######## design 1 ########
===== config.mk =====
export PLATFORM = sky130hd
export DESIGN_NAME = sw_systolic_scorer
export DESIGN_NICKNAME = d
export VERILOG_FILES = /design/src/rtl/sw_systolic_scorer_pkg.sv /design/src/rtl/sw_systolic_scorer_pe.sv /design/src/rtl/sw_systolic_scorer.sv
export SDC_FILE = /design/constraint.sdc
export NUM_CORES = 2
export LEC_CHECK = 0
export CAP_MARGIN = 5
export CORE_MARGIN = 2
export CORE_UTILIZATION = 25
export DETAILED_ROUTE_END_ITERATION = 8
export GPL_ROUTABILITY_DRIVEN = 0
export HOLD_SLACK_MARGIN = 0.15
export REMOVE_ABC_BUFFERS = 1
export SLEW_MARGIN = 20
export SYNTH_ARGS = -nofsm -noshare
export SYNTH_HDL_FRONTEND = slang
export SYNTH_HIERARCHICAL = 1
export SYNTH_SLANG_ARGS = --single-unit

===== constraint.sdc =====
create_clock -name clk -period 150.9 [get_ports clk]
set_clock_uncertainty 0.05 [all_clocks]
set_input_delay 30.18 -clock clk [delete_from_list [all_inputs] [get_ports clk]]
set_output_delay 30.18 -clock clk [all_outputs]
set_load 0.05 [all_outputs]

===== src/rtl/sw_systolic_scorer_pkg.sv =====
// Shared types and default parameters for the Smith-Waterman score engine.
package design_variables;

  typedef logic [1:0] letter_t;

  localparam letter_t LETTER_A = 2'b00;
  localparam letter_t LETTER_G = 2'b01;
  localparam letter_t LETTER_T = 2'b10;
  localparam letter_t LETTER_C = 2'b11;

  typedef enum logic [1:0] {
    ST_IDLE,
    ST_LOAD,
    ST_COMPUTE,
    ST_DONE
  } state_t;

  localparam int DEF_SEQ_LEN          = 32;
  localparam int DEF_LETTERS_PER_BEAT = 4;
  localparam int DEF_SCORE_WIDTH      = 8;
  localparam int DEF_MATCH_SCORE      = 2;
  localparam int DEF_MISMATCH_PENALTY = 1;
  localparam int DEF_GAP_PENALTY      = 1;

endpackage


===== src/rtl/sw_systolic_scorer_pe.sv =====
// One systolic processing element: holds query letter i and scores one cell per edge.
// SW_SCORE_POSITION_EN adds a database-index counter and best-position register.
module sw_pe
  import design_variables::*;
#(
  parameter int SCORE_WIDTH      = DEF_SCORE_WIDTH,
  parameter int MATCH_SCORE      = DEF_MATCH_SCORE,
  parameter int MISMATCH_PENALTY = DEF_MISMATCH_PENALTY,
  parameter int GAP_PENALTY      = DEF_GAP_PENALTY
`ifdef SW_SCORE_POSITION_EN
  , parameter int POS_W          = 5
`endif
) (
  input  logic                   clk,
  input  logic                   rst,
  input  logic                   clr,
  input  logic                   en,
  input  logic                   load_en,
  input  letter_t                load_letter,
  input  letter_t                db_in,
  input  logic                   db_valid_in,
  input  logic [SCORE_WIDTH-1:0] h_up,
  output letter_t                db_out,
  output logic                   db_valid_out,
  output logic [SCORE_WIDTH-1:0] h_out,
  output logic [SCORE_WIDTH-1:0] max_out
`ifdef SW_SCORE_POSITION_EN
  , output logic [POS_W-1:0]     pos_out
`endif
);

  // Two guard bits keep Hdiag + MATCH_SCORE from overflowing before saturation.
  localparam int CW = SCORE_WIDTH + 2;
  localparam logic signed [CW-1:0] H_MAX = CW'((1 << SCORE_WIDTH) - 1);

  letter_t                 q_reg;
  logic [SCORE_WIDTH-1:0]  diag_q;
  logic signed [CW-1:0]    sub, t_diag, t_up, t_left, cand;
  logic [SCORE_WIDTH-1:0]  h_next;
`ifdef SW_SCORE_POSITION_EN
  logic [POS_W-1:0]        db_idx;
`endif

  always_comb begin
    sub    = (q_reg == db_in) ? CW'(MATCH_SCORE) : -CW'(MISMATCH_PENALTY);
    t_diag = $signed({2'b00, diag_q}) + sub;
    t_up   = $signed({2'b00, h_up}) - CW'(GAP_PENALTY);
    t_left = $signed({2'b00, h_out}) - CW'(GAP_PENALTY);
    cand   = '0;
    if (t_diag > cand) cand = t_diag;
    if (t_up > cand)   cand = t_up;
    if (t_left > cand) cand = t_left;
    h_next = (cand > H_MAX) ? H_MAX[SCORE_WIDTH-1:0] : cand[SCORE_WIDTH-1:0];
  end

  always_ff @(posedge clk or posedge rst) begin
    if (rst) begin
      q_reg        <= LETTER_A;
      diag_q       <= '0;
      h_out        <= '0;
      max_out      <= '0;
      db_out       <= LETTER_A;
      db_valid_out <= 1'b0;
`ifdef SW_SCORE_POSITION_EN
      db_idx       <= '0;
      pos_out      <= '0;
`endif
    end else begin
      if (load_en) q_reg <= load_letter;
      if (clr) begin
        diag_q       <= '0;
        h_out        <= '0;
        max_out      <= '0;
        db_out       <= LETTER_A;
        db_valid_out <= 1'b0;
`ifdef SW_SCORE_POSITION_EN
        db_idx       <= '0;
        pos_out      <= '0;
`endif
      end else if (en) begin
        db_out       <= db_in;
        db_valid_out <= db_valid_in;
        diag_q       <= h_up;
        // Flush slots carry no letter; a zero H keeps them out of later cells.
        h_out        <= db_valid_in ? h_next : '0;
        if (db_valid_in && (h_next > max_out)) begin
          max_out <= h_next;
`ifdef SW_SCORE_POSITION_EN
          pos_out <= db_idx;
`endif
        end
`ifdef SW_SCORE_POSITION_EN
        if (db_valid_in) db_idx <= db_idx + 1'b1;
`endif
      end
    end
  end

endmodule


===== src/rtl/sw_systolic_scorer.sv =====
// Smith-Waterman local-alignment score engine: load, systolic compute, max-reduce.
// SW_SCORE_POSITION_EN adds query_end/db_end outputs locating the best cell.
module sw_systolic_scorer
  import design_variables::*;
#(
  parameter int SEQ_LEN          = DEF_SEQ_LEN,
  parameter int LETTERS_PER_BEAT = DEF_LETTERS_PER_BEAT,
  parameter int SCORE_WIDTH      = DEF_SCORE_WIDTH,
  parameter int MATCH_SCORE      = DEF_MATCH_SCORE,
  parameter int MISMATCH_PENALTY = DEF_MISMATCH_PENALTY,
  parameter int GAP_PENALTY      = DEF_GAP_PENALTY
) (
  input  logic                            clk,
  input  logic                            rst,
  input  logic                            start,
  output logic                            ready,
  input  logic [2*LETTERS_PER_BEAT-1:0]   query_seq_in,
  input  logic [2*LETTERS_PER_BEAT-1:0]   database_seq_in,
  output logic [SCORE_WIDTH-1:0]          score,
  output logic                            output_valid
`ifdef SW_SCORE_POSITION_EN
  , output logic [$clog2(SEQ_LEN)-1:0]    query_end
  , output logic [$clog2(SEQ_LEN)-1:0]    db_end
`endif
);

  localparam int IW    = 2 * LETTERS_PER_BEAT;
  localparam int BEATS = SEQ_LEN / LETTERS_PER_BEAT;
  localparam int BW    = (BEATS > 1) ? $clog2(BEATS) : 1;
  localparam int CCW   = $clog2(2 * SEQ_LEN);
  localparam int DBW   = 2 * SEQ_LEN;
  localparam int POS_W = $clog2(SEQ_LEN);

  state_t                 state, state_next;
  logic [BW-1:0]          beat_cnt;
  logic [CCW-1:0]         comp_cnt;
  logic [DBW-1:0]         db_buf;
  logic [DBW+IW-1:0]      db_cat;
  logic                   load_phase, compute_phase;

  logic [SCORE_WIDTH-1:0] pe_h   [SEQ_LEN];
  logic [SCORE_WIDTH-1:0] pe_max [SEQ_LEN];
  logic [SCORE_WIDTH-1:0] up_h   [SEQ_LEN];
  letter_t                pe_db  [SEQ_LEN];
  letter_t                in_db  [SEQ_LEN];
  logic                   pe_dbv [SEQ_LEN];
  logic                   in_dbv [SEQ_LEN];
  logic [SCORE_WIDTH-1:0] best_max;
`ifdef SW_SCORE_POSITION_EN
  logic [POS_W-1:0]       pe_pos [SEQ_LEN];
  logic [POS_W-1:0]       best_q, best_d;
`endif

  assign load_phase    = (state == ST_LOAD);
  assign compute_phase = (state == ST_COMPUTE);
  assign db_cat        = {database_seq_in, db_buf};

  always_comb begin
    state_next = state;
    unique case (state)
      ST_IDLE:    if (start) state_next = ST_LOAD;
      ST_LOAD:    if (beat_cnt == BW'(BEATS - 1)) state_next = ST_COMPUTE;
      ST_COMPUTE: if (comp_cnt == CCW'(2 * SEQ_LEN - 1)) state_next = ST_DONE;
      ST_DONE:    state_next = ST_IDLE;
      default:    state_next = ST_IDLE;
    endcase
  end

  always_ff @(posedge clk or posedge rst) begin
    if (rst) begin
      state        <= ST_IDLE;
      ready        <= 1'b1;
      output_valid <= 1'b0;
      score        <= '0;
      beat_cnt     <= '0;
      comp_cnt     <= '0;
      db_buf       <= '0;
`ifdef SW_SCORE_POSITION_EN
      query_end    <= '0;
      db_end       <= '0;
`endif
    end else begin
      state        <= state_next;
      ready        <= (state_next == ST_IDLE);
      output_valid <= (state_next == ST_DONE);
      case (state)
        ST_IDLE: beat_cnt <= '0;
        ST_LOAD: begin
          beat_cnt <= beat_cnt + 1'b1;
          db_buf   <= db_cat[DBW+IW-1:IW];
          comp_cnt <= '0;
        end
        ST_COMPUTE: begin
          comp_cnt <= comp_cnt + 1'b1;
          db_buf   <= {2'b00, db_buf[DBW-1:2]};
          // The final compute edge only flushes, so the PE maxima are already settled.
          if (state_next == ST_DONE) begin
            score <= best_max;
`ifdef SW_SCORE_POSITION_EN
            query_end <= best_q;
            db_end    <= best_d;
`endif
          end
        end
        default: ;
      endcase
    end
  end

  for (genvar i = 0; i < SEQ_LEN; i++) begin : g_pe
    if (i == 0) begin : g_head
      assign up_h[i]   = '0;
      assign in_db[i]  = db_buf[1:0];
      assign in_dbv[i] = (comp_cnt < CCW'(SEQ_LEN));
    end else begin : g_link
      assign up_h[i]   = pe_h[i-1];
      assign in_db[i]  = pe_db[i-1];
      assign in_dbv[i] = pe_dbv[i-1];
    end

    sw_pe #(
      .SCORE_WIDTH      (SCORE_WIDTH),
      .MATCH_SCORE      (MATCH_SCORE),
      .MISMATCH_PENALTY (MISMATCH_PENALTY),
      .GAP_PENALTY      (GAP_PENALTY)
`ifdef SW_SCORE_POSITION_EN
      , .POS_W          (POS_W)
`endif
    ) u_pe (
      .clk          (clk),
      .rst          (rst),
      .clr          (load_phase),
      .en           (compute_phase),
      .load_en      (load_phase && (beat_cnt == BW'(i / LETTERS_PER_BEAT))),
      .load_letter  (query_seq_in[2*(i%LETTERS_PER_BEAT) +: 2]),
      .db_in        (in_db[i]),
      .db_valid_in  (in_dbv[i]),
      .h_up         (up_h[i]),
      .db_out       (pe_db[i]),
      .db_valid_out (pe_dbv[i]),
      .h_out        (pe_h[i]),
      .max_out      (pe_max[i])
`ifdef SW_SCORE_POSITION_EN
      , .pos_out    (pe_pos[i])
`endif
    );
  end

  // Strictly-greater scan so the lowest query index wins ties.
  always_comb begin
    best_max = pe_max[0];
`ifdef SW_SCORE_POSITION_EN
    best_q = '0;
    best_d = pe_pos[0];
`endif
    for (int unsigned i = 1; i < SEQ_LEN; i++) begin
      if (pe_max[i] > best_max) begin
        best_max = pe_max[i];
`ifdef SW_SCORE_POSITION_EN
        best_q = POS_W'(i);
        best_d = pe_pos[i];
`endif
      end
    end
  end

endmodule

######## design 2 ########
### src/rtl/vend_pkg.sv
`default_nettype none
// ============================================================================
//  Module      : vend_pkg
//  Description : Shared definitions for the change dispenser: denomination
//                indices and coin values, FSM state encoding, fault codes.
//  Revision    : 1.0 - initial release
// ============================================================================
package vend_pkg;

    localparam int NUM_DENOM = 5;

    // Denomination indices; bit position in hopper_req and slot in stock.
    localparam logic [2:0] DENOM_1  = 3'd0;
    localparam logic [2:0] DENOM_5  = 3'd1;
    localparam logic [2:0] DENOM_10 = 3'd2;
    localparam logic [2:0] DENOM_20 = 3'd3;
    localparam logic [2:0] DENOM_50 = 3'd4;

    typedef enum logic [2:0] {
        S_IDLE   = 3'd0,
        S_SELECT = 3'd1,
        S_REQ    = 3'd2,
        S_REL    = 3'd3,
        S_DONE   = 3'd4,
        S_FAIL   = 3'd5
    } state_t;

    localparam logic [1:0] ERR_NONE    = 2'b00;
    localparam logic [1:0] ERR_NO_COIN = 2'b01;
    localparam logic [1:0] ERR_TIMEOUT = 2'b10;
    localparam logic [1:0] ERR_ABORT   = 2'b11;

    // Coin value for a denomination index.
    function automatic logic [7:0] denom_value(input logic [2:0] idx);
        logic [7:0] val;
        case (idx)
            DENOM_1:  val = 8'd1;
            DENOM_5:  val = 8'd5;
            DENOM_10: val = 8'd10;
            DENOM_20: val = 8'd20;
            DENOM_50: val = 8'd50;
            default:  val = 8'd0;
        endcase
        return val;
    endfunction

    // Index of the set bit in a one-hot denomination vector.
    function automatic logic [2:0] onehot_to_idx(input logic [NUM_DENOM-1:0] oh);
        logic [2:0] idx;
        idx = 3'd0;
        for (int d = 0; d < NUM_DENOM; d++) begin
            if (oh[d]) idx = 3'(d);
        end
        return idx;
    endfunction

endpackage
`default_nettype wire

### src/rtl/denom_picker.sv
`default_nettype none
// ============================================================================
//  Module      : denom_picker
//  Description : Combinational greedy coin selector. Chooses the largest
//                denomination whose value fits in the amount still owed and
//                whose hopper is not empty.
//  Ports       : remaining [7:0] - amount still owed
//                in_stock  [4:0] - per-denomination "stock non-zero" flags
//                choice    [4:0] - one-hot selected denomination
//                valid           - a denomination was found
//  Revision    : 1.0 - initial release
// ============================================================================
module denom_picker
    import vend_pkg::*;
(
    input  logic [7:0]           remaining,
    input  logic [NUM_DENOM-1:0] in_stock,
    output logic [NUM_DENOM-1:0] choice,
    output logic                 valid
);

    always_comb begin
        logic found;
        found  = 1'b0;
        choice = '0;
        // Scan from the largest coin downwards; first fit wins.
        for (int d = NUM_DENOM - 1; d >= 0; d--) begin
            if (!found && in_stock[d] && (denom_value(3'(d)) <= remaining)) begin
                choice[d] = 1'b1;
                found     = 1'b1;
            end
        end
        valid = found;
    end

endmodule
`default_nettype wire

### src/rtl/change_dispense_ctrl.sv
`default_nettype none
// ============================================================================
//  Module      : change_dispense_ctrl
//  Description : Pays out change through five coin hoppers. Picks coins
//                greedily (50/20/10/5/1) among denominations in stock, issues
//                each coin over a req/ack handshake guarded by a timeout and
//                tracks per-denomination stock, reloadable while idle.
//  Ports       : clk, rst (async, active-high)
//                start, change_amt[7:0], abort      - payout control
//                hopper_req[4:0], hopper_ack        - hopper handshake
//                load_en, load_sel[2:0], load_cnt   - stock reload (idle only)
//                stock[5*STOCK_W-1:0]               - packed stock counters
//                remaining[7:0], busy, done, fail, err[1:0] - status
//                low_stock[4:0]                     - only with STOCK_LOW_WARN_EN
//  Options     : `define STOCK_LOW_WARN_EN adds the low_stock output.
//  Revision    : 1.0 - initial release
// ============================================================================
module change_dispense_ctrl
    import vend_pkg::*;
#(
    parameter int STOCK_W     = 6,
    parameter int INIT_STOCK  = 10,
    parameter int ACK_TIMEOUT = 1000
) (
    input  logic                           clk,
    input  logic                           rst,
    input  logic                           start,
    input  logic [7:0]                     change_amt,
    input  logic                           abort,
    output logic [NUM_DENOM-1:0]           hopper_req,
    input  logic                           hopper_ack,
    input  logic                           load_en,
    input  logic [2:0]                     load_sel,
    input  logic [STOCK_W-1:0]             load_cnt,
    output logic [NUM_DENOM*STOCK_W-1:0]   stock,
`ifdef STOCK_LOW_WARN_EN
    output logic [NUM_DENOM-1:0]           low_stock,
`endif
    output logic [7:0]                     remaining,
    output logic                           busy,
    output logic                           done,
    output logic                           fail,
    output logic [1:0]                     err
);

    localparam int                 TMR_W    = (ACK_TIMEOUT > 2) ? $clog2(ACK_TIMEOUT) : 1;
    localparam logic [TMR_W-1:0]   TMR_LAST = TMR_W'(ACK_TIMEOUT - 1);
    localparam logic [STOCK_W-1:0] STOCK_RST = STOCK_W'(INIT_STOCK);

    state_t               state;
    logic [STOCK_W-1:0]   stock_cnt [NUM_DENOM];
    logic [TMR_W-1:0]     timer;
    logic [2:0]           sel_idx;
    logic                 abort_lat;

    logic [NUM_DENOM-1:0] stock_nz;
    logic [NUM_DENOM-1:0] pick_choice;
    logic                 pick_valid;

    for (genvar d = 0; d < NUM_DENOM; d++) begin : g_stock
        assign stock[d*STOCK_W +: STOCK_W] = stock_cnt[d];
        assign stock_nz[d]                 = |stock_cnt[d];
    end

    assign busy = (state != S_IDLE);

    denom_picker u_picker (
        .remaining (remaining),
        .in_stock  (stock_nz),
        .choice    (pick_choice),
        .valid     (pick_valid)
    );

    always_ff @(posedge clk or posedge rst) begin
        if (rst) begin
            state      <= S_IDLE;
            remaining  <= 8'd0;
            hopper_req <= '0;
            done       <= 1'b0;
            fail       <= 1'b0;
            err        <= ERR_NONE;
            abort_lat  <= 1'b0;
            timer      <= '0;
            sel_idx    <= 3'd0;
            for (int d = 0; d < NUM_DENOM; d++) begin
                stock_cnt[d] <= STOCK_RST;
            end
        end else begin
            done <= 1'b0;
            fail <= 1'b0;

            // Sticky abort: acted upon only at the next coin boundary.
            if (state != S_IDLE) begin
                abort_lat <= abort_lat | abort;
            end

            case (state)
                S_IDLE: begin
                    // A reload in the same cycle as start lands before the
                    // first SELECT, so selection sees the new count.
                    if (load_en) begin
                        for (int d = 0; d < NUM_DENOM; d++) begin
                            if (load_sel == 3'(d)) stock_cnt[d] <= load_cnt;
                        end
                    end
                    if (start) begin
                        state     <= S_SELECT;
                        remaining <= change_amt;
                        err       <= ERR_NONE;
                        abort_lat <= 1'b0;
                    end
                end

                S_SELECT: begin
                    if (abort_lat) begin
                        state <= S_FAIL;
                        err   <= ERR_ABORT;
                        fail  <= 1'b1;
                    end else if (remaining == 8'd0) begin
                        state <= S_DONE;
                        done  <= 1'b1;
                    end else if (pick_valid) begin
                        state      <= S_REQ;
                        hopper_req <= pick_choice;
                        sel_idx    <= onehot_to_idx(pick_choice);
                        timer      <= '0;
                    end else begin
                        state <= S_FAIL;
                        err   <= ERR_NO_COIN;
                        fail  <= 1'b1;
                    end
                end

                S_REQ: begin
                    if (hopper_ack) begin
                        state      <= S_REL;
                        hopper_req <= '0;
                        timer      <= '0;
                        remaining  <= remaining - denom_value(sel_idx);
                        for (int d = 0; d < NUM_DENOM; d++) begin
                            if ((sel_idx == 3'(d)) && (stock_cnt[d] != '0)) begin
                                stock_cnt[d] <= stock_cnt[d] - STOCK_W'(1);
                            end
                        end
                    end else if (timer == TMR_LAST) begin
                        state      <= S_FAIL;
                        hopper_req <= '0;
                        err        <= ERR_TIMEOUT;
                        fail       <= 1'b1;
                    end else begin
                        timer <= timer + TMR_W'(1);
                    end
                end

                S_REL: begin
                    // Wait for the hopper to release ack before the next coin.
                    if (!hopper_ack) begin
                        state <= S_SELECT;
                    end else if (timer == TMR_LAST) begin
                        state <= S_FAIL;
                        err   <= ERR_TIMEOUT;
                        fail  <= 1'b1;
                    end else begin
                        timer <= timer + TMR_W'(1);
                    end
                end

                S_DONE:  state <= S_IDLE;
                S_FAIL:  state <= S_IDLE;
                default: state <= S_IDLE;
            endcase
        end
    end

`ifdef STOCK_LOW_WARN_EN
    localparam logic [STOCK_W-1:0] LOW_LIMIT = STOCK_W'(3);

    for (genvar d = 0; d < NUM_DENOM; d++) begin : g_low_stock
        always_ff @(posedge clk or posedge rst) begin
            if (rst) begin
                low_stock[d] <= (STOCK_RST < LOW_LIMIT);
            end else begin
                low_stock[d] <= (stock_cnt[d] < LOW_LIMIT);
            end
        end
    end
`endif

endmodule
`default_nettype wire

### config.mk
export PLATFORM = sky130hd
export DESIGN_NAME = change_dispense_ctrl
export DESIGN_NICKNAME = d
export VERILOG_FILES = /design/src/rtl/vend_pkg.sv /design/src/rtl/denom_picker.sv /design/src/rtl/change_dispense_ctrl.sv
export SDC_FILE = /design/constraint.sdc
export NUM_CORES = 1
export LEC_CHECK = 0
export ABC_AREA = 0
export CORE_MARGIN = 2
export CORE_UTILIZATION = 45
export CTS_BUF_LIST = sky130_fd_sc_hd__clkbuf_8
export DETAILED_ROUTE_END_ITERATION = 8
export DONT_BUFFER_PORTS = 1
export SKIP_CTS_REPAIR_TIMING = 1
export SYNTH_ARGS = -nofsm -noshare
export SYNTH_HDL_FRONTEND = slang
export SYNTH_SLANG_ARGS = --single-unit
### constraint.sdc
create_clock -name clk -period 4.9 [get_ports clk]
set_input_delay 0.49 -clock clk [delete_from_list [all_inputs] [get_ports clk]]
set_output_delay 0.49 -clock clk [all_outputs]
set_load 0.01 [all_outputs]
######## design 3 ########
`src/rtl/tank_motion_ctrl_pkg.sv`:
```
// Shared tank definitions: direction/FSM encodings and arena geometry.
package tank_motion_ctrl_pkg;

  typedef enum logic [1:0] {
    DIR_UP    = 2'd0,
    DIR_DOWN  = 2'd1,
    DIR_LEFT  = 2'd2,
    DIR_RIGHT = 2'd3
  } dir_e;

  typedef enum logic [1:0] {
    ST_IDLE  = 2'd0,
    ST_TURN  = 2'd1,
    ST_MOVE  = 2'd2,
    ST_BLOCK = 2'd3
  } state_e;

  localparam int unsigned TANK_SIZE = 32;
  localparam int unsigned ARENA_W   = 640;
  localparam int unsigned ARENA_H   = 480;

endpackage

```
`src/rtl/tank_motion_ctrl_move_tick_gen.sv`:
```
// Free-running move-tick divider; held at zero while disabled or cleared.
module move_tick_gen #(
  parameter int unsigned TICK_DIV = 500000,
  parameter int unsigned CNT_W    = 19
) (
  input  logic clk,
  input  logic rst_n,
  input  logic enable,
  input  logic clear,
  output logic tick
);

  logic [CNT_W-1:0] cnt_q, cnt_d;
  logic             wrap;

  assign wrap = (cnt_q == CNT_W'(TICK_DIV - 1));
  assign tick = enable & wrap;

  always_comb begin
    cnt_d = cnt_q + CNT_W'(1);
    if (clear || !enable || wrap) cnt_d = '0;
  end

  always_ff @(posedge clk or negedge rst_n) begin
    if (!rst_n) cnt_q <= '0;
    else        cnt_q <= cnt_d;
  end

endmodule

```
`src/rtl/tank_motion_ctrl.sv`:
```
// Per-tank motion controller: turns or steps the tank once per move tick.
module tank_motion_ctrl
  import tank_motion_ctrl_pkg::*;
#(
  parameter int unsigned INIT_VER = 400,
  parameter int unsigned INIT_HOR = 32,
  parameter int unsigned TICK_DIV = 500000,
  parameter int unsigned CNT_W    = 19,
  parameter int unsigned STEP     = 1,
  parameter int unsigned MAX_VER  = ARENA_H - TANK_SIZE,
  parameter int unsigned MAX_HOR  = ARENA_W - TANK_SIZE
) (
  input  logic       clk,
  input  logic       rst_n,
  input  logic       enable,
  input  logic       respawn,
  input  logic       btn_up,
  input  logic       btn_down,
  input  logic       btn_left,
  input  logic       btn_right,
  input  logic       tank_up_valid,
  input  logic       tank_down_valid,
  input  logic       tank_left_valid,
  input  logic       tank_right_valid,
  output logic [9:0] position_ver,
  output logic [9:0] position_hor,
  output logic [1:0] facing,
  output logic       moving,
  output logic       blocked
);

  logic       tick;
  logic [9:0] ver_q, ver_d, hor_q, hor_d;
  dir_e       facing_q, facing_d, req_dir;
  state_e     state_q, state_d;
  logic       blocked_q, blocked_d;
  logic       req_vld, flag_ok, bound_ok;
  logic [10:0] ver_x, hor_x;

  move_tick_gen #(.TICK_DIV(TICK_DIV), .CNT_W(CNT_W)) u_tick (
    .clk    (clk),
    .rst_n  (rst_n),
    .enable (enable),
    .clear  (respawn),
    .tick   (tick)
  );

  always_comb begin
    req_vld = 1'b1;
    req_dir = DIR_UP;
    if      (btn_up)    req_dir = DIR_UP;
    else if (btn_down)  req_dir = DIR_DOWN;
    else if (btn_left)  req_dir = DIR_LEFT;
    else if (btn_right) req_dir = DIR_RIGHT;
    else                req_vld = 1'b0;
  end

  // 11-bit compares so a step at either edge cannot wrap the 10-bit position
  assign ver_x = {1'b0, ver_q};
  assign hor_x = {1'b0, hor_q};

  always_comb begin
    flag_ok  = 1'b0;
    bound_ok = 1'b0;
    case (req_dir)
      DIR_UP:    begin flag_ok = tank_up_valid;    bound_ok = ver_x >= 11'(STEP); end
      DIR_DOWN:  begin flag_ok = tank_down_valid;  bound_ok = ver_x + 11'(STEP) <= 11'(MAX_VER); end
      DIR_LEFT:  begin flag_ok = tank_left_valid;  bound_ok = hor_x >= 11'(STEP); end
      DIR_RIGHT: begin flag_ok = tank_right_valid; bound_ok = hor_x + 11'(STEP) <= 11'(MAX_HOR); end
      default:   ;
    endcase
  end

  always_comb begin
    ver_d     = ver_q;
    hor_d     = hor_q;
    facing_d  = facing_q;
    state_d   = state_q;
    blocked_d = 1'b0;
    if (respawn) begin
      ver_d    = 10'(INIT_VER);
      hor_d    = 10'(INIT_HOR);
      facing_d = DIR_UP;
      state_d  = ST_IDLE;
    end else if (tick) begin
      if (!req_vld) begin
        state_d = ST_IDLE;
      end else if (req_dir != facing_q) begin
        facing_d = req_dir;
        state_d  = ST_TURN;
      end else if (flag_ok && bound_ok) begin
        state_d = ST_MOVE;
        case (req_dir)
          DIR_UP:    ver_d = ver_q - 10'(STEP);
          DIR_DOWN:  ver_d = ver_q + 10'(STEP);
          DIR_LEFT:  hor_d = hor_q - 10'(STEP);
          DIR_RIGHT: hor_d = hor_q + 10'(STEP);
          default:   ;
        endcase
      end else begin
        state_d   = ST_BLOCK;
        blocked_d = 1'b1;
      end
    end
  end

  always_ff @(posedge clk or negedge rst_n) begin
    if (!rst_n) begin
      ver_q     <= 10'(INIT_VER);
      hor_q     <= 10'(INIT_HOR);
      facing_q  <= DIR_UP;
      state_q   <= ST_IDLE;
      blocked_q <= 1'b0;
    end else begin
      ver_q     <= ver_d;
      hor_q     <= hor_d;
      facing_q  <= facing_d;
      state_q   <= state_d;
      blocked_q <= blocked_d;
    end
  end

  assign position_ver = ver_q;
  assign position_hor = hor_q;
  assign facing       = facing_q;
  assign moving       = (state_q == ST_MOVE);
  assign blocked      = blocked_q;

endmodule

```
`config.mk`:
```
export PLATFORM = sky130hd
export DESIGN_NAME = tank_motion_ctrl
export DESIGN_NICKNAME = d
export VERILOG_FILES = /design/src/rtl/tank_motion_ctrl_pkg.sv /design/src/rtl/tank_motion_ctrl_move_tick_gen.sv /design/src/rtl/tank_motion_ctrl.sv
export SDC_FILE = /design/constraint.sdc
export NUM_CORES = 1
export LEC_CHECK = 0
export ABC_AREA = 1
export ABC_CLOCK_PERIOD_IN_PS = 1900
export CAP_MARGIN = 40
export CORE_ASPECT_RATIO = 0.75
export CORE_MARGIN = 2
export CORE_UTILIZATION = 34
export DETAILED_ROUTE_END_ITERATION = 8
export GPL_TIMING_DRIVEN = 1
export PLACE_DENSITY = 0.58
export SYNTH_ARGS = -nofsm -noshare
export SYNTH_HDL_FRONTEND = slang
export SYNTH_SLANG_ARGS = --single-unit
```
`constraint.sdc`:
```
create_clock -name clk -period 1.9 [get_ports clk]
set_clock_uncertainty 0.05 [all_clocks]
set_input_delay 0.19 -clock clk [delete_from_list [all_inputs] [get_ports clk]]
set_output_delay 0.19 -clock clk [all_outputs]
set_load 0.05 [all_outputs]
```
######## design 4 ########
`config.mk`:
```
export PLATFORM = sky130hd
export DESIGN_NAME = dtcore32_wb_arbiter
export DESIGN_NICKNAME = d
export VERILOG_FILES = /design/src/rtl/dtcore32_wb_arbiter.sv
export SDC_FILE = /design/constraint.sdc
export NUM_CORES = 1
export LEC_CHECK = 0
export ABC_CLOCK_PERIOD_IN_PS = 3020
export CAP_MARGIN = 10
export CORE_MARGIN = 2
export CORE_UTILIZATION = 45
export CTS_CLUSTER_SIZE = 25
export DETAILED_ROUTE_END_ITERATION = 8
export PLACE_DENSITY = 0.75
export SYNTH_ARGS = -nofsm -noshare
export SYNTH_HDL_FRONTEND = slang
export SYNTH_SLANG_ARGS = --single-unit
```
`constraint.sdc`:
```
create_clock -name clk_i -period 3.02 [get_ports clk_i]
set_clock_uncertainty 0.2 [all_clocks]
set_input_delay 0.604 -clock clk_i [delete_from_list [all_inputs] [get_ports clk_i]]
set_output_delay 0.604 -clock clk_i [all_outputs]
set_load 0.005 [all_outputs]
```
`src/rtl/dtcore32_wb_arbiter.sv`:
```
// dtcore32_wb_arbiter: regfile write-port arbiter for the dtcore32 pipeline.
// In-order pipeline writeback always wins the single write port. Long-latency
// (mul/div) results queue in a small FIFO and drain on free cycles.
// Optional starvation guard: define DTCORE32_WB_STARVE_GUARD_EN to enable it.
// When enabled, a FIFO head that waits MAX_WAIT cycles raises pipe_stall_o.
// That stall holds the pipeline off until the head is written.
module dtcore32_wb_arbiter #(
   parameter int DEPTH    = 4,
   parameter int MAX_WAIT = 8
) (
   input  logic                       clk_i,
   input  logic                       rst_ni,
   input  logic                       pipe_wb_valid_i,
   input  logic [4:0]                 pipe_wb_rd_i,
   input  logic [31:0]                pipe_wb_data_i,
   input  logic                       lu_valid_i,
   output logic                       lu_ready_o,
   input  logic [4:0]                 lu_rd_i,
   input  logic [31:0]                lu_data_i,
   output logic                       regfile_wr_en_o,
   output logic [4:0]                 dest_reg_o,
   output logic [31:0]                reg_wr_data_o,
   output logic [31:0]                pending_mask_o,
   output logic [$clog2(DEPTH):0]     fifo_count_o,
   output logic                       pipe_stall_o
);

   localparam int AW = $clog2(DEPTH);
   localparam int CW = AW + 1;

   logic [4:0]     rd_q   [DEPTH];
   logic [31:0]    data_q [DEPTH];
   logic [DEPTH-1:0] vld;
   logic [AW-1:0]  wr_ptr, rd_ptr;
   logic [CW-1:0]  count;
   logic           push, pop, pipe_sel, fifo_empty, stall;

   assign fifo_empty   = (count == '0);
   assign lu_ready_o   = (count != CW'(DEPTH));
   assign fifo_count_o = count;
   // x0 results complete the handshake but are never stored
   assign push         = lu_valid_i && lu_ready_o && (lu_rd_i != 5'd0);
   // pipeline writes to x0 are dropped and leave the port free for the FIFO
   assign pipe_sel     = pipe_wb_valid_i && (pipe_wb_rd_i != 5'd0) && !stall;
   assign pop          = !pipe_sel && !fifo_empty;

   // FIFO payload storage; no reset needed, validity is tracked separately
   always_ff @(posedge clk_i) begin
      if (push) begin
         rd_q[wr_ptr]   <= lu_rd_i;
         data_q[wr_ptr] <= lu_data_i;
      end
   end

   // FIFO pointers, occupancy and per-entry valid bits
   always_ff @(posedge clk_i) begin
      if (!rst_ni) begin
         wr_ptr <= '0;
         rd_ptr <= '0;
         count  <= '0;
         vld    <= '0;
      end else begin
         if (push) begin
            vld[wr_ptr] <= 1'b1;
            wr_ptr      <= wr_ptr + 1'b1;
         end
         if (pop) begin
            vld[rd_ptr] <= 1'b0;
            rd_ptr      <= rd_ptr + 1'b1;
         end
         if (push && !pop)      count <= count + 1'b1;
         else if (!push && pop) count <= count - 1'b1;
      end
   end

   // pending-destination mask for decode hazard checks
   always_comb begin
      pending_mask_o = '0;
      for (int i = 0; i < DEPTH; i++)
         if (vld[i]) pending_mask_o[rd_q[i]] = 1'b1;
      pending_mask_o[0] = 1'b0;
   end

   // registered regfile write port; idle cycles hold rd/data
   always_ff @(posedge clk_i) begin
      if (!rst_ni) begin
         regfile_wr_en_o <= 1'b0;
         dest_reg_o      <= '0;
         reg_wr_data_o   <= '0;
      end else if (pipe_sel) begin
         regfile_wr_en_o <= 1'b1;
         dest_reg_o      <= pipe_wb_rd_i;
         reg_wr_data_o   <= pipe_wb_data_i;
      end else if (pop) begin
         regfile_wr_en_o <= 1'b1;
         dest_reg_o      <= rd_q[rd_ptr];
         reg_wr_data_o   <= data_q[rd_ptr];
      end else begin
         regfile_wr_en_o <= 1'b0;
      end
   end

`ifdef DTCORE32_WB_STARVE_GUARD_EN
   localparam int WW = $clog2(MAX_WAIT + 1);
   logic [WW-1:0] wait_cnt;

   // count cycles the head is denied; raise stall at threshold until a pop
   always_ff @(posedge clk_i) begin
      if (!rst_ni) begin
         wait_cnt <= '0;
         stall    <= 1'b0;
      end else if (pop || fifo_empty) begin
         wait_cnt <= '0;
         stall    <= 1'b0;
      end else begin
         if (wait_cnt != WW'(MAX_WAIT)) wait_cnt <= wait_cnt + 1'b1;
         else                           stall    <= 1'b1;
      end
   end

   // the pipeline must honour the stall request
   always_ff @(posedge clk_i) begin
      if (rst_ni && stall)
         assert (!pipe_wb_valid_i) else $error("pipe writeback while stalled");
   end
`else
   assign stall = 1'b0;
`endif

   assign pipe_stall_o = stall;

endmodule

```
### I/O pins on the die edge, design 1

(0.5 px per um) Pins as bars across the die edge, other pins in gray.
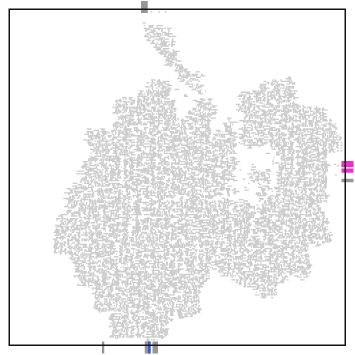
- score: magenta (pins 8; direction output; edge right)
- rst: blue (pins 1; direction input; edge bottom)
die extent in x: 669.0 um
die outline height: 669.0 um
port buffer count: 28

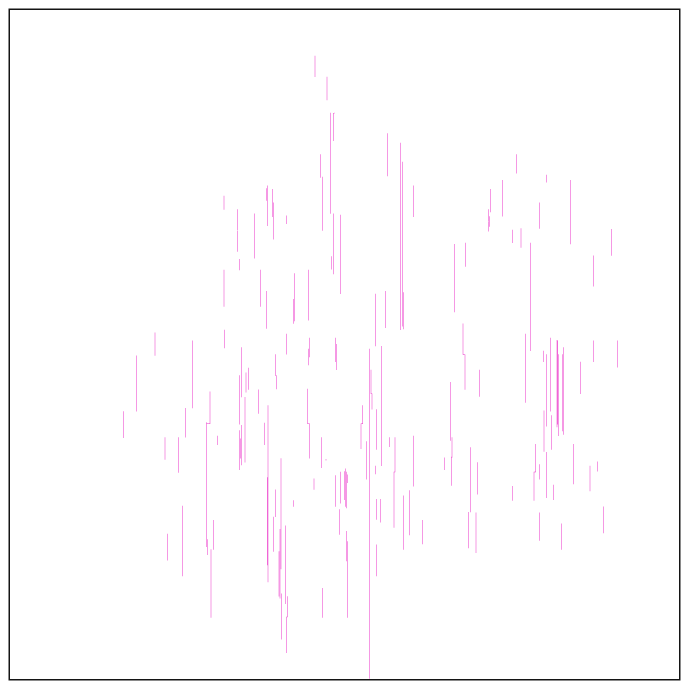
*M4 wires, design 1*
(1 px per um)
- longest straight run: 330 um
- share of all routed wire: 2.3%
- main direction: vertical
- wire length on this layer: 6710 um
- nets with wire on the layer: 99
vias after detailed routing: 94791
wire length reported by the detailed router: 298000 um

==> run summary, design 1 <==
The synthesis and place-and-route flow finished, so here is a summary.

The run finished with clean final reports. The worst register-to-register path has a depth of 316. For reference, the critical path is captured by score[0].

The initial antenna violation count is 6. The sink count of the clock tree is between 1000 and 1500. The worst hold path terminates at comp_cnt[0]. During synthesis, Yosys emitted a total of 6 warnings. Before placement the cells fill 25.06% of the core. The most frequent cell on the critical path is sky130_fd_sc_hd__a21oi_1. Pins over their slew limit in the final report were tallied at 0. Looking at the clock tree report, the root buffer type is sky130_fd_sc_hd__clkbuf_16.

Setup repair after global routing left no endpoint under its margin. The final hold slack is between 400 and 500 ps. The post-CTS setup-driven buffer insertion count is 0.

The finished design was reported to have a net count of approximately 14000.
## design 1: area by class of cell
type	count	area, um^2
Antenna cell	9	22.52
Inverter	1331	4999
Tap cell	5904	7387
Sequential cell	1010	25280
Timing Repair Buffer	116	968.4
Clock buffer	190	4049
Fill cell	46991	318700
Multi-Input combinational cell	10212	78880
Clock inverter	58	882.1
## design 1: per-layer routing
layer / wire length, um / vias to the layer above / part of all wire, %
met5: 0 / - / 0
met4: 6708 / 0 / 2.3
met3: 11140 / 353 / 3.7
met2: 137500 / 1590 / 46
met1: 142700 / 45667 / 48
li1: - / 47181 / -
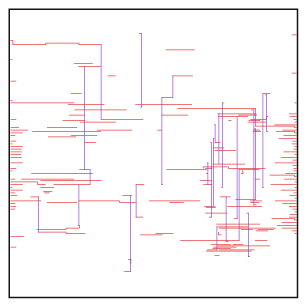
*Routed metal, one color a layer, design 4*
(2 px per um) Two of the layers only.
- met3: red (wire length 1570 um)
- met4: purple (wire length 738 um)
wire length reported by the detailed router: 24590 um
average wire length per cell after detail routing: 22.26 um

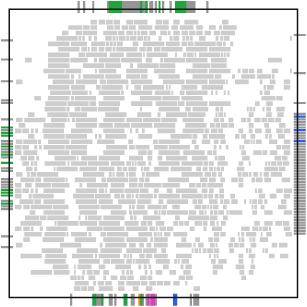
*I/O pins on the die edge, design 4*
(2 px per um) Pins as bars across the die edge, other pins in gray.
- dest_reg_o: blue (pins 5; direction output; edge 3 right, 2 bottom)
- pipe_wb_data_i: green (pins 32; direction input; edge 16 top, 10 left, 6 bottom)
- rst_ni: orange (pins 1; direction input; edge bottom)
- fifo_count_o: magenta (pins 3; direction output; edge bottom)
- all pins by edge: 48 right, 43 top, 33 left, 29 bottom
die outline height: 143.4 um
port buffer count: 150

==> run summary, design 4 <==
The synthesis and place-and-route flow finished, so here is a summary.

The run finished, with violations left. The checks that failed: negative setup slack. Endpoints with negative setup slack in the final report add up to 1. The fraction of met3 tracks used by global routing came out at around 4.5%.

The max-slew violation count came out at 0. Leaving out fill and tap cells, the most frequent cell in the layout is sky130_fd_sc_hd__edfxtp_1. The number of enable flip-flop cells came out at 148. The buffer-and-inverter tally for the worst setup path is 2. The sort of element at the start of the critical path is a flip-flop. Subtracting the final worst setup slack from the clock period gives 3041 ps.

The inverter count of the layout excluding clock inverters came out at 13. In this run the post-CTS setup repair buffer count came out at 23. The clock buffers instantiated in the layout total 22.

The area used by multi-input combinational logic came out at 3141 um^2. The critical path in the final layout is reported with a setup slack of -21.16 ps. The register share after synthesis came out at roughly 62%. The worst setup path is captured at an output port. The area share of and/or/nand/nor cells after synthesis came out at ~8.4%. The post-synthesis cell count from yosys is 639. Entering global routing, the biggest net connects 41 pins. The share of the clock period used by the worst path came out at 100.7%.
design 4: through the flow:
stage               setup TNS, ps  area (um^2)  hold WS (ps)  util, %
detailed placement         -475.9        10740         319.5    56.83
finish                     -21.16        11660         328.2    61.72
global placement           -297.8        10740         317.4    56.83
global route               -242.9        11660         359.6    61.72
floorplan                       0         8748         303.6        -
CTS                             0        11510         331.7    60.92
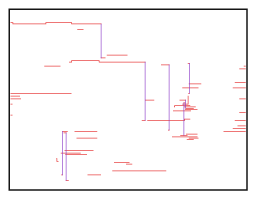
*Routed metal, one color a layer, design 3*
(2 px per um) Two of the layers only.
- met3: red (wire length 422 um)
- met4: purple (wire length 160 um)
vias after detailed routing: 3708
wire length reported by the detailed router: 10220 um

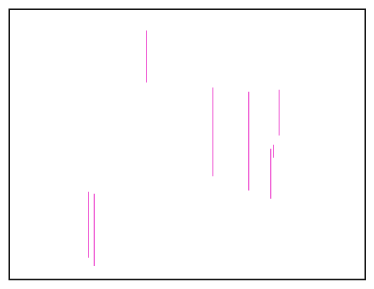
*M4 wires, design 3*
(3 px per um)
- share of all routed wire: 1.6%
- main direction: vertical
- nets with wire on the layer: 8
- longest straight run: 32.6 um
- wire length on this layer: 160 um

==> run summary, design 3 <==
The synthesis and place-and-route flow finished, so here is a summary.

The flow ran to the end, but the final reports show violations. The final reports fail on negative setup slack. The least setup slack across all paths after layout came out at -209.0 ps. The logic gate fraction of the total cell area is 42.36%.

The peak per-stage delay on the critical path came out at 590 ps. The critical path ends at position_hor[1]. The final layout reports a setup TNS of -3918 ps. On met1, the global router reports a usage of 27.13%. Broken down by cell family, the worst path's largest delay share belongs to simple AND/OR/NAND/NOR gates. Per the timing report, the biggest fanout along the worst path comes to 8. The final-report setup violation count is 22. For reference, the critical path is launched at position_hor[5]. The worst slack at placement is -286.7 ps. The floorplan net count came out at between 500 and 600.

The class occupying the most area after layout is reported as multi-input combinational cells. The clock distribution area overhead in the final layout came out at 2.809%. The initial antenna violation count came out at 0. The adder and majority gate portion of the synthesized area came out at 3.390%. The utilization after layout came out at 52.54%. The inverter count of the layout excluding clock inverters is 63. The tally of nets with antenna violations remaining after routing is 0.
## design 3: what timing repair did
item,4_1_cts,5_1_grt
pin swaps,14,15
gates resized,39,32
endpoints found under the setup margin,24,29
buffers inserted,14,6
hold endpoints to repair,14,0
hold buffers,1,0
## design 3: kinds of logic (layout without fill, tap and decap cells)
logic type,count (synthesis),in the layout
AND/OR/NAND/NOR,289,289
buffers and inverters,78,221
AND-OR/OR-AND,55,55
flip-flops,44,44
XOR/XNOR,13,13
adder cells (fa/ha/maj),9,9
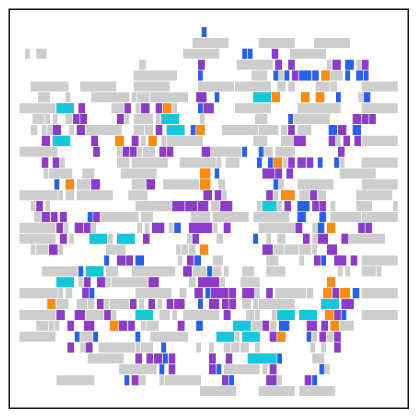
*Gate-type map, design 2*
(4 px per um)
- AND and OR gates: orange (cells 23; most used and3_1)
- inverting AOI/OAI gates: purple (cells 141; most used o21ai_0)
- NAND gates: blue (cells 62; most used nand2_1; where all over the die)
- adder and majority cells: cyan (cells 18; most used ha_1)

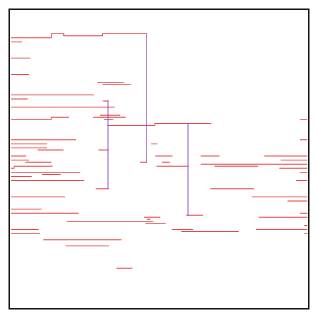
*Routed metal, one color a layer, design 2*
(3 px per um) Two of the layers only.
- met3: red (wire length 756 um)
- met4: purple (wire length 103 um)

==> run summary, design 2 <==
The synthesis and place-and-route flow finished, so here is a summary.

For this run the top cell type by instance count after synthesis was sky130_fd_sc_hd__nor2_1. The post-synth count of flops with an enable pin is 0. The fraction of layout cells with a size suffix above 1 is about 10%. The maximum clock rate came out at about 330 MHz.

The uppermost layer routed is met4. The number of sequential storage elements is 64. The initial antenna violation count came out at 0. After floorplanning, the core was divided into 34 placement rows. The clock-pin transition on the worst setup and hold timing paths came out at 80 ps. The floorplan step set the die height to 99.35 um.

The flow ran to the end, and the final reports show no timing, DRC or antenna violations. The number of cells after detailed placement is a little under 600. In this run the clock root is driven by a sky130_fd_sc_hd__clkbuf_8. The max-slew violation count came out at 0. Setup repair after global routing left no endpoint under its margin.

The final-report hold violation count is 0. The core region is 8763 um^2. The type of the setup path with the least slack is flip-flop to flip-flop. In this run the critical register-to-register path is captured at stock[21]. Per the STA report, the cell with the highest stage delay on the worst path is sky130_fd_sc_hd__nor3_1. Looking at the area split, the leading class of cells is multi-input combinational cells. The share of the clock period used by the worst path came out at 60.97%. The quantity of I/O buffers inserted on ports came out at 0.
-- design 2: layer usage --
metal / global-route usage [%] / up-vias
met5: 0 / -
met4: 6.849 / 0
met3: 4.779 / 9
met2: 36.33 / 110
met1: 30.97 / 1764
li1: - / 1767

######## design 5 ########
`config.mk`:
```
export PLATFORM = sky130hd
export DESIGN_NAME = dual_slope_ctrl
export DESIGN_NICKNAME = d
export VERILOG_FILES = /design/src/rtl/dual_slope_pkg.sv /design/src/rtl/dual_slope_ctrl_phase_timer.sv /design/src/rtl/dual_slope_ctrl.sv
export SDC_FILE = /design/constraint.sdc
export NUM_CORES = 1
export LEC_CHECK = 0
export CAP_MARGIN = 20
export CORE_ASPECT_RATIO = 1.75
export CORE_MARGIN = 2
export CORE_UTILIZATION = 35
export DETAILED_ROUTE_END_ITERATION = 8
export HOLD_SLACK_MARGIN = 0.15
export PLACE_DENSITY_LB_ADDON = 0.1
export SLEW_MARGIN = 20
export SYNTH_ARGS = -nofsm -noshare
export SYNTH_HDL_FRONTEND = slang
export SYNTH_SLANG_ARGS = --single-unit
```
`constraint.sdc`:
```
create_clock -name clk_i -period 3.5 [get_ports clk_i]
set_input_delay 0.7 -clock clk_i [delete_from_list [all_inputs] [get_ports clk_i]]
set_output_delay 0.7 -clock clk_i [all_outputs]
set_load 0.05 [all_outputs]
```
`src/rtl/dual_slope_pkg.sv`:
```
// Shared types and defaults for the dual-slope ADC controller.
// The AZERO state only exists when DUAL_SLOPE_AZ_EN is defined.
package dual_slope_pkg;

  localparam int CNT_W_DEF     = 16;
  localparam int AZ_CYCLES_DEF = 256;

  typedef enum logic [2:0] {
    S_IDLE,
`ifdef DUAL_SLOPE_AZ_EN
    S_AZERO,
`endif
    S_INTEG,
    S_DEINT,
    S_DONE
  } state_e;

endpackage

```
`src/rtl/dual_slope_ctrl_phase_timer.sv`:
```
// Phase counter shared by auto-zero, integrate and de-integrate.
// Counts up from zero and holds at the terminal value, so it never wraps.
module phase_timer
  import dual_slope_pkg::*;
#(
  parameter int W = CNT_W_DEF
) (
  input  logic         clk_i,
  input  logic         rst_n_i,
  input  logic         clr_i,
  input  logic         en_i,
  input  logic [W-1:0] tc_val_i,
  output logic [W-1:0] cnt_o,
  output logic         tc_o
);

  logic [W-1:0] cnt_q, cnt_d;

  assign tc_o  = (cnt_q == tc_val_i);
  assign cnt_o = cnt_q;

  always_comb begin
    cnt_d = cnt_q;
    if (clr_i)             cnt_d = '0;
    else if (en_i && !tc_o) cnt_d = cnt_q + W'(1);
  end

  always_ff @(posedge clk_i or negedge rst_n_i) begin
    if (!rst_n_i) cnt_q <= '0;
    else          cnt_q <= cnt_d;
  end

endmodule

```
`src/rtl/dual_slope_ctrl.sv`:
```
// Dual-slope integrating ADC sequencer: integrate for t_int, de-integrate until
// the comparator flips or t_max expires. Optional auto-zero via DUAL_SLOPE_AZ_EN.
module dual_slope_ctrl
  import dual_slope_pkg::*;
#(
  parameter int CNT_W     = CNT_W_DEF,
  parameter int AZ_CYCLES = AZ_CYCLES_DEF
) (
  input  logic             clk_i,
  input  logic             rst_n_i,
  input  logic             start_i,
  input  logic             abort_i,
  input  logic             comp_i,
  input  logic [CNT_W-1:0] t_int_i,
  input  logic [CNT_W-1:0] t_max_i,
  output logic             sw_in_o,
  output logic             sw_ref_o,
  output logic             ref_neg_o,
  output logic             sw_az_o,
  output logic             busy_o,
  output logic             done_o,
  output logic [CNT_W-1:0] result_o,
  output logic             ovf_o,
  output logic             neg_o
);

  localparam logic [CNT_W-1:0] AZ_TC = CNT_W'(AZ_CYCLES - 1);

  state_e           state_q, state_d;
  logic [1:0]       sync_q, sync_d;
  logic [CNT_W-1:0] t_int_m1_q, t_int_m1_d, t_max_q, t_max_d;
  logic [CNT_W-1:0] result_q, result_d;
  logic             neg_r_q, neg_r_d, ovf_q, ovf_d, neg_q, neg_d;
  logic             sw_in_q, sw_in_d, sw_ref_q, sw_ref_d, ref_neg_q, ref_neg_d;
  logic             busy_q, busy_d, done_q, done_d;
  logic             comp_s, tmr_clr, tmr_en, tmr_tc;
  logic [CNT_W-1:0] tmr_cnt, tc_val;

  assign sync_d = {sync_q[0], comp_i};
  assign comp_s = sync_q[1];

  always_comb begin
    state_d    = state_q;
    t_int_m1_d = t_int_m1_q;
    t_max_d    = t_max_q;
    neg_r_d    = neg_r_q;
    result_d   = result_q;
    ovf_d      = ovf_q;
    neg_d      = neg_q;
    tmr_en     = 1'b0;
    tc_val     = AZ_TC;
    case (state_q)
      S_IDLE: if (start_i) begin
        t_int_m1_d = (t_int_i == '0) ? '0 : t_int_i - CNT_W'(1);
        t_max_d    = t_max_i;
`ifdef DUAL_SLOPE_AZ_EN
        state_d    = S_AZERO;
`else
        state_d    = S_INTEG;
`endif
      end
`ifdef DUAL_SLOPE_AZ_EN
      S_AZERO: begin
        tmr_en = 1'b1;
        if (tmr_tc) state_d = S_INTEG;
      end
`endif
      S_INTEG: begin
        tmr_en = 1'b1;
        tc_val = t_int_m1_q;
        if (tmr_tc) begin
          neg_r_d = ~comp_s;
          state_d = S_DEINT;
        end
      end
      S_DEINT: begin
        tmr_en = 1'b1;
        tc_val = t_max_q;
        // comp_s at entry equals ~neg_r, so a crossing is comp_s == neg_r;
        // it is tested first so a crossing on the timeout cycle wins
        if (comp_s == neg_r_q) begin
          result_d = tmr_cnt;
          ovf_d    = 1'b0;
          neg_d    = neg_r_q;
          state_d  = S_DONE;
        end else if (tmr_tc) begin
          result_d = t_max_q;
          ovf_d    = 1'b1;
          neg_d    = neg_r_q;
          state_d  = S_DONE;
        end
      end
      S_DONE:  state_d = S_IDLE;
      default: state_d = S_IDLE;
    endcase
    if (abort_i) begin
      state_d  = S_IDLE;
      result_d = result_q;
      ovf_d    = ovf_q;
      neg_d    = neg_q;
    end
  end

  assign tmr_clr   = (state_d != state_q) || (state_q == S_IDLE);
  assign sw_in_d   = (state_d == S_INTEG);
  assign sw_ref_d  = (state_d == S_DEINT);
  assign ref_neg_d = sw_ref_d && !neg_r_d;
  assign busy_d    = (state_d != S_IDLE);
  assign done_d    = (state_d == S_DONE);

  phase_timer #(.W(CNT_W)) u_tmr (
    .clk_i    (clk_i),
    .rst_n_i  (rst_n_i),
    .clr_i    (tmr_clr),
    .en_i     (tmr_en),
    .tc_val_i (tc_val),
    .cnt_o    (tmr_cnt),
    .tc_o     (tmr_tc)
  );

  always_ff @(posedge clk_i or negedge rst_n_i) begin
    if (!rst_n_i) begin
      state_q    <= S_IDLE;
      sync_q     <= '0;
      t_int_m1_q <= '0;
      t_max_q    <= '0;
      neg_r_q    <= 1'b0;
      result_q   <= '0;
      ovf_q      <= 1'b0;
      neg_q      <= 1'b0;
      sw_in_q    <= 1'b0;
      sw_ref_q   <= 1'b0;
      ref_neg_q  <= 1'b0;
      busy_q     <= 1'b0;
      done_q     <= 1'b0;
    end else begin
      state_q    <= state_d;
      sync_q     <= sync_d;
      t_int_m1_q <= t_int_m1_d;
      t_max_q    <= t_max_d;
      neg_r_q    <= neg_r_d;
      result_q   <= result_d;
      ovf_q      <= ovf_d;
      neg_q      <= neg_d;
      sw_in_q    <= sw_in_d;
      sw_ref_q   <= sw_ref_d;
      ref_neg_q  <= ref_neg_d;
      busy_q     <= busy_d;
      done_q     <= done_d;
    end
  end

`ifdef DUAL_SLOPE_AZ_EN
  logic sw_az_q;
  always_ff @(posedge clk_i or negedge rst_n_i) begin
    if (!rst_n_i) sw_az_q <= 1'b0;
    else          sw_az_q <= (state_d == S_AZERO);
  end
  assign sw_az_o = sw_az_q;
`else
  assign sw_az_o = 1'b0;
`endif

  assign sw_in_o   = sw_in_q;
  assign sw_ref_o  = sw_ref_q;
  assign ref_neg_o = ref_neg_q;
  assign busy_o    = busy_q;
  assign done_o    = done_q;
  assign result_o  = result_q;
  assign ovf_o     = ovf_q;
  assign neg_o     = neg_q;

endmodule
```
######## design 6 ########
===== src/rtl/seg_pkg.sv =====
// seg_pkg: shared constants for the 7-segment scan controller.
//   SEG_BLANK : all segments and the decimal point off (active-low).
//   HEX_SEG   : hex nibble to segment pattern, bits 0..6 = a..g, bit 7 = dp,
//               active-low, dp off. Index 15 is leftmost in the literal.
package seg_pkg;

   localparam logic [7:0] SEG_BLANK = 8'hFF;

   localparam logic [15:0][7:0] HEX_SEG = {
      8'h8E, 8'h86, 8'hA1, 8'hC6,   // F E d C
      8'h83, 8'h88, 8'h90, 8'h80,   // b A 9 8
      8'hF8, 8'h82, 8'h92, 8'h99,   // 7 6 5 4
      8'hB0, 8'hA4, 8'hF9, 8'hC0    // 3 2 1 0
   };

endpackage


===== src/rtl/seg_hex_decode.sv =====
// seg_hex_decode: combinational nibble + decimal point to active-low
// segment pattern.
//   nib_i : hex digit value
//   dp_i  : 1 = decimal point lit
//   seg_o : segments a..g in bits 0..6, dp in bit 7, active-low
module seg_hex_decode
   import seg_pkg::*;
(
   input  logic [3:0] nib_i,
   input  logic       dp_i,
   output logic [7:0] seg_o
);

   assign seg_o = {~dp_i, HEX_SEG[nib_i][6:0]};

endmodule


===== src/rtl/seg_scan_ctrl.sv =====
// seg_scan_ctrl: multiplexed 7-segment display scanner with double-buffered
// data, PWM brightness, leading-zero blanking and per-digit blink.
//   clk, clr_n    : clock, asynchronous active-low reset
//   data, dp      : nibble / decimal point per digit (digit DIGITS-1 is MSD)
//   load          : strobe capturing data/dp into the pending buffer
//   digit_mask    : 1 = digit in use
//   blink_mask    : 1 = digit blinks
//   blank_lz      : leading-zero blanking enable
//   brightness    : PWM on-phases per slot
//   display_data  : registered active-low segments (dp in bit 7)
//   display_en    : registered one-cold digit enable
//   frame_done    : pulse in the last cycle of each full scan
//   upd_pending   : pending buffer waiting for the next frame boundary
module seg_scan_ctrl
   import seg_pkg::*;
#(
   parameter int DIGITS       = 8,
   parameter int SCAN_DIV     = 100000,
   parameter int BRIGHT_W     = 4,
   parameter int BLINK_FRAMES = 256
) (
   input  logic                  clk,
   input  logic                  clr_n,
   input  logic [4*DIGITS-1:0]   data,
   input  logic [DIGITS-1:0]     dp,
   input  logic                  load,
   input  logic [DIGITS-1:0]     digit_mask,
   input  logic [DIGITS-1:0]     blink_mask,
   input  logic                  blank_lz,
   input  logic [BRIGHT_W-1:0]   brightness,
   output logic [7:0]            display_data,
   output logic [DIGITS-1:0]     display_en,
   output logic                  frame_done,
   output logic                  upd_pending
);

   // The slot tick is kept as (phase, sub) so the PWM phase needs no divider:
   // tick = phase * UNIT + sub.
   localparam int UNIT  = SCAN_DIV >> BRIGHT_W;
   localparam int SUB_W = (UNIT > 1) ? $clog2(UNIT) : 1;
   localparam int DIG_W = $clog2(DIGITS);
   localparam int FRM_W = (BLINK_FRAMES > 1) ? $clog2(BLINK_FRAMES) : 1;

   localparam logic [SUB_W-1:0] SUB_LAST = SUB_W'(UNIT - 1);
   localparam logic [DIG_W-1:0] DIG_LAST = DIG_W'(DIGITS - 1);
   localparam logic [FRM_W-1:0] FRM_LAST = FRM_W'(BLINK_FRAMES - 1);

   logic [SUB_W-1:0]          sub_q, sub_d;
   logic [BRIGHT_W-1:0]       phase_q, phase_d;
   logic [DIG_W-1:0]          digit_q, digit_d;
   logic [FRM_W-1:0]          frm_q, frm_d;
   logic                      blink_q, blink_d;
   logic [DIGITS-1:0][3:0]    act_nib_q, act_nib_d, pend_nib_q, pend_nib_d;
   logic [DIGITS-1:0]         act_dp_q, act_dp_d, pend_dp_q, pend_dp_d;
   logic                      upd_q, upd_d;
   logic                      fd_q, fd_d;
   logic [DIGITS-1:0]         en_q, en_d;
   logic [7:0]                seg_q, seg_d;

   logic                      slot_end, frame_end, upper_nz, blank;
   logic [3:0]                cur_nib;
   logic                      cur_dp;
   logic [7:0]                dec_seg;

   assign cur_nib = act_nib_q[digit_q];
   assign cur_dp  = act_dp_q[digit_q];

   seg_hex_decode u_dec (
      .nib_i (cur_nib),
      .dp_i  (cur_dp),
      .seg_o (dec_seg)
   );

   always_comb begin
      slot_end  = (sub_q == SUB_LAST) && (phase_q == '1);
      frame_end = slot_end && (digit_q == DIG_LAST);

      // scan counters; phase wraps on its own at the end of the slot
      sub_d   = (sub_q == SUB_LAST) ? '0 : sub_q + 1'b1;
      phase_d = (sub_q == SUB_LAST) ? phase_q + 1'b1 : phase_q;
      digit_d = digit_q;
      if (slot_end) digit_d = (digit_q == DIG_LAST) ? '0 : digit_q + 1'b1;

      // frame_done is registered from next state so it is high in the
      // boundary cycle itself, the same cycle a coincident load must hit
      fd_d = (sub_d == SUB_LAST) && (phase_d == '1) && (digit_d == DIG_LAST);

      frm_d   = frm_q;
      blink_d = blink_q;
      if (frame_end) begin
         if (frm_q == FRM_LAST) begin
            frm_d   = '0;
            blink_d = ~blink_q;
         end else begin
            frm_d = frm_q + 1'b1;
         end
      end

      // double buffer: a load on the boundary bypasses pending entirely
      pend_nib_d = load ? data : pend_nib_q;
      pend_dp_d  = load ? dp   : pend_dp_q;
      act_nib_d  = act_nib_q;
      act_dp_d   = act_dp_q;
      upd_d      = upd_q;
      if (frame_end) begin
         upd_d = 1'b0;
         if (load) begin
            act_nib_d = data;
            act_dp_d  = dp;
         end else if (upd_q) begin
            act_nib_d = pend_nib_q;
            act_dp_d  = pend_dp_q;
         end
      end else if (load) begin
         upd_d = 1'b1;
      end

      // any non-zero nibble at or above the current digit keeps it lit
      upper_nz = 1'b0;
      for (int i = 0; i < DIGITS; i++)
         if (i >= int'(digit_q) && act_nib_q[i] != 4'h0) upper_nz = 1'b1;

      blank = !digit_mask[digit_q]
           || (blank_lz && digit_q != '0 && !upper_nz)
           || (blink_mask[digit_q] && blink_q)
           || (phase_q >= brightness);

      en_d  = '1;
      seg_d = SEG_BLANK;
      if (!blank) begin
         en_d[digit_q] = 1'b0;
         seg_d         = dec_seg;
      end
   end

   always_ff @(posedge clk or negedge clr_n) begin
      if (!clr_n) begin
         sub_q      <= '0;
         phase_q    <= '0;
         digit_q    <= '0;
         frm_q      <= '0;
         blink_q    <= 1'b0;
         act_nib_q  <= '0;
         act_dp_q   <= '0;
         pend_nib_q <= '0;
         pend_dp_q  <= '0;
         upd_q      <= 1'b0;
         fd_q       <= 1'b0;
         en_q       <= '1;
         seg_q      <= SEG_BLANK;
      end else begin
         sub_q      <= sub_d;
         phase_q    <= phase_d;
         digit_q    <= digit_d;
         frm_q      <= frm_d;
         blink_q    <= blink_d;
         act_nib_q  <= act_nib_d;
         act_dp_q   <= act_dp_d;
         pend_nib_q <= pend_nib_d;
         pend_dp_q  <= pend_dp_d;
         upd_q      <= upd_d;
         fd_q       <= fd_d;
         en_q       <= en_d;
         seg_q      <= seg_d;
      end
   end

   assign display_data = seg_q;
   assign display_en   = en_q;
   assign frame_done   = fd_q;
   assign upd_pending  = upd_q;

endmodule


===== config.mk =====
export PLATFORM = sky130hd
export DESIGN_NAME = seg_scan_ctrl
export DESIGN_NICKNAME = d
export VERILOG_FILES = /design/src/rtl/seg_pkg.sv /design/src/rtl/seg_hex_decode.sv /design/src/rtl/seg_scan_ctrl.sv
export SDC_FILE = /design/constraint.sdc
export NUM_CORES = 1
export LEC_CHECK = 0
export ABC_AREA = 1
export CORE_UTILIZATION = 60
export DETAILED_ROUTE_END_ITERATION = 10
export PLACE_DENSITY = 0.93
export SLEW_MARGIN = 20
export SYNTH_ARGS = -nofsm -noshare
export SYNTH_HDL_FRONTEND = slang
export SYNTH_SLANG_ARGS = --single-unit

===== constraint.sdc =====
create_clock -name clk -period 4.1 [get_ports clk]
set_input_delay 0.615 -clock clk [delete_from_list [all_inputs] [get_ports clk]]
set_output_delay 0.615 -clock clk [all_outputs]
set_load 0.005 [all_outputs]

######## design 7 ########
$ cat src/rtl/csa_add_scheduler.sv
// csa_add_scheduler: round-robin, nibble-serial WIDTH-bit adder sharing one 4-bit carry-skip slice; CSA_SCHED_OVF_EN adds resp_ovf
module CarrySkipAdder (
  input  logic [3:0] a,
  input  logic [3:0] b,
  input  logic       cin,
  output logic [3:0] sum,
  output logic       cout
);
  logic [3:0] p;
  logic [4:0] c;
  always_comb begin
    p = a ^ b;
    c = '0;
    c[0] = cin;
    for (int i = 0; i < 4; i++) c[i+1] = (a[i] & b[i]) | (p[i] & c[i]);
    sum = p ^ c[3:0];
    cout = &p ? cin : c[4];
  end
endmodule

module csa_add_scheduler #(
  parameter int WIDTH = 16
) (
  input  logic             clk,
  input  logic             rst,
  input  logic             req0_valid,
  input  logic             req1_valid,
  output logic             req0_ready,
  output logic             req1_ready,
  input  logic [WIDTH-1:0] req0_a,
  input  logic [WIDTH-1:0] req0_b,
  input  logic [WIDTH-1:0] req1_a,
  input  logic [WIDTH-1:0] req1_b,
  input  logic             req0_cin,
  input  logic             req1_cin,
  output logic             resp_valid,
  input  logic             resp_ready,
  output logic [WIDTH-1:0] resp_sum,
  output logic             resp_cout,
  output logic             resp_id,
  output logic             busy
`ifdef CSA_SCHED_OVF_EN
  ,
  output logic             resp_ovf
`endif
);
  localparam int N = WIDTH / 4;
  localparam int IW = N > 1 ? $clog2(N) : 1;
  typedef enum logic [1:0] {IDLE, CALC, DONE} state_t;
  state_t state, state_nx;
  logic prio, grant, acc, id, c, last, nc;
  logic [WIDTH-1:0] a, b, work, work_nx;
  logic [IW-1:0] idx;
  logic [3:0] na, nb, ns;
  CarrySkipAdder u_slice (.a(na), .b(nb), .cin(c), .sum(ns), .cout(nc));
  always_comb begin
    grant = (req0_valid & req1_valid) ? prio : req1_valid;
    req0_ready = (state == IDLE) & !grant & !rst;
    req1_ready = (state == IDLE) & grant & !rst;
    acc = (req0_valid & req0_ready) | (req1_valid & req1_ready);
    last = idx == IW'(N - 1);
    na = a[idx*4 +: 4];
    nb = b[idx*4 +: 4];
    work_nx = work;
    work_nx[idx*4 +: 4] = ns;
    state_nx = state == IDLE ? (acc ? CALC : IDLE) :
               state == CALC ? (last ? DONE : CALC) :
               (resp_ready ? IDLE : DONE);
    busy = state != IDLE;
  end
  always_ff @(posedge clk or posedge rst) begin
    if (rst) begin
      state <= IDLE;
      prio <= 1'b0;
      id <= 1'b0;
      c <= 1'b0;
      idx <= '0;
      a <= '0;
      b <= '0;
      work <= '0;
      resp_valid <= 1'b0;
      resp_sum <= '0;
      resp_cout <= 1'b0;
      resp_id <= 1'b0;
`ifdef CSA_SCHED_OVF_EN
      resp_ovf <= 1'b0;
`endif
    end else begin
      state <= state_nx;
      resp_valid <= state_nx == DONE;
      if (acc) begin
        a <= grant ? req1_a : req0_a;
        b <= grant ? req1_b : req0_b;
        c <= grant ? req1_cin : req0_cin;
        idx <= '0;
        id <= grant;
        prio <= !grant;
      end else if (state == CALC) begin
        work <= work_nx;
        c <= nc;
        idx <= last ? idx : idx + 1'b1;
        if (last) begin
          resp_sum <= work_nx;
          resp_cout <= nc;
          resp_id <= id;
`ifdef CSA_SCHED_OVF_EN
          resp_ovf <= a[WIDTH-1] ^ b[WIDTH-1] ^ ns[3] ^ nc;
`endif
        end
      end
    end
  end
endmodule

$ cat config.mk
export PLATFORM = sky130hd
export DESIGN_NAME = csa_add_scheduler
export DESIGN_NICKNAME = d
export VERILOG_FILES = /design/src/rtl/csa_add_scheduler.sv
export SDC_FILE = /design/constraint.sdc
export NUM_CORES = 1
export LEC_CHECK = 0
export ABC_AREA = 1
export CORE_MARGIN = 2
export CORE_UTILIZATION = 25
export CTS_CLUSTER_DIAMETER = 200
export DETAILED_ROUTE_END_ITERATION = 10
export SLEW_MARGIN = 15
export SYNTH_ARGS = -nofsm -noshare
export SYNTH_HDL_FRONTEND = slang
export SYNTH_SLANG_ARGS = --single-unit
$ cat constraint.sdc
create_clock -name clk -period 4.26 [get_ports clk]
set_input_delay 0.852 -clock clk [delete_from_list [all_inputs] [get_ports clk]]
set_output_delay 0.852 -clock clk [all_outputs]
set_load 0.1 [all_outputs]
######## design 8 ########
**src/rtl/program_store_if.sv**
```systemverilog
`default_nettype none
// ============================================================================
// Module   : program_store_if
// Purpose  : Loader and fetch signal bundle for the loadable program store.
// Revision : 1.0 - initial release
// ============================================================================
interface program_store_if #(
    parameter int INSTR_W = 20,
    parameter int ADDR_W  = 4
);
    logic               load_start;
    logic               load_end;
    logic               load_valid;
    logic [7:0]         load_data;
    logic               load_ready;
    logic               load_done;
    logic [ADDR_W:0]    word_count;
    logic               busy;
    logic               fetch_en;
    logic [ADDR_W-1:0]  fetch_addr;
    logic [INSTR_W-1:0] instr;
    logic               instr_valid;
    logic               fetch_err;

    modport master (
        output load_start, load_end, load_valid, load_data, fetch_en, fetch_addr,
        input  load_ready, load_done, word_count, busy, instr, instr_valid, fetch_err
    );

    modport slave (
        input  load_start, load_end, load_valid, load_data, fetch_en, fetch_addr,
        output load_ready, load_done, word_count, busy, instr, instr_valid, fetch_err
    );
endinterface
`default_nettype wire

```
**src/rtl/program_store.sv**
```systemverilog
`default_nettype none
// ============================================================================
// Module   : program_store
// Purpose  : Byte-serial loadable instruction store with registered fetch port.
// Revision : 1.0 - initial release
// ============================================================================
module program_store #(
    parameter int INSTR_W = 20,
    parameter int ADDR_W  = 4
) (
    input  wire logic        clk,
    input  wire logic        rst,
    program_store_if.slave   bus
);
    localparam int c_depth = 2 ** ADDR_W;
    localparam int c_bytes = (INSTR_W + 7) / 8;
    localparam int c_cnt_w = (c_bytes > 1) ? $clog2(c_bytes) : 1;
    localparam int c_sh_w  = (c_bytes > 1) ? (c_bytes - 1) * 8 : 8;
    localparam logic [c_cnt_w-1:0] c_last_byte = c_cnt_w'(c_bytes - 1);
    localparam logic [ADDR_W:0]    c_last_word = (ADDR_W + 1)'(c_depth - 1);

    typedef enum logic [0:0] {
        S_IDLE = 1'b0,
        S_LOAD = 1'b1
    } state_t;

    state_t               r_state;
    state_t               w_next_state;
    logic [ADDR_W:0]      r_wr_ptr;
    logic [ADDR_W:0]      r_word_count;
    logic [c_cnt_w-1:0]   r_byte_cnt;
    logic                 r_load_done;
    logic [INSTR_W-1:0]   r_instr;
    logic                 r_instr_valid;
    logic                 r_fetch_err;
    logic [INSTR_W-1:0]   r_mem [c_depth];

    logic                 w_accept;
    logic                 w_wr_en;
    logic                 w_clear;
    logic                 w_done;
    logic [INSTR_W-1:0]   w_word;

    always_comb begin
        w_next_state = r_state;
        w_clear      = 1'b0;
        w_done       = 1'b0;
        w_accept     = (r_state == S_LOAD) && bus.load_valid;
        w_wr_en      = w_accept && (r_byte_cnt == c_last_byte) && !bus.load_start;
        case (r_state)
            S_IDLE: begin
                if (bus.load_start) begin
                    w_next_state = S_LOAD;
                    w_clear      = 1'b1;
                end
            end
            S_LOAD: begin
                // A restart outranks both termination causes and suppresses load_done.
                if (bus.load_start) begin
                    w_clear = 1'b1;
                end else if ((w_wr_en && (r_wr_ptr == c_last_word)) || bus.load_end) begin
                    w_next_state = S_IDLE;
                    w_done       = 1'b1;
                end
            end
            default: w_next_state = S_IDLE;
        endcase
    end

    always_ff @(posedge clk or posedge rst) begin
        if (rst) begin
            r_state     <= S_IDLE;
            r_load_done <= 1'b0;
        end else begin
            r_state     <= w_next_state;
            r_load_done <= w_done;
        end
    end

    always_ff @(posedge clk or posedge rst) begin
        if (rst) begin
            r_wr_ptr     <= '0;
            r_word_count <= '0;
            r_byte_cnt   <= '0;
        end else if (w_clear) begin
            r_wr_ptr     <= '0;
            r_word_count <= '0;
            r_byte_cnt   <= '0;
        end else if (w_accept) begin
            if (r_byte_cnt == c_last_byte) begin
                r_wr_ptr     <= r_wr_ptr + (ADDR_W + 1)'(1);
                r_word_count <= r_word_count + (ADDR_W + 1)'(1);
                r_byte_cnt   <= '0;
            end else begin
                r_byte_cnt   <= r_byte_cnt + c_cnt_w'(1);
            end
        end
    end

    // The word is assembled from the bytes already shifted in plus the byte
    // arriving now; truncation drops the unused high bits of the first byte.
    generate
        if (c_bytes == 1) begin : g_single
            assign w_word = INSTR_W'(bus.load_data);
        end else begin : g_multi
            logic [c_sh_w-1:0] r_shift;
            always_ff @(posedge clk or posedge rst) begin
                if (rst) begin
                    r_shift <= '0;
                end else if (w_accept) begin
                    r_shift <= c_sh_w'({r_shift, bus.load_data});
                end
            end
            assign w_word = INSTR_W'({r_shift, bus.load_data});
        end
    endgenerate

    always_ff @(posedge clk) begin
        if (w_wr_en) begin
            r_mem[r_wr_ptr[ADDR_W-1:0]] <= w_word;
        end
    end

    always_ff @(posedge clk or posedge rst) begin
        if (rst) begin
            r_instr       <= '0;
            r_instr_valid <= 1'b0;
            r_fetch_err   <= 1'b0;
        end else begin
            r_instr_valid <= 1'b0;
            r_fetch_err   <= 1'b0;
            if ((r_state == S_IDLE) && bus.fetch_en) begin
                r_instr_valid <= 1'b1;
                if ({1'b0, bus.fetch_addr} < r_word_count) begin
                    r_instr <= r_mem[bus.fetch_addr];
                end else begin
                    r_instr     <= '0;
                    r_fetch_err <= 1'b1;
                end
            end
        end
    end

    assign bus.load_ready  = (r_state == S_LOAD);
    assign bus.busy        = (r_state == S_LOAD);
    assign bus.load_done   = r_load_done;
    assign bus.word_count  = r_word_count;
    assign bus.instr       = r_instr;
    assign bus.instr_valid = r_instr_valid;
    assign bus.fetch_err   = r_fetch_err;
endmodule
`default_nettype wire

```
**src/flat_wrapper.sv**
```systemverilog
// flat-port wrapper written by rule: the top's interface ports become plain ports
module program_store_flat 
#(
    parameter int INSTR_W = 20,
    parameter int ADDR_W  = 4
)
  (clk, rst, bus_load_start, bus_load_end, bus_load_valid, bus_load_data, bus_fetch_en, bus_fetch_addr, bus_load_ready, bus_load_done, bus_word_count, bus_busy, bus_instr, bus_instr_valid, bus_fetch_err);
  program_store_if #(.INSTR_W(INSTR_W), .ADDR_W(ADDR_W)) bus_i ();
  input  wire logic clk;
  input  wire logic rst;
  input wire logic [$bits(bus_i.load_start)-1:0] bus_load_start;
  input wire logic [$bits(bus_i.load_end)-1:0] bus_load_end;
  input wire logic [$bits(bus_i.load_valid)-1:0] bus_load_valid;
  input wire logic [$bits(bus_i.load_data)-1:0] bus_load_data;
  input wire logic [$bits(bus_i.fetch_en)-1:0] bus_fetch_en;
  input wire logic [$bits(bus_i.fetch_addr)-1:0] bus_fetch_addr;
  output wire logic [$bits(bus_i.load_ready)-1:0] bus_load_ready;
  output wire logic [$bits(bus_i.load_done)-1:0] bus_load_done;
  output wire logic [$bits(bus_i.word_count)-1:0] bus_word_count;
  output wire logic [$bits(bus_i.busy)-1:0] bus_busy;
  output wire logic [$bits(bus_i.instr)-1:0] bus_instr;
  output wire logic [$bits(bus_i.instr_valid)-1:0] bus_instr_valid;
  output wire logic [$bits(bus_i.fetch_err)-1:0] bus_fetch_err;
  assign bus_i.load_start = bus_load_start;
  assign bus_i.load_end = bus_load_end;
  assign bus_i.load_valid = bus_load_valid;
  assign bus_i.load_data = bus_load_data;
  assign bus_i.fetch_en = bus_fetch_en;
  assign bus_i.fetch_addr = bus_fetch_addr;
  assign bus_load_ready = bus_i.load_ready;
  assign bus_load_done = bus_i.load_done;
  assign bus_word_count = bus_i.word_count;
  assign bus_busy = bus_i.busy;
  assign bus_instr = bus_i.instr;
  assign bus_instr_valid = bus_i.instr_valid;
  assign bus_fetch_err = bus_i.fetch_err;
  program_store #(.INSTR_W(INSTR_W), .ADDR_W(ADDR_W)) u_core (.clk(clk), .rst(rst), .bus(bus_i));
endmodule
```
**config.mk**
```make
export PLATFORM = sky130hd
export DESIGN_NAME = program_store_flat
export DESIGN_NICKNAME = d
export VERILOG_FILES = /design/src/rtl/program_store_if.sv /design/src/rtl/program_store.sv /design/src/flat_wrapper.sv
export SDC_FILE = /design/constraint.sdc
export NUM_CORES = 1
export LEC_CHECK = 0
export CAP_MARGIN = 15
export CORE_MARGIN = 3
export CORE_UTILIZATION = 50
export DETAILED_ROUTE_END_ITERATION = 12
export PLACE_DENSITY = 0.77
export SLEW_MARGIN = 20
export SYNTH_ARGS = -nofsm -noshare
export SYNTH_HDL_FRONTEND = slang
export SYNTH_SLANG_ARGS = --single-unit
```
**constraint.sdc**
```tcl
create_clock -name clk -period 7.1 [get_ports clk]
set_input_delay 1.775 -clock clk [delete_from_list [all_inputs] [get_ports clk]]
set_output_delay 1.775 -clock clk [all_outputs]
set_load 0.005 [all_outputs]
```
### Clock nets, design 7

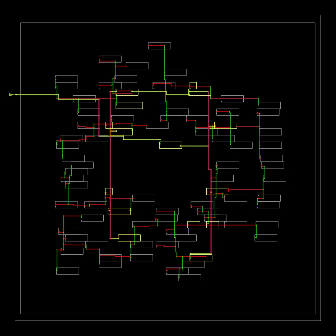
latest clock arrival within the worst-skew pair: 340 ps
count of flip-flops and latches: 70
final clock skew: 7.619 ps
number of sinks handled by clock tree synthesis: 70
clock tree buffer count of the final layout: 11

==> run summary, design 7 <==
The synthesis and place-and-route flow finished, so here is a summary.

The fraction of layout cells with a size suffix above 1 came out at 10.87%. CTS built an H-tree with a depth of 3. The number of cells reported by Yosys stat comes to 458. IR analysis of the VDD net gives a maximum drop of 0.2668 mV. The path with the worst hold slack has its endpoint at resp_sum[4]. Once layout is complete, the utilization of the core stands at a little over a third. The reg-to-reg critical path startpoint is idx[0]. The flow ran to the end, and the final reports show no timing, DRC or antenna violations. Note that the worst hold path type here is flip-flop to flip-flop. In the final layout, multi-input gates take up 33.49% of the cell area.

The synthesis-stage register bit count is 70. The adder and majority gate portion of the synthesized area is 5.217%. The mean area per synthesized cell came out at 8.065 um^2. The number of global-route vias before repair came out at 3336. The pre-antenna-repair detailed-routing pass consisted of 4 iterations.

The worst endpoint data arrival time is 3760 ps. Across the whole layout, storage elements make up 34.32% of the cell area. The script reports the combined buffer and inverter count of the critical path as 5. After global routing, the most crowded layer is met2. The clock distribution area overhead in the final layout is between 6 and 7%. The share of the clock period used by the worst path is 81.81%.
-- design 7: layer usage --
metal	vias up	part of all wire, %
met1	1509	46
met4	0	1.8
li1	1629	-
met5	-	0
met3	13	5.7
met2	91	46
-- design 7: sequential cells by signal (all words and copies together) (netlist names) --
name / count
resp_valid: 1
idx: 2
id: 1
state: 2
prio: 1
resp_cout: 1
resp_id: 1
a: 16
c: 1
work: 12
resp_sum: 16
b: 16
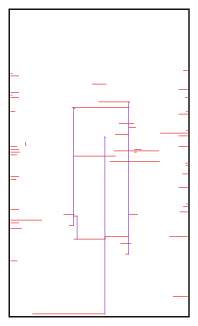
*Routed metal, one color a layer, design 5*
(2 px per um) Two of the layers only.
- met4: purple (wire length 235 um)
- met3: red (wire length 362 um)

==> run summary, design 5 <==
The synthesis and place-and-route flow finished, so here is a summary.

The flow ran to the end, and the final reports show no timing, DRC or antenna violations. The clock distribution area overhead in the final layout is roughly 5.5%. The all-layer global routing usage is 18.29%.

The yosys warning tally is 0. The post-CTS setup-driven buffer insertion count is 0. The start point of the worst min-delay path is sync_q[0]. The slew of the pin with the lowest slew margin came out at 969.6 ps. The clock-pin transition on the worst setup and hold timing paths is 60 ps. The quantity of I/O buffers inserted on ports came out at 59. The number of well taps is roughly 170. The initial standard-cell utilization of the core is 35.72%. The share of the synthesized area in the top cell type is roughly 43%. Tracing the worst setup path back leads to its startpoint at state_q[0].

The synthesized design spends more area on one cell type than any other, namely sky130_fd_sc_hd__dfrtp_1. The logic gate fraction of the total cell area is about 43%.
-- design 5: layer usage --
| layer | share of wire (%) | track usage, % | routed length, um |
|---|---|---|---|
| met5 | 0 | 0 | 0 |
| met4 | 2.0 | 6.681 | 234 |
| met3 | 3.1 | 3.402 | 362 |
| met2 | 54 | 32.38 | 6284 |
| met1 | 40 | 21.24 | 4672 |
-- design 5: cell families after synthesis --
family / share of synthesized area, %
AND-OR/OR-AND: 9.834
multiplexers: 11.38
XOR/XNOR: 2.958
other: 0.08445
adder cells (fa/ha/maj): 0.5634
buffers and inverters: 3.832
AND/OR/NAND/NOR: 27.95
flip-flops: 43.39
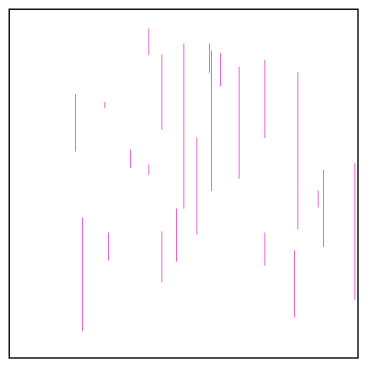
*M4 wires, design 8*
(2 px per um)
- share of all routed wire: 2.7%
- wire length on this layer: 785 um
- main direction: vertical
wire length reported by the detailed router: 29400 um
vias after detailed routing: 6761

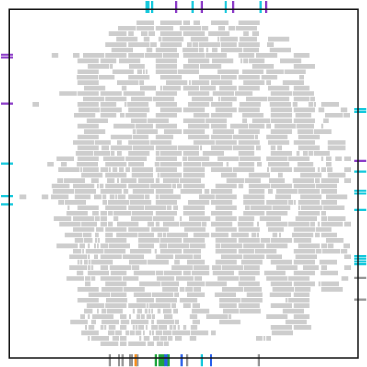
*I/O pins on the die edge, design 8*
(2 px per um) Pins as bars across the die edge, other pins in gray.
- bus_load_valid: orange (pins 1; direction input; edge bottom)
- bus_instr: cyan (pins 20; direction output; edge 10 right, 6 top, 3 left, 1 bottom)
- bus_fetch_addr: blue (pins 4; direction input; edge bottom)
- bus_word_count: green (pins 5; direction output; edge bottom)
- bus_load_data: purple (pins 8; direction input; edge 4 top, 3 left, 1 right)
die outline height: 173.7 um
die extent in x: 173.7 um
port buffer count: 47

==> run summary, design 8 <==
The synthesis and place-and-route flow finished, so here is a summary.

The largest fanout of any net on the critical path is 19. The met2 usage came out at between 30% and 40%. The flow ran to the end, and the final reports show no timing, DRC or antenna violations.

In this run, the combinational gates consume under 10% of the power. The async set-reset flop share out of synthesis is 13.04%. The worst setup path is launched from an input port.

The fraction of layout cells with a size suffix above 1 came out at a little under a quarter. For hold timing, the worst endpoint is u_core.bus.fetch_err. The setup path with the least slack is of type input port to flip-flop. Detailed placement finished with a half-perimeter wire length of 17360 um.

Per the gpl log, the routability congestion estimate is 0.7600. The power of the clock network came out at 1.75 mW. The cell type of the slowest stage on the worst timing path is sky130_fd_sc_hd__nor2_4. Global routing used 19.65% of the available tracks across all layers. The power density over the cells came out at about 280 nW/um^2. The final-report setup violation count came out at 0. The data arrival time reported for the critical path is approximately 4700 ps. The wire length per cell is 25.93 um.

The final cell count without fillers came out at 1134. The post-synthesis instance total is 670. At floorplan, the net count of the design was reported as 697.

The detailed router used layers up to and including met4. The sink count of the clock tree is 368. Yosys reports a chip area of 14060 um^2.

The yosys warning tally came out at 0.
[design 8: area by class of cell]
cell class,instances,area (um^2)
multi-input cells,256,3113
repair buffers,67,613.1
well taps,372,465.4
flip-flops and latches,368,10810
clock inverters,18,108.9
clock buffers,44,972.2
inverters,9,33.78
fillers,1935,11210
[design 8: registers in the layout (all words and copies together) (netlist names)]
register	cells
u_core.r_mem	320
u_core.bus.instr	20
u_core.g_multi.r_shift	12
u_core.bus.word_count	5
u_core.r_wr_ptr	5
u_core.r_byte_cnt	2
u_core.bus.busy	1
u_core.bus.fetch_err	1
u_core.bus.instr_valid	1
u_core.bus.load_done	1
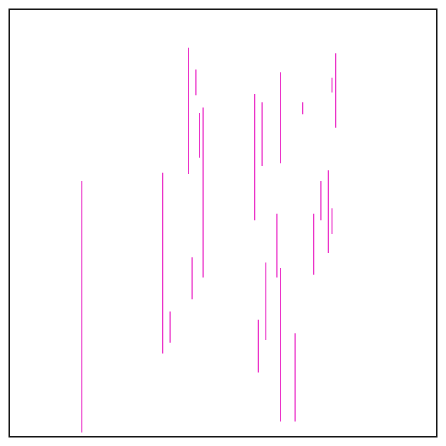
*M4 wires, design 6*
(4 px per um)
- nets with wire on the layer: 18
- share of all routed wire: 2.9%
wire length reported by the detailed router: 16120 um
vias after detailed routing: 5902

==> run summary, design 6 <==
The synthesis and place-and-route flow finished, so here is a summary.

The run finished with clean final reports. The combinational power reported by the tool is 0.184 mW. The async set-reset flop share out of synthesis is 100.0%. The net switching share of the total power came out at 22.21%.

Headroom to the max-slew limit came out at about a third. The power of the clock network came out at 1.51 mW. The script reports the combined buffer and inverter count of the critical path as 2.

After layout the clock buffers and inverters come to 7.399% of cell area. The count of nets left with antenna violations once routing finished came out at 0. Global routing used 7.603% of the available met3 tracks. The proportion of cell area occupied by registers came out at 40.24%. The H-tree generated during clock tree synthesis spans 4 levels. The post-synth area from yosys stat came out at 6550 um^2. The clock-pin transition on the worst setup and hold timing paths is 60 ps. The first global-routing pass estimated 27340 um of wire. The data required time at the worst endpoint is about 4500 ps. The largest part of the power goes to the clock network. The count of cell instances traversed by the critical path came out at 8. The post-route report lists met1 wire length as 6800 um. For this run, design rule violations remaining after detail routing come to 0. The total congestion overflow is 0.

The inverter count of the layout excluding clock inverters is 128. The worst endpoint data arrival time came out at 3250 ps. Entering global routing, the biggest net connects ~75 pins.
[design 6: state kept, by name (all words and copies together), names as in the netlist]
signal and count:
act_nib_q 32, pend_dp_q 8, act_dp_q 8, phase_q 4
blink_q 1, display_en 8, frame_done 1, pend_nib_q 32
display_data 8, sub_q 13, frm_q 8, digit_q 3
upd_pending 1
[design 6: cells by family (layout without fill, tap and decap cells)]
group                      after synthesis  in the layout  synth area share (%)
DFF                                    127            127                 48.83
and+or+nand+nor                        469            469                 28.94
buffers and inverters                  154            244                 10.37
AOI/OAI and AO/OA                       87             87                 7.488
adders and majority gates               18             18                 3.438
xor gates and xnor gates                 7              7                0.9360

######## design 9 ########
### Routed metal, one color a layer, design 9

(3 px per um) Two of the layers only.
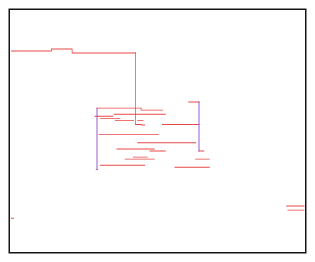

===== config.mk =====
export PLATFORM = sky130hd
export DESIGN_NAME = key_event_decoder
export DESIGN_NICKNAME = d
export VERILOG_FILES = /design/src/rtl/key_event_pkg.sv /design/src/rtl/key_edge_detect.sv /design/src/rtl/key_event_decoder.sv
export SDC_FILE = /design/constraint.sdc
export NUM_CORES = 1
export LEC_CHECK = 0
export CAP_MARGIN = 10
export CORE_ASPECT_RATIO = 0.8
export CORE_MARGIN = 5
export CORE_UTILIZATION = 30
export DETAILED_ROUTE_END_ITERATION = 8
export GPL_TIMING_DRIVEN = 0
export PLACE_DENSITY_LB_ADDON = 0.05
export RECOVER_POWER = 25
export SKIP_LAST_GASP = 1
export SLEW_MARGIN = 20
export SYNTH_ARGS = -nofsm -noshare
export SYNTH_HDL_FRONTEND = slang
export SYNTH_SLANG_ARGS = --single-unit

===== constraint.sdc =====
create_clock -name clk -period 2.3 [get_ports clk]
set_clock_uncertainty 0.2 [all_clocks]
set_input_delay 0.46 -clock clk [delete_from_list [all_inputs] [get_ports clk]]
set_output_delay 0.46 -clock clk [all_outputs]
set_load 0.05 [all_outputs]

===== src/rtl/key_event_pkg.sv =====
// rtl/key_event_pkg.sv - shared state type, default timing and counter width helper for key_event_decoder
package key_event_pkg;

    typedef enum logic [2:0] {
        ST_IDLE   = 3'd0,
        ST_PRESS1 = 3'd1,
        ST_WAIT2  = 3'd2,
        ST_PRESS2 = 3'd3,
        ST_LONG   = 3'd4
    } key_state_t;

    // Defaults assume a 100 MHz clock
    localparam int LONG_TIME_DEF   = 100_000_000;
    localparam int DBL_GAP_DEF     = 30_000_000;
    localparam int REPEAT_TIME_DEF = 10_000_000;

    function automatic int key_cnt_w(input int a, input int b, input int c);
        int m;
        m = a;
        if (b > m) m = b;
        if (c > m) m = c;
        return $clog2(m) + 1;
    endfunction

    localparam int CNT_W = key_cnt_w(LONG_TIME_DEF, DBL_GAP_DEF, REPEAT_TIME_DEF);

endpackage


===== src/rtl/key_edge_detect.sv =====
// rtl/key_edge_detect.sv - registers the key level, gives rise/fall strobes and registered press/release pulses
module key_edge_detect
(
    input  logic clk,
    input  logic rst,
    input  logic key_level,
    output logic rise,
    output logic fall,
    output logic press_pulse,
    output logic release_pulse
);

    logic key_prev;

    assign rise = key_level & ~key_prev;
    assign fall = ~key_level & key_prev;

    always_ff @(posedge clk) begin
        if (rst) begin
            key_prev      <= 1'b0;
            press_pulse   <= 1'b0;
            release_pulse <= 1'b0;
        end else begin
            key_prev      <= key_level;
            press_pulse   <= rise;
            release_pulse <= fall;
        end
    end

endmodule


===== src/rtl/key_event_decoder.sv =====
// rtl/key_event_decoder.sv - classifies a debounced key into click/double/long/repeat pulses; KEY_REPEAT_EN enables auto-repeat
module key_event_decoder
    import key_event_pkg::*;
#(
    parameter int LONG_TIME   = LONG_TIME_DEF,
    parameter int DBL_GAP     = DBL_GAP_DEF,
    parameter int REPEAT_TIME = REPEAT_TIME_DEF
)
(
    input  logic clk,
    input  logic rst,
    input  logic key_level,
    output logic press_pulse,
    output logic release_pulse,
    output logic short_click,
    output logic double_click,
    output logic long_press,
    output logic repeat_pulse
);

    localparam int CW = key_cnt_w(LONG_TIME, DBL_GAP, REPEAT_TIME);
    localparam logic [CW-1:0] LONG_END = CW'(LONG_TIME - 1);
    localparam logic [CW-1:0] GAP_END  = CW'(DBL_GAP - 1);
    localparam logic [CW-1:0] CNT_MAX  = {CW{1'b1}};

    logic          rise;
    logic          fall;
    key_state_t    state;
    key_state_t    state_nxt;
    logic [CW-1:0] cnt;
    logic          cnt_clr;
    logic          short_nxt;
    logic          dbl_nxt;
    logic          long_nxt;
`ifdef KEY_REPEAT_EN
    localparam logic [CW-1:0] REP_END = CW'(REPEAT_TIME - 1);
    logic          rep_nxt;
`endif

    key_edge_detect u_edge (
        .clk           (clk),
        .rst           (rst),
        .key_level     (key_level),
        .rise          (rise),
        .fall          (fall),
        .press_pulse   (press_pulse),
        .release_pulse (release_pulse)
    );

    always_comb begin
        state_nxt = state;
        cnt_clr   = 1'b0;
        short_nxt = 1'b0;
        dbl_nxt   = 1'b0;
        long_nxt  = 1'b0;
`ifdef KEY_REPEAT_EN
        rep_nxt   = 1'b0;
`endif
        case (state)
            ST_IDLE: begin
                if (rise) state_nxt = ST_PRESS1;
            end
            // A fall wins over a coincident long-press expiry
            ST_PRESS1: begin
                if (fall) begin
                    state_nxt = ST_WAIT2;
                end else if (cnt == LONG_END) begin
                    state_nxt = ST_LONG;
                    long_nxt  = 1'b1;
                end
            end
            // Gap expiry wins over a coincident rise, which then opens a fresh first press
            ST_WAIT2: begin
                if (cnt == GAP_END) begin
                    short_nxt = 1'b1;
                    state_nxt = rise ? ST_PRESS1 : ST_IDLE;
                end else if (rise) begin
                    state_nxt = ST_PRESS2;
                end
            end
            ST_PRESS2: begin
                if (fall) begin
                    state_nxt = ST_IDLE;
                    dbl_nxt   = 1'b1;
                end
            end
            ST_LONG: begin
                if (fall) begin
                    state_nxt = ST_IDLE;
                end
`ifdef KEY_REPEAT_EN
                else if (cnt == REP_END) begin
                    rep_nxt = 1'b1;
                    cnt_clr = 1'b1;
                end
`endif
            end
            default: state_nxt = ST_IDLE;
        endcase
    end

    always_ff @(posedge clk) begin
        if (rst) begin
            state        <= ST_IDLE;
            cnt          <= '0;
            short_click  <= 1'b0;
            double_click <= 1'b0;
            long_press   <= 1'b0;
        end else begin
            state        <= state_nxt;
            short_click  <= short_nxt;
            double_click <= dbl_nxt;
            long_press   <= long_nxt;
            if (state_nxt != state || cnt_clr) begin
                cnt <= '0;
            end else if (cnt != CNT_MAX) begin
                cnt <= cnt + 1'b1;
            end
        end
    end

`ifdef KEY_REPEAT_EN
    always_ff @(posedge clk) begin
        if (rst) begin
            repeat_pulse <= 1'b0;
        end else begin
            repeat_pulse <= rep_nxt;
        end
    end
`else
    assign repeat_pulse = 1'b0;
`endif

endmodule

######## design 10 ########
===== src/rtl/action_input_arbiter_pkg.sv =====
`default_nettype none
// +----------------------------------------------------------------------------+
// | Module   : action_input_arbiter_pkg                                        |
// | Purpose  : Shared types for the per-action input arbiter: source-select    |
// |            mode encoding, per-channel state encoding and a small helper    |
// |            used to size the channel counters.                              |
// | Revision : 1.0  initial release                                            |
// +----------------------------------------------------------------------------+
package action_input_arbiter_pkg;

  // Source select for every action channel.
  typedef enum logic [1:0] {
    MODE_BUTTON = 2'd0,
    MODE_SENSOR = 2'd1,
    MODE_EITHER = 2'd2,
    MODE_OFF    = 2'd3
  } input_mode_t;

  // Per-channel life cycle.
  typedef enum logic [1:0] {
    ST_IDLE     = 2'd0,
    ST_ARMING   = 2'd1,
    ST_ACTIVE   = 2'd2,
    ST_COOLDOWN = 2'd3
  } action_state_t;

  function automatic int max3(input int a, input int b, input int c);
    int m;
    m = a;
    if (b > m) m = b;
    if (c > m) m = c;
    return m;
  endfunction

endpackage
`default_nettype wire


===== src/rtl/action_input_arbiter_channel.sv =====
`default_nettype none
// +----------------------------------------------------------------------------+
// | Module   : action_input_arbiter_channel                                    |
// | Purpose  : One action channel: 2-flop synchronisers on both raw sources,   |
// |            source select, and the IDLE/ARMING/ACTIVE/COOLDOWN FSM with     |
// |            debounce, minimum hold and cooldown timing.                     |
// | Ports    : clk, reset_n     clock / async active-low reset                 |
// |            mode             registered source select (input_mode_t)        |
// |            sensor_raw       unsynchronised sensor request                  |
// |            button_raw       unsynchronised button request                  |
// |            flush            force IDLE at the next edge                    |
// |            grant            permission to enter ACTIVE this cycle          |
// |            level            channel ACTIVE                                 |
// |            pulse            one-cycle strobe after entering ACTIVE         |
// |            busy             channel not IDLE                               |
// |            qualify          debounce complete, would enter if granted      |
// | Revision : 1.0  initial release                                            |
// +----------------------------------------------------------------------------+
module action_input_arbiter_channel
  import action_input_arbiter_pkg::*;
#(
  parameter int DEBOUNCE_CYCLES = 4,
  parameter int HOLD_CYCLES     = 8,
  parameter int COOLDOWN_CYCLES = 16,
  parameter int CNT_W           = 5
) (
  input  logic       clk,
  input  logic       reset_n,
  input  logic [1:0] mode,
  input  logic       sensor_raw,
  input  logic       button_raw,
  input  logic       flush,
  input  logic       grant,
  output logic       level,
  output logic       pulse,
  output logic       busy,
  output logic       qualify
);

  localparam logic [CNT_W-1:0] c_deb_last  = CNT_W'(DEBOUNCE_CYCLES - 1);
  localparam logic [CNT_W-1:0] c_hold_last = CNT_W'(HOLD_CYCLES - 1);
  localparam logic [CNT_W-1:0] c_cool_last =
    CNT_W'((COOLDOWN_CYCLES > 0) ? COOLDOWN_CYCLES - 1 : 0);
  localparam bit c_has_cool = (COOLDOWN_CYCLES > 0);

  logic [1:0]       sen_sync_q, sen_sync_d;
  logic [1:0]       btn_sync_q, btn_sync_d;
  action_state_t    state_q, state_d;
  logic [CNT_W-1:0] cnt_q, cnt_d;
  logic             pulse_q, pulse_d;
  logic             sen_s, btn_s, r;

  assign sen_s = sen_sync_q[1];
  assign btn_s = btn_sync_q[1];

  always_comb begin
    r = 1'b0;
    case (mode)
      MODE_BUTTON: r = btn_s;
      MODE_SENSOR: r = sen_s;
      MODE_EITHER: r = btn_s | sen_s;
      default:     r = 1'b0;
    endcase
  end

  // Debounce finished with the input still present; the parent decides
  // whether this turns into an activation.
  assign qualify = (state_q == ST_ARMING) && r && (cnt_q == c_deb_last);

  always_comb begin
    sen_sync_d = {sen_sync_q[0], sensor_raw};
    btn_sync_d = {btn_sync_q[0], button_raw};
    state_d    = state_q;
    cnt_d      = cnt_q;
    pulse_d    = 1'b0;
    if (flush) begin
      state_d = ST_IDLE;
      cnt_d   = '0;
    end else begin
      case (state_q)
        ST_IDLE: begin
          if (r) begin
            state_d = ST_ARMING;
            cnt_d   = '0;
          end
        end
        ST_ARMING: begin
          if (!r) begin
            state_d = ST_IDLE;
            cnt_d   = '0;
          end else if (cnt_q == c_deb_last) begin
            // Without the grant the count is held, so activation follows
            // on the first granted cycle.
            if (grant) begin
              state_d = ST_ACTIVE;
              cnt_d   = '0;
              pulse_d = 1'b1;
            end
          end else begin
            cnt_d = cnt_q + CNT_W'(1);
          end
        end
        ST_ACTIVE: begin
          if (cnt_q == c_hold_last) begin
            if (!r) begin
              state_d = c_has_cool ? ST_COOLDOWN : ST_IDLE;
              cnt_d   = '0;
            end
          end else begin
            cnt_d = cnt_q + CNT_W'(1);
          end
        end
        default: begin
          if (cnt_q == c_cool_last) begin
            state_d = ST_IDLE;
            cnt_d   = '0;
          end else begin
            cnt_d = cnt_q + CNT_W'(1);
          end
        end
      endcase
    end
  end

  always_ff @(posedge clk or negedge reset_n) begin
    if (!reset_n) begin
      sen_sync_q <= '0;
      btn_sync_q <= '0;
      state_q    <= ST_IDLE;
      cnt_q      <= '0;
      pulse_q    <= 1'b0;
    end else begin
      sen_sync_q <= sen_sync_d;
      btn_sync_q <= btn_sync_d;
      state_q    <= state_d;
      cnt_q      <= cnt_d;
      pulse_q    <= pulse_d;
    end
  end

  assign level = (state_q == ST_ACTIVE);
  assign busy  = (state_q != ST_IDLE);
  assign pulse = pulse_q;

endmodule
`default_nettype wire


===== src/rtl/action_input_arbiter.sv =====
`default_nettype none
// +----------------------------------------------------------------------------+
// | Module   : action_input_arbiter                                            |
// | Purpose  : Registered per-action source select (sensor / button) feeding   |
// |            runner: NUM_ACTIONS debounced channels, optional mutual         |
// |            exclusion by index priority, flush on mode change.             |
// | Ports    : clk, reset_n     clk_33m clock / async active-low reset         |
// |            mode             input_mode_t source select                     |
// |            sensor_act       raw sensor requests, active high               |
// |            button_act       raw button requests, active high               |
// |            act_level        registered action level                        |
// |            act_pulse        one-cycle strobe per activation                |
// |            busy             channel not IDLE                               |
// | Revision : 1.0  initial release                                            |
// +----------------------------------------------------------------------------+
module action_input_arbiter
  import action_input_arbiter_pkg::*;
#(
  parameter int NUM_ACTIONS     = 2,
  parameter int DEBOUNCE_CYCLES = 4,
  parameter int HOLD_CYCLES     = 8,
  parameter int COOLDOWN_CYCLES = 16,
  parameter int EXCLUSIVE       = 1
) (
  input  logic                   clk,
  input  logic                   reset_n,
  input  logic [1:0]             mode,
  input  logic [NUM_ACTIONS-1:0] sensor_act,
  input  logic [NUM_ACTIONS-1:0] button_act,
  output logic [NUM_ACTIONS-1:0] act_level,
  output logic [NUM_ACTIONS-1:0] act_pulse,
  output logic [NUM_ACTIONS-1:0] busy
);

  localparam int CNT_W =
    $clog2(max3(DEBOUNCE_CYCLES, HOLD_CYCLES, COOLDOWN_CYCLES) + 1);

  logic [1:0]             mode_q, mode_d;
  logic [1:0]             mode_prev_q, mode_prev_d;
  logic                   flush;
  logic [NUM_ACTIONS-1:0] qualify;
  logic [NUM_ACTIONS-1:0] grant;

  always_comb begin
    mode_d      = mode;
    mode_prev_d = mode_q;
  end

  always_ff @(posedge clk or negedge reset_n) begin
    if (!reset_n) begin
      mode_q      <= MODE_BUTTON;
      mode_prev_q <= MODE_BUTTON;
    end else begin
      mode_q      <= mode_d;
      mode_prev_q <= mode_prev_d;
    end
  end

  // One-cycle flush after every change of the registered mode.
  assign flush = (mode_q != mode_prev_q);

  // Grant is built from the pre-grant "qualify" flags. When no channel is
  // active, the lowest qualifying channel always wins, so "no lower channel
  // qualifies" is the same as "no lower channel is entering", and the chain
  // stays free of combinational feedback through the channels.
  generate
    if (EXCLUSIVE != 0) begin : g_excl
      for (genvar i = 0; i < NUM_ACTIONS; i++) begin : g_grant
        localparam logic [NUM_ACTIONS-1:0] c_below =
          NUM_ACTIONS'((64'd1 << i) - 64'd1);
        assign grant[i] = ~(|act_level) & ~(|(qualify & c_below));
      end
    end else begin : g_free
      assign grant = '1;
    end
  endgenerate

  generate
    for (genvar i = 0; i < NUM_ACTIONS; i++) begin : g_ch
      action_input_arbiter_channel #(
        .DEBOUNCE_CYCLES (DEBOUNCE_CYCLES),
        .HOLD_CYCLES     (HOLD_CYCLES),
        .COOLDOWN_CYCLES (COOLDOWN_CYCLES),
        .CNT_W           (CNT_W)
      ) u_ch (
        .clk        (clk),
        .reset_n    (reset_n),
        .mode       (mode_q),
        .sensor_raw (sensor_act[i]),
        .button_raw (button_act[i]),
        .flush      (flush),
        .grant      (grant[i]),
        .level      (act_level[i]),
        .pulse      (act_pulse[i]),
        .busy       (busy[i]),
        .qualify    (qualify[i])
      );
    end
  endgenerate

endmodule
`default_nettype wire


===== config.mk =====
export PLATFORM = sky130hd
export DESIGN_NAME = action_input_arbiter
export DESIGN_NICKNAME = d
export VERILOG_FILES = /design/src/rtl/action_input_arbiter_pkg.sv /design/src/rtl/action_input_arbiter_channel.sv /design/src/rtl/action_input_arbiter.sv
export SDC_FILE = /design/constraint.sdc
export NUM_CORES = 1
export LEC_CHECK = 0
export CORE_MARGIN = 5
export CORE_UTILIZATION = 55
export CTS_CLUSTER_DIAMETER = 40
export DETAILED_ROUTE_END_ITERATION = 8
export GPL_ROUTABILITY_DRIVEN = 0
export PLACE_DENSITY = 0.82
export SLEW_MARGIN = 20
export SYNTH_ARGS = -nofsm -noshare
export SYNTH_HDL_FRONTEND = slang
export SYNTH_HIERARCHICAL = 1
export SYNTH_SLANG_ARGS = --single-unit

===== constraint.sdc =====
create_clock -name clk -period 2.87 [get_ports clk]
set_input_delay 0.574 -clock clk [delete_from_list [all_inputs] [get_ports clk]]
set_output_delay 0.574 -clock clk [all_outputs]
set_load 0.05 [all_outputs]

######## design 11 ########
===== src/rtl/rv32i_microcode_sequencer_pkg.sv =====
// rv32i microcode sequencer shared definitions.
// Opcodes, ROM entry points, trap causes and FSM states.
package rv32i_microcode_sequencer_pkg;

  localparam int END_BIT = 10;

  localparam logic [4:0] FETCH_LAST = 5'h01;
  localparam logic [4:0] TRAP_ADDR  = 5'h13;
  localparam logic [4:0] LAST_ADDR  = 5'h14;

  localparam logic [6:0] OPC_LOAD   = 7'b0000011;
  localparam logic [6:0] OPC_MISC   = 7'b0001111;
  localparam logic [6:0] OPC_OPIMM  = 7'b0010011;
  localparam logic [6:0] OPC_AUIPC  = 7'b0010111;
  localparam logic [6:0] OPC_STORE  = 7'b0100011;
  localparam logic [6:0] OPC_OP     = 7'b0110011;
  localparam logic [6:0] OPC_LUI    = 7'b0110111;
  localparam logic [6:0] OPC_BRANCH = 7'b1100011;
  localparam logic [6:0] OPC_JALR   = 7'b1100111;
  localparam logic [6:0] OPC_JAL    = 7'b1101111;
  localparam logic [6:0] OPC_SYSTEM = 7'b1110011;

  localparam logic [4:0] E_LB     = 5'h02;
  localparam logic [4:0] E_LH     = 5'h03;
  localparam logic [4:0] E_LW     = 5'h04;
  localparam logic [4:0] E_FENCE  = 5'h06;
  localparam logic [4:0] E_OPIMM  = 5'h07;
  localparam logic [4:0] E_AUIPC  = 5'h08;
  localparam logic [4:0] E_SB     = 5'h09;
  localparam logic [4:0] E_SH     = 5'h0A;
  localparam logic [4:0] E_SW     = 5'h0B;
  localparam logic [4:0] E_OP     = 5'h0D;
  localparam logic [4:0] E_LUI    = 5'h0E;
  localparam logic [4:0] E_BRANCH = 5'h0F;
  localparam logic [4:0] E_JALR   = 5'h10;
  localparam logic [4:0] E_JAL    = 5'h11;
  localparam logic [4:0] E_MRET   = 5'h12;

  localparam logic [31:0] MRET_INSN = 32'h30200073;

  typedef enum logic [1:0] {
    CAUSE_NONE    = 2'b00,
    CAUSE_IRQ     = 2'b01,
    CAUSE_ILLEGAL = 2'b10,
    CAUSE_UCODE   = 2'b11
  } cause_e;

  typedef enum logic [1:0] {
    S_BOOT,
    S_RUN,
    S_HOLD
  } seq_state_e;

endpackage


===== src/rtl/rv32i_microcode_sequencer_if.sv =====
// Bus bundle between the sequencer, instruction register, ROM and CSRs.
// master drives instruction/ROM/bus status, slave is the sequencer.
interface rv32i_microcode_sequencer_if;
  logic [31:0] instr_i;
  logic [31:0] microcode_i;
  logic        stall_i;
  logic        irq_i;
  logic        mie_i;
  logic [4:0]  microcode_addr_o;
  logic        ctrl_valid_o;
  logic        retire_o;
  logic        trap_o;
  logic [1:0]  trap_cause_o;
  logic        ucode_err_o;

  modport master (
    output instr_i, microcode_i, stall_i, irq_i, mie_i,
    input  microcode_addr_o, ctrl_valid_o, retire_o,
    input  trap_o, trap_cause_o, ucode_err_o
  );

  modport slave (
    input  instr_i, microcode_i, stall_i, irq_i, mie_i,
    output microcode_addr_o, ctrl_valid_o, retire_o,
    output trap_o, trap_cause_o, ucode_err_o
  );
endinterface


===== src/rtl/rv32i_ucode_dispatch.sv =====
// Opcode to microcode entry-point decoder.
// funct3[2] is ignored so unsigned loads share the signed entries.
module rv32i_ucode_dispatch
  import rv32i_microcode_sequencer_pkg::*;
(
  input  logic [31:0] instr_i,
  output logic [4:0]  entry,
  output logic        illegal
);
  logic [6:0] opc;
  logic [1:0] f3;

  assign opc = instr_i[6:0];
  assign f3  = instr_i[13:12];

  always_comb begin
    entry   = '0;
    illegal = 1'b0;
    unique case (1'b1)
      (opc == OPC_LOAD): begin
        unique case (f3)
          2'b00:   entry = E_LB;
          2'b01:   entry = E_LH;
          2'b10:   entry = E_LW;
          default: illegal = 1'b1;
        endcase
      end
      (opc == OPC_STORE): begin
        unique case (f3)
          2'b00:   entry = E_SB;
          2'b01:   entry = E_SH;
          2'b10:   entry = E_SW;
          default: illegal = 1'b1;
        endcase
      end
      (opc == OPC_MISC):   entry = E_FENCE;
      (opc == OPC_OPIMM):  entry = E_OPIMM;
      (opc == OPC_AUIPC):  entry = E_AUIPC;
      (opc == OPC_OP):     entry = E_OP;
      (opc == OPC_LUI):    entry = E_LUI;
      (opc == OPC_BRANCH): entry = E_BRANCH;
      (opc == OPC_JALR):   entry = E_JALR;
      (opc == OPC_JAL):    entry = E_JAL;
      (instr_i == MRET_INSN): entry = E_MRET;
      default: illegal = 1'b1;
    endcase
  end
endmodule


===== src/rtl/rv32i_microcode_sequencer.sv =====
// Microcode ROM address sequencer for the rv32i core.
// Fetch, dispatch, stall hold and trap diversion at op boundaries.
module rv32i_microcode_sequencer
  import rv32i_microcode_sequencer_pkg::*;
(
  input logic clk_i,
  input logic rst_ni,
  rv32i_microcode_sequencer_if.slave bus
);
  seq_state_e state_q, state_d;
  logic [4:0] addr_q, addr_d;
  logic       trap_q, trap_d;
  cause_e     cause_q, cause_d;
  logic       err_q, err_d;
  logic       valid, retire;

  logic [4:0] entry;
  logic       illegal;
  logic       is_end;
  logic       in_trap;
  logic       unused_ucode;

  rv32i_ucode_dispatch u_dispatch (
    .instr_i (bus.instr_i),
    .entry   (entry),
    .illegal (illegal)
  );

  assign is_end  = bus.microcode_i[END_BIT];
  assign in_trap = (addr_q >= TRAP_ADDR);
  assign unused_ucode = ^{bus.microcode_i[31:END_BIT+1],
                          bus.microcode_i[END_BIT-1:0]};

  always_ff @(posedge clk_i or negedge rst_ni) begin
    if (!rst_ni) begin
      state_q <= S_BOOT;
      addr_q  <= '0;
      trap_q  <= 1'b0;
      cause_q <= CAUSE_NONE;
      err_q   <= 1'b0;
    end else begin
      state_q <= state_d;
      addr_q  <= addr_d;
      trap_q  <= trap_d;
      cause_q <= cause_d;
      err_q   <= err_d;
    end
  end

  always_comb begin
    state_d = state_q;
    addr_d  = addr_q;
    trap_d  = 1'b0;
    cause_d = cause_q;
    err_d   = err_q;
    valid   = 1'b0;
    retire  = 1'b0;
    unique case (state_q)
      S_BOOT: state_d = S_RUN;
      S_RUN, S_HOLD: begin
        if (bus.stall_i) begin
          state_d = S_HOLD;
        end else begin
          state_d = S_RUN;
          valid   = 1'b1;
          if (addr_q == FETCH_LAST) begin
            if (illegal) begin
              addr_d  = TRAP_ADDR;
              trap_d  = 1'b1;
              cause_d = CAUSE_ILLEGAL;
            end else begin
              addr_d = entry;
            end
          end else if (is_end) begin
            // The trap sequence never retires and never re-traps.
            retire = !in_trap;
            if (bus.irq_i && bus.mie_i && !in_trap) begin
              addr_d  = TRAP_ADDR;
              trap_d  = 1'b1;
              cause_d = CAUSE_IRQ;
            end else begin
              addr_d = '0;
            end
          end else if (addr_q >= LAST_ADDR) begin
            addr_d  = '0;
            err_d   = 1'b1;
            trap_d  = 1'b1;
            cause_d = CAUSE_UCODE;
          end else begin
            addr_d = addr_q + 5'd1;
          end
        end
      end
      default: state_d = S_BOOT;
    endcase
  end

  assign bus.microcode_addr_o = addr_q;
  assign bus.ctrl_valid_o     = valid;
  assign bus.retire_o         = retire;
  assign bus.trap_o           = trap_q;
  assign bus.trap_cause_o     = cause_q;
  assign bus.ucode_err_o      = err_q;
endmodule


===== src/flat_wrapper.sv =====
// flat-port wrapper written by rule: the top's interface ports become plain ports
module rv32i_microcode_sequencer_flat import rv32i_microcode_sequencer_pkg::*;
  (clk_i, rst_ni, bus_instr_i, bus_microcode_i, bus_stall_i, bus_irq_i, bus_mie_i, bus_microcode_addr_o, bus_ctrl_valid_o, bus_retire_o, bus_trap_o, bus_trap_cause_o, bus_ucode_err_o);
  rv32i_microcode_sequencer_if bus_i ();
  input logic clk_i;
  input logic rst_ni;
  input wire logic [$bits(bus_i.instr_i)-1:0] bus_instr_i;
  input wire logic [$bits(bus_i.microcode_i)-1:0] bus_microcode_i;
  input wire logic [$bits(bus_i.stall_i)-1:0] bus_stall_i;
  input wire logic [$bits(bus_i.irq_i)-1:0] bus_irq_i;
  input wire logic [$bits(bus_i.mie_i)-1:0] bus_mie_i;
  output wire logic [$bits(bus_i.microcode_addr_o)-1:0] bus_microcode_addr_o;
  output wire logic [$bits(bus_i.ctrl_valid_o)-1:0] bus_ctrl_valid_o;
  output wire logic [$bits(bus_i.retire_o)-1:0] bus_retire_o;
  output wire logic [$bits(bus_i.trap_o)-1:0] bus_trap_o;
  output wire logic [$bits(bus_i.trap_cause_o)-1:0] bus_trap_cause_o;
  output wire logic [$bits(bus_i.ucode_err_o)-1:0] bus_ucode_err_o;
  assign bus_i.instr_i = bus_instr_i;
  assign bus_i.microcode_i = bus_microcode_i;
  assign bus_i.stall_i = bus_stall_i;
  assign bus_i.irq_i = bus_irq_i;
  assign bus_i.mie_i = bus_mie_i;
  assign bus_microcode_addr_o = bus_i.microcode_addr_o;
  assign bus_ctrl_valid_o = bus_i.ctrl_valid_o;
  assign bus_retire_o = bus_i.retire_o;
  assign bus_trap_o = bus_i.trap_o;
  assign bus_trap_cause_o = bus_i.trap_cause_o;
  assign bus_ucode_err_o = bus_i.ucode_err_o;
  rv32i_microcode_sequencer u_core (.clk_i(clk_i), .rst_ni(rst_ni), .bus(bus_i));
endmodule

===== config.mk =====
export PLATFORM = sky130hd
export DESIGN_NAME = rv32i_microcode_sequencer_flat
export DESIGN_NICKNAME = d
export VERILOG_FILES = /design/src/rtl/rv32i_microcode_sequencer_pkg.sv /design/src/rtl/rv32i_microcode_sequencer_if.sv /design/src/rtl/rv32i_ucode_dispatch.sv /design/src/rtl/rv32i_microcode_sequencer.sv /design/src/flat_wrapper.sv
export SDC_FILE = /design/constraint.sdc
export NUM_CORES = 1
export LEC_CHECK = 0
export CELL_PAD_IN_SITES_DETAIL_PLACEMENT = 0
export CELL_PAD_IN_SITES_GLOBAL_PLACEMENT = 1
export CORE_MARGIN = 5
export CORE_UTILIZATION = 26
export CTS_CLUSTER_SIZE = 12
export DETAILED_ROUTE_END_ITERATION = 6
export GPL_ROUTABILITY_DRIVEN = 0
export GPL_TIMING_DRIVEN = 0
export PLACE_DENSITY = 0.92
export RECOVER_POWER = 100
export SYNTH_ARGS = -nofsm -noshare
export SYNTH_HDL_FRONTEND = slang
export SYNTH_SLANG_ARGS = --single-unit

===== constraint.sdc =====
create_clock -name clk_i -period 3.2 [get_ports clk_i]
set_input_delay 0.32 -clock clk_i [delete_from_list [all_inputs] [get_ports clk_i]]
set_output_delay 0.32 -clock clk_i [all_outputs]
set_load 0.005 [all_outputs]


==> layout pictures side by side <==
Routed clock nets over the placement.
shot_01.png
(8 px per um)
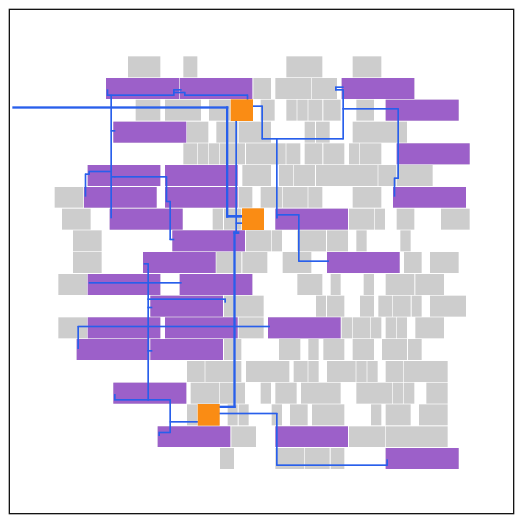
shot_02.png
(4 px per um)
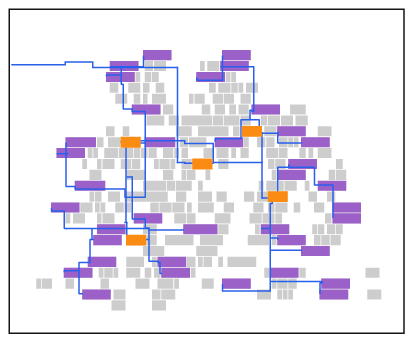
shot_03.png
(6 px per um)
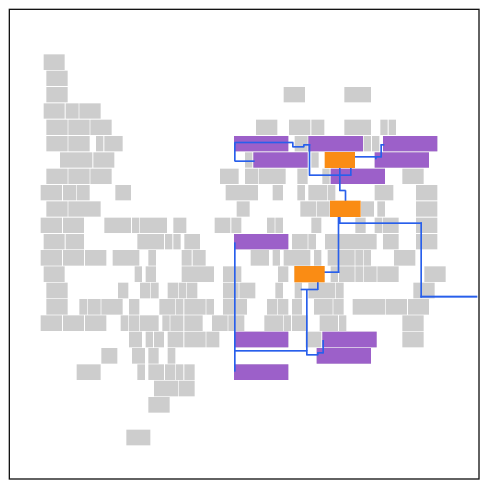
Design 11 is shot_03.png.
Design 9 is shot_02.png.
Design 10 is shot_01.png.

Key to shot_03.png:
- flip-flops: purple (count 11)
- cells driving clock nets: orange (count 3)
- clock wires: blue (length 168 um)
- routed clock nets: 4

### A small window of the routed layout, design 9

Window x 48 to 98, y 31 to 81 um. Cells in gray, sequential cells in the stronger gray; small squares are vias.
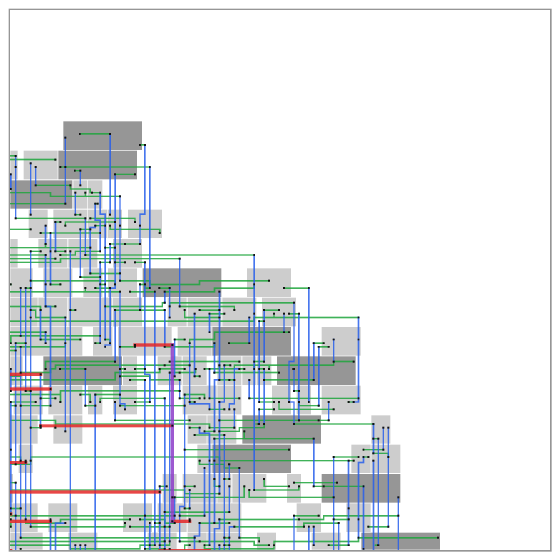
- met4: purple
- met2: blue
- met3: red
- met1: green
- netlist names of flops here include: cnt (11)
- cells with their middle in the window: 83
- most frequent: dfxtp_1 (11), nor2_1 (8), buf_4 (8)
- sequential cells in the window: 11

## Picture notes: 'Routed metal, one color a layer' of design 9
- met4: purple (wire length 60.5 um)
- met3: red (wire length 237 um)

==> run summary, design 9 <==
The synthesis and place-and-route flow finished, so here is a summary.

The final reports fail on negative setup slack. Summing the areas of all and, or, nand and nor instances in the mapped netlist gives a little under a third of the synthesized area. The power of the clock network came out at 0.599 mW. The run finished, with violations left. The least setup slack across all paths after layout is -6.584 ps. The largest non-sequential cell family by area is simple AND/OR/NAND/NOR gates. The sink count of the clock tree came out at 37.

Looking at the power breakdown, sequential logic takes 48.8% of the total. The multi-input combinational gate total is approximately 160. The slew of the pin with the lowest slew margin came out at 631.7 ps. In the post-synthesis netlist, the cell with the most instances is sky130_fd_sc_hd__dfxtp_1. For this run, the final setup violation count is recorded as 5. Looking at the clock tree report, the root buffer type is sky130_fd_sc_hd__clkbuf_8. The area added between synthesis and finish came out at 27.54%.

The post-CTS setup-driven buffer insertion count came out at 11. The commonest register cell is sky130_fd_sc_hd__dfxtp_1. The final-report hold violation count came out at 0. The power spent charging and discharging nets is 0.3001 mW.
## design 9: routing by layer
metal / share of wire [%] / routed length [um] / vias up / track usage (%)
met5: 0 / 0 / - / 0
met4: 1.3 / 60 / 0 / 3.956
met3: 5.0 / 237 / 7 / 3.125
met2: 42 / 1988 / 41 / 17.61
met1: 52 / 2467 / 794 / 17.73
li1: - / - / 832 / -
## design 9: stage by stage
stage	instance area [um^2]	worst slack (ps)
2_1_floorplan	1872	94.15
3_3_place_gp	2043	-424.4
3_5_place_dp	2043	-428.8
4_1_cts	2311	-23.19
5_1_grt	2387	-77.61
6_report	2387	-6.584
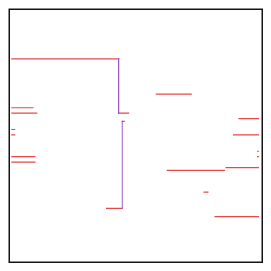
*Routed metal, one color a layer, design 10*
(4 px per um) Two of the layers only.
- met3: red (wire length 112 um)
- met4: purple (wire length 35.4 um)
wire length reported by the detailed router: 2629 um
global-route usage over all layers: 14.94%
vias after detailed routing: 1092

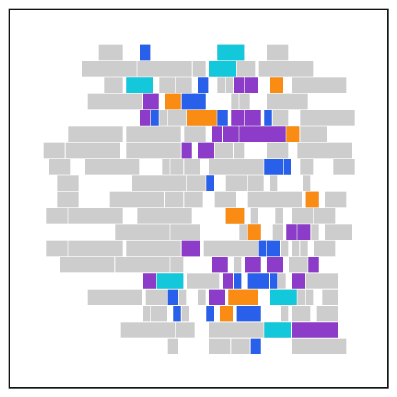
*Gate-type map, design 10*
(6 px per um)
- AND and OR gates: orange (cells 9)
- NAND gates: blue (cells 19; most used nand2_1)
- adder and majority cells: cyan (cells 6; most used ha_1)
- inverting AOI/OAI gates: purple (cells 23; most used a21oi_1)

==> run summary, design 10 <==
The synthesis and place-and-route flow finished, so here is a summary.

The floorplan has 19 rows. The last timing report of the flow puts the setup violation total at 0. The routed wirelength on the met1 layer is recorded as between 1000 and 1500 um. After global routing, the most crowded layer is met2. The cell type of the slowest stage on the worst timing path is sky130_fd_sc_hd__clkdlybuf4s50_1.

Across the VDD grid, the largest voltage drop is 0.2834 mV. Among the non-sequential cells, simple AND/OR/NAND/NOR gates take the most area. The post-synth area from yosys stat came out at 1536 um^2. The overall die size recorded for this design is just under 4000 um^2. The reg-to-reg critical path startpoint is g_ch[0].u_ch/cnt_q[0]. The placed wire-length estimate after detailed placement is 1961 um. The final-report hold violation count came out at 0. The run finished with clean final reports. The CTS tree is yes.

The inverter count of the layout excluding clock inverters is 11. Per the CTS log, the maximum H-tree level is 1. The hold-critical path endpoint is g_ch[1].u_ch/sen_sync_q[1]. Looking at the area split, the leading class of cells is multi-input combinational cells. The post-layout instance area came out at 1743 um^2.
design 10: report_power, final:
group	switching (mW)	internal, mW	total, mW
Combinational	0.0478	0.0376	0.0855
Clock	0.115	0.0778	0.193
Sequential	0.0122	0.405	0.417
design 10: metrics by stage:
step	std cells	hold WS, ps	setup slack (ps)
2_1_floorplan	145	278.4	612.0
3_3_place_gp	187	332.0	585.5
3_5_place_dp	187	335.5	518.6
4_1_cts	191	368.1	130.0
5_1_grt	191	387.2	93.78
6_report	191	366.0	199.8
design 10: repair_timing:
action | in CTS | in global routing
buffers inserted | 0 | 0
endpoints found under the setup margin | 0 | 1
gates resized | 0 | 1
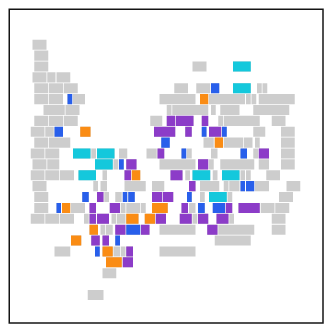
*Gate-type map, design 11*
(4 px per um)
- NAND gates: blue (cells 21; most used nand2_1)
- AND and OR gates: orange (cells 12)
- inverting AOI/OAI gates: purple (cells 34; most used o21ai_0)
- adder and majority cells: cyan (cells 9; most used ha_1)
most frequent logic cell in the layout: sky130_fd_sc_hd__clkdlybuf4s50_1
proportion of cell area occupied by multi-input gates: 46.75%
non-filler cells, final: 246

==> run summary, design 11 <==
The synthesis and place-and-route flow finished, so here is a summary.

The flow ran to the end, and the final reports show no timing, DRC or antenna violations. The setup skew after layout came out at 5.894 ps. Non-clock inverters in the final layout number 14. Per the final layout report, the fraction of cells sized above drive strength 1 comes to 9.278%. The total congestion overflow is 0. The synthesis report lists the Yosys warning total as 0. The number of clock-tree buffers in the layout is 4. STA classifies the critical path startpoint as an input port. The sink count of the clock tree is 11. The setup slack of the most critical reg-to-reg path came out at 950 ps. The fraction of met3 tracks used by global routing came out at 3.318%. The largest non-sequential cell family by area is simple AND/OR/NAND/NOR gates. The die is 78.04 um wide. The cell row count is 24. The power density over the cells came out at 548.4 nW/um^2. According to the cell report, flip-flops and latches in the layout number 11.

The clock passes through at most 2 buffers. The number of levels in the clock H-tree came out at 1. The initial standard-cell utilization of the core came out at 27.27%.

The total power draw came out at ~0.96 mW. The initial antenna violation count is 0. TritonCTS built the clock tree. By count the netlist is led by sky130_fd_sc_hd__nor2_1 (14), sky130_fd_sc_hd__inv_1 (13), sky130_fd_sc_hd__dfrtp_1 (11), sky130_fd_sc_hd__nand2_1 (11), sky130_fd_sc_hd__ha_1 (9).

The leakage component of the power was reported as 0.7035 nW. Looking at the global route congestion table, the highest-usage layer is met2. The count of cells along the worst hold path came out at 1.

The proportion of cell area occupied by registers is 15.70%. The highest clock rate this design can be run at is 378.8 MHz. The critical path in the final layout is reported with a setup slack of about 560 ps.
-- design 11: flip-flops by register name, summed over array words and instances (netlist names) --
signal / count
u_core.bus.trap_cause_o: 2
u_core.bus.microcode_addr_o: 5
u_core.bus.trap_o: 1
u_core.bus.ucode_err_o: 1
u_core.state_q: 2
-- design 11: layer usage --
metal  wire [um]  up-vias
met2        1441       53
met4          22        0
li1            -      639
met3         315        4
met5           0        -
met1        1483      584


## Gallery

M4 wires.
panel A
(2 px per um)
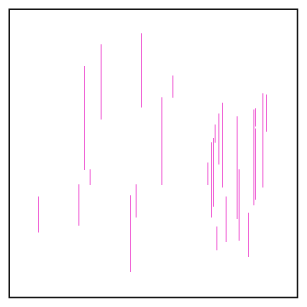
panel B
(3 px per um)
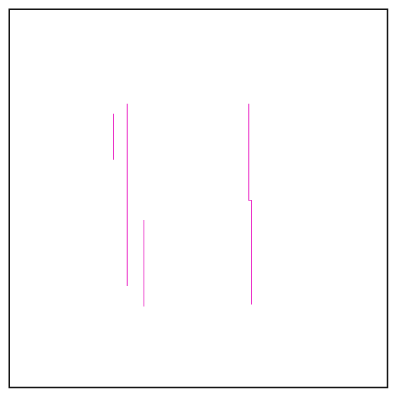
panel C
(3 px per um)
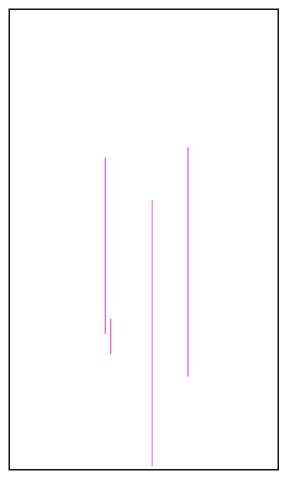
Panel C comes from design 5.
Panel A comes from design 4.
Panel B comes from design 7.

Key to panel C:
- main direction: vertical
- wire length on this layer: 235 um


==> screenshots <==
Gate-type map.
(a)
(2 px per um)
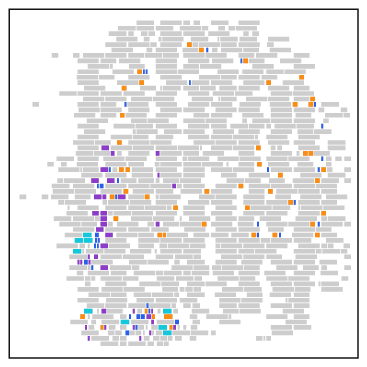
(b)
(4 px per um)
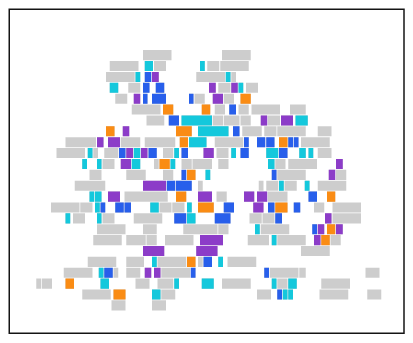
(c)
(4 px per um)
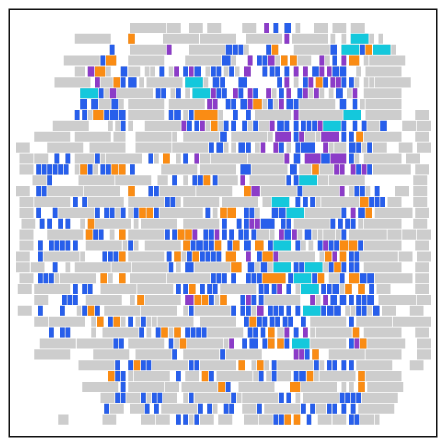
(d)
(3 px per um)
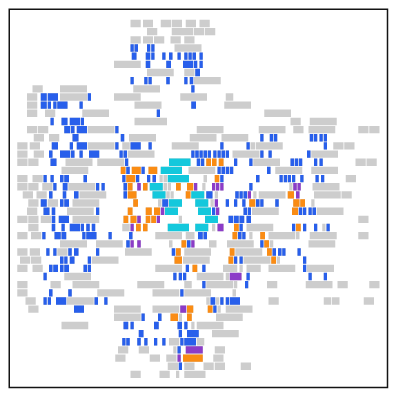
(e)
(2 px per um)
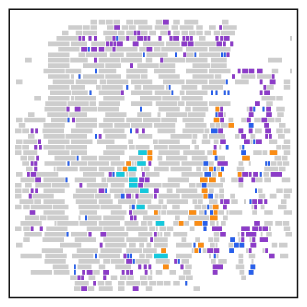
(f)
(3 px per um)
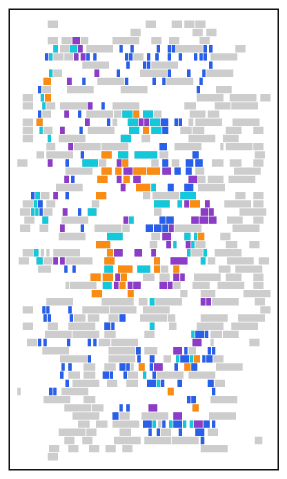
- smallest die: (b)
| from | picture |
|---|---|
| design 8 | (a) |
| design 6 | (c) |
| design 5 | (f) |
| design 7 | (d) |
| design 9 | (b) |
| design 4 | (e) |

Power and IR drop assume default switching activity.
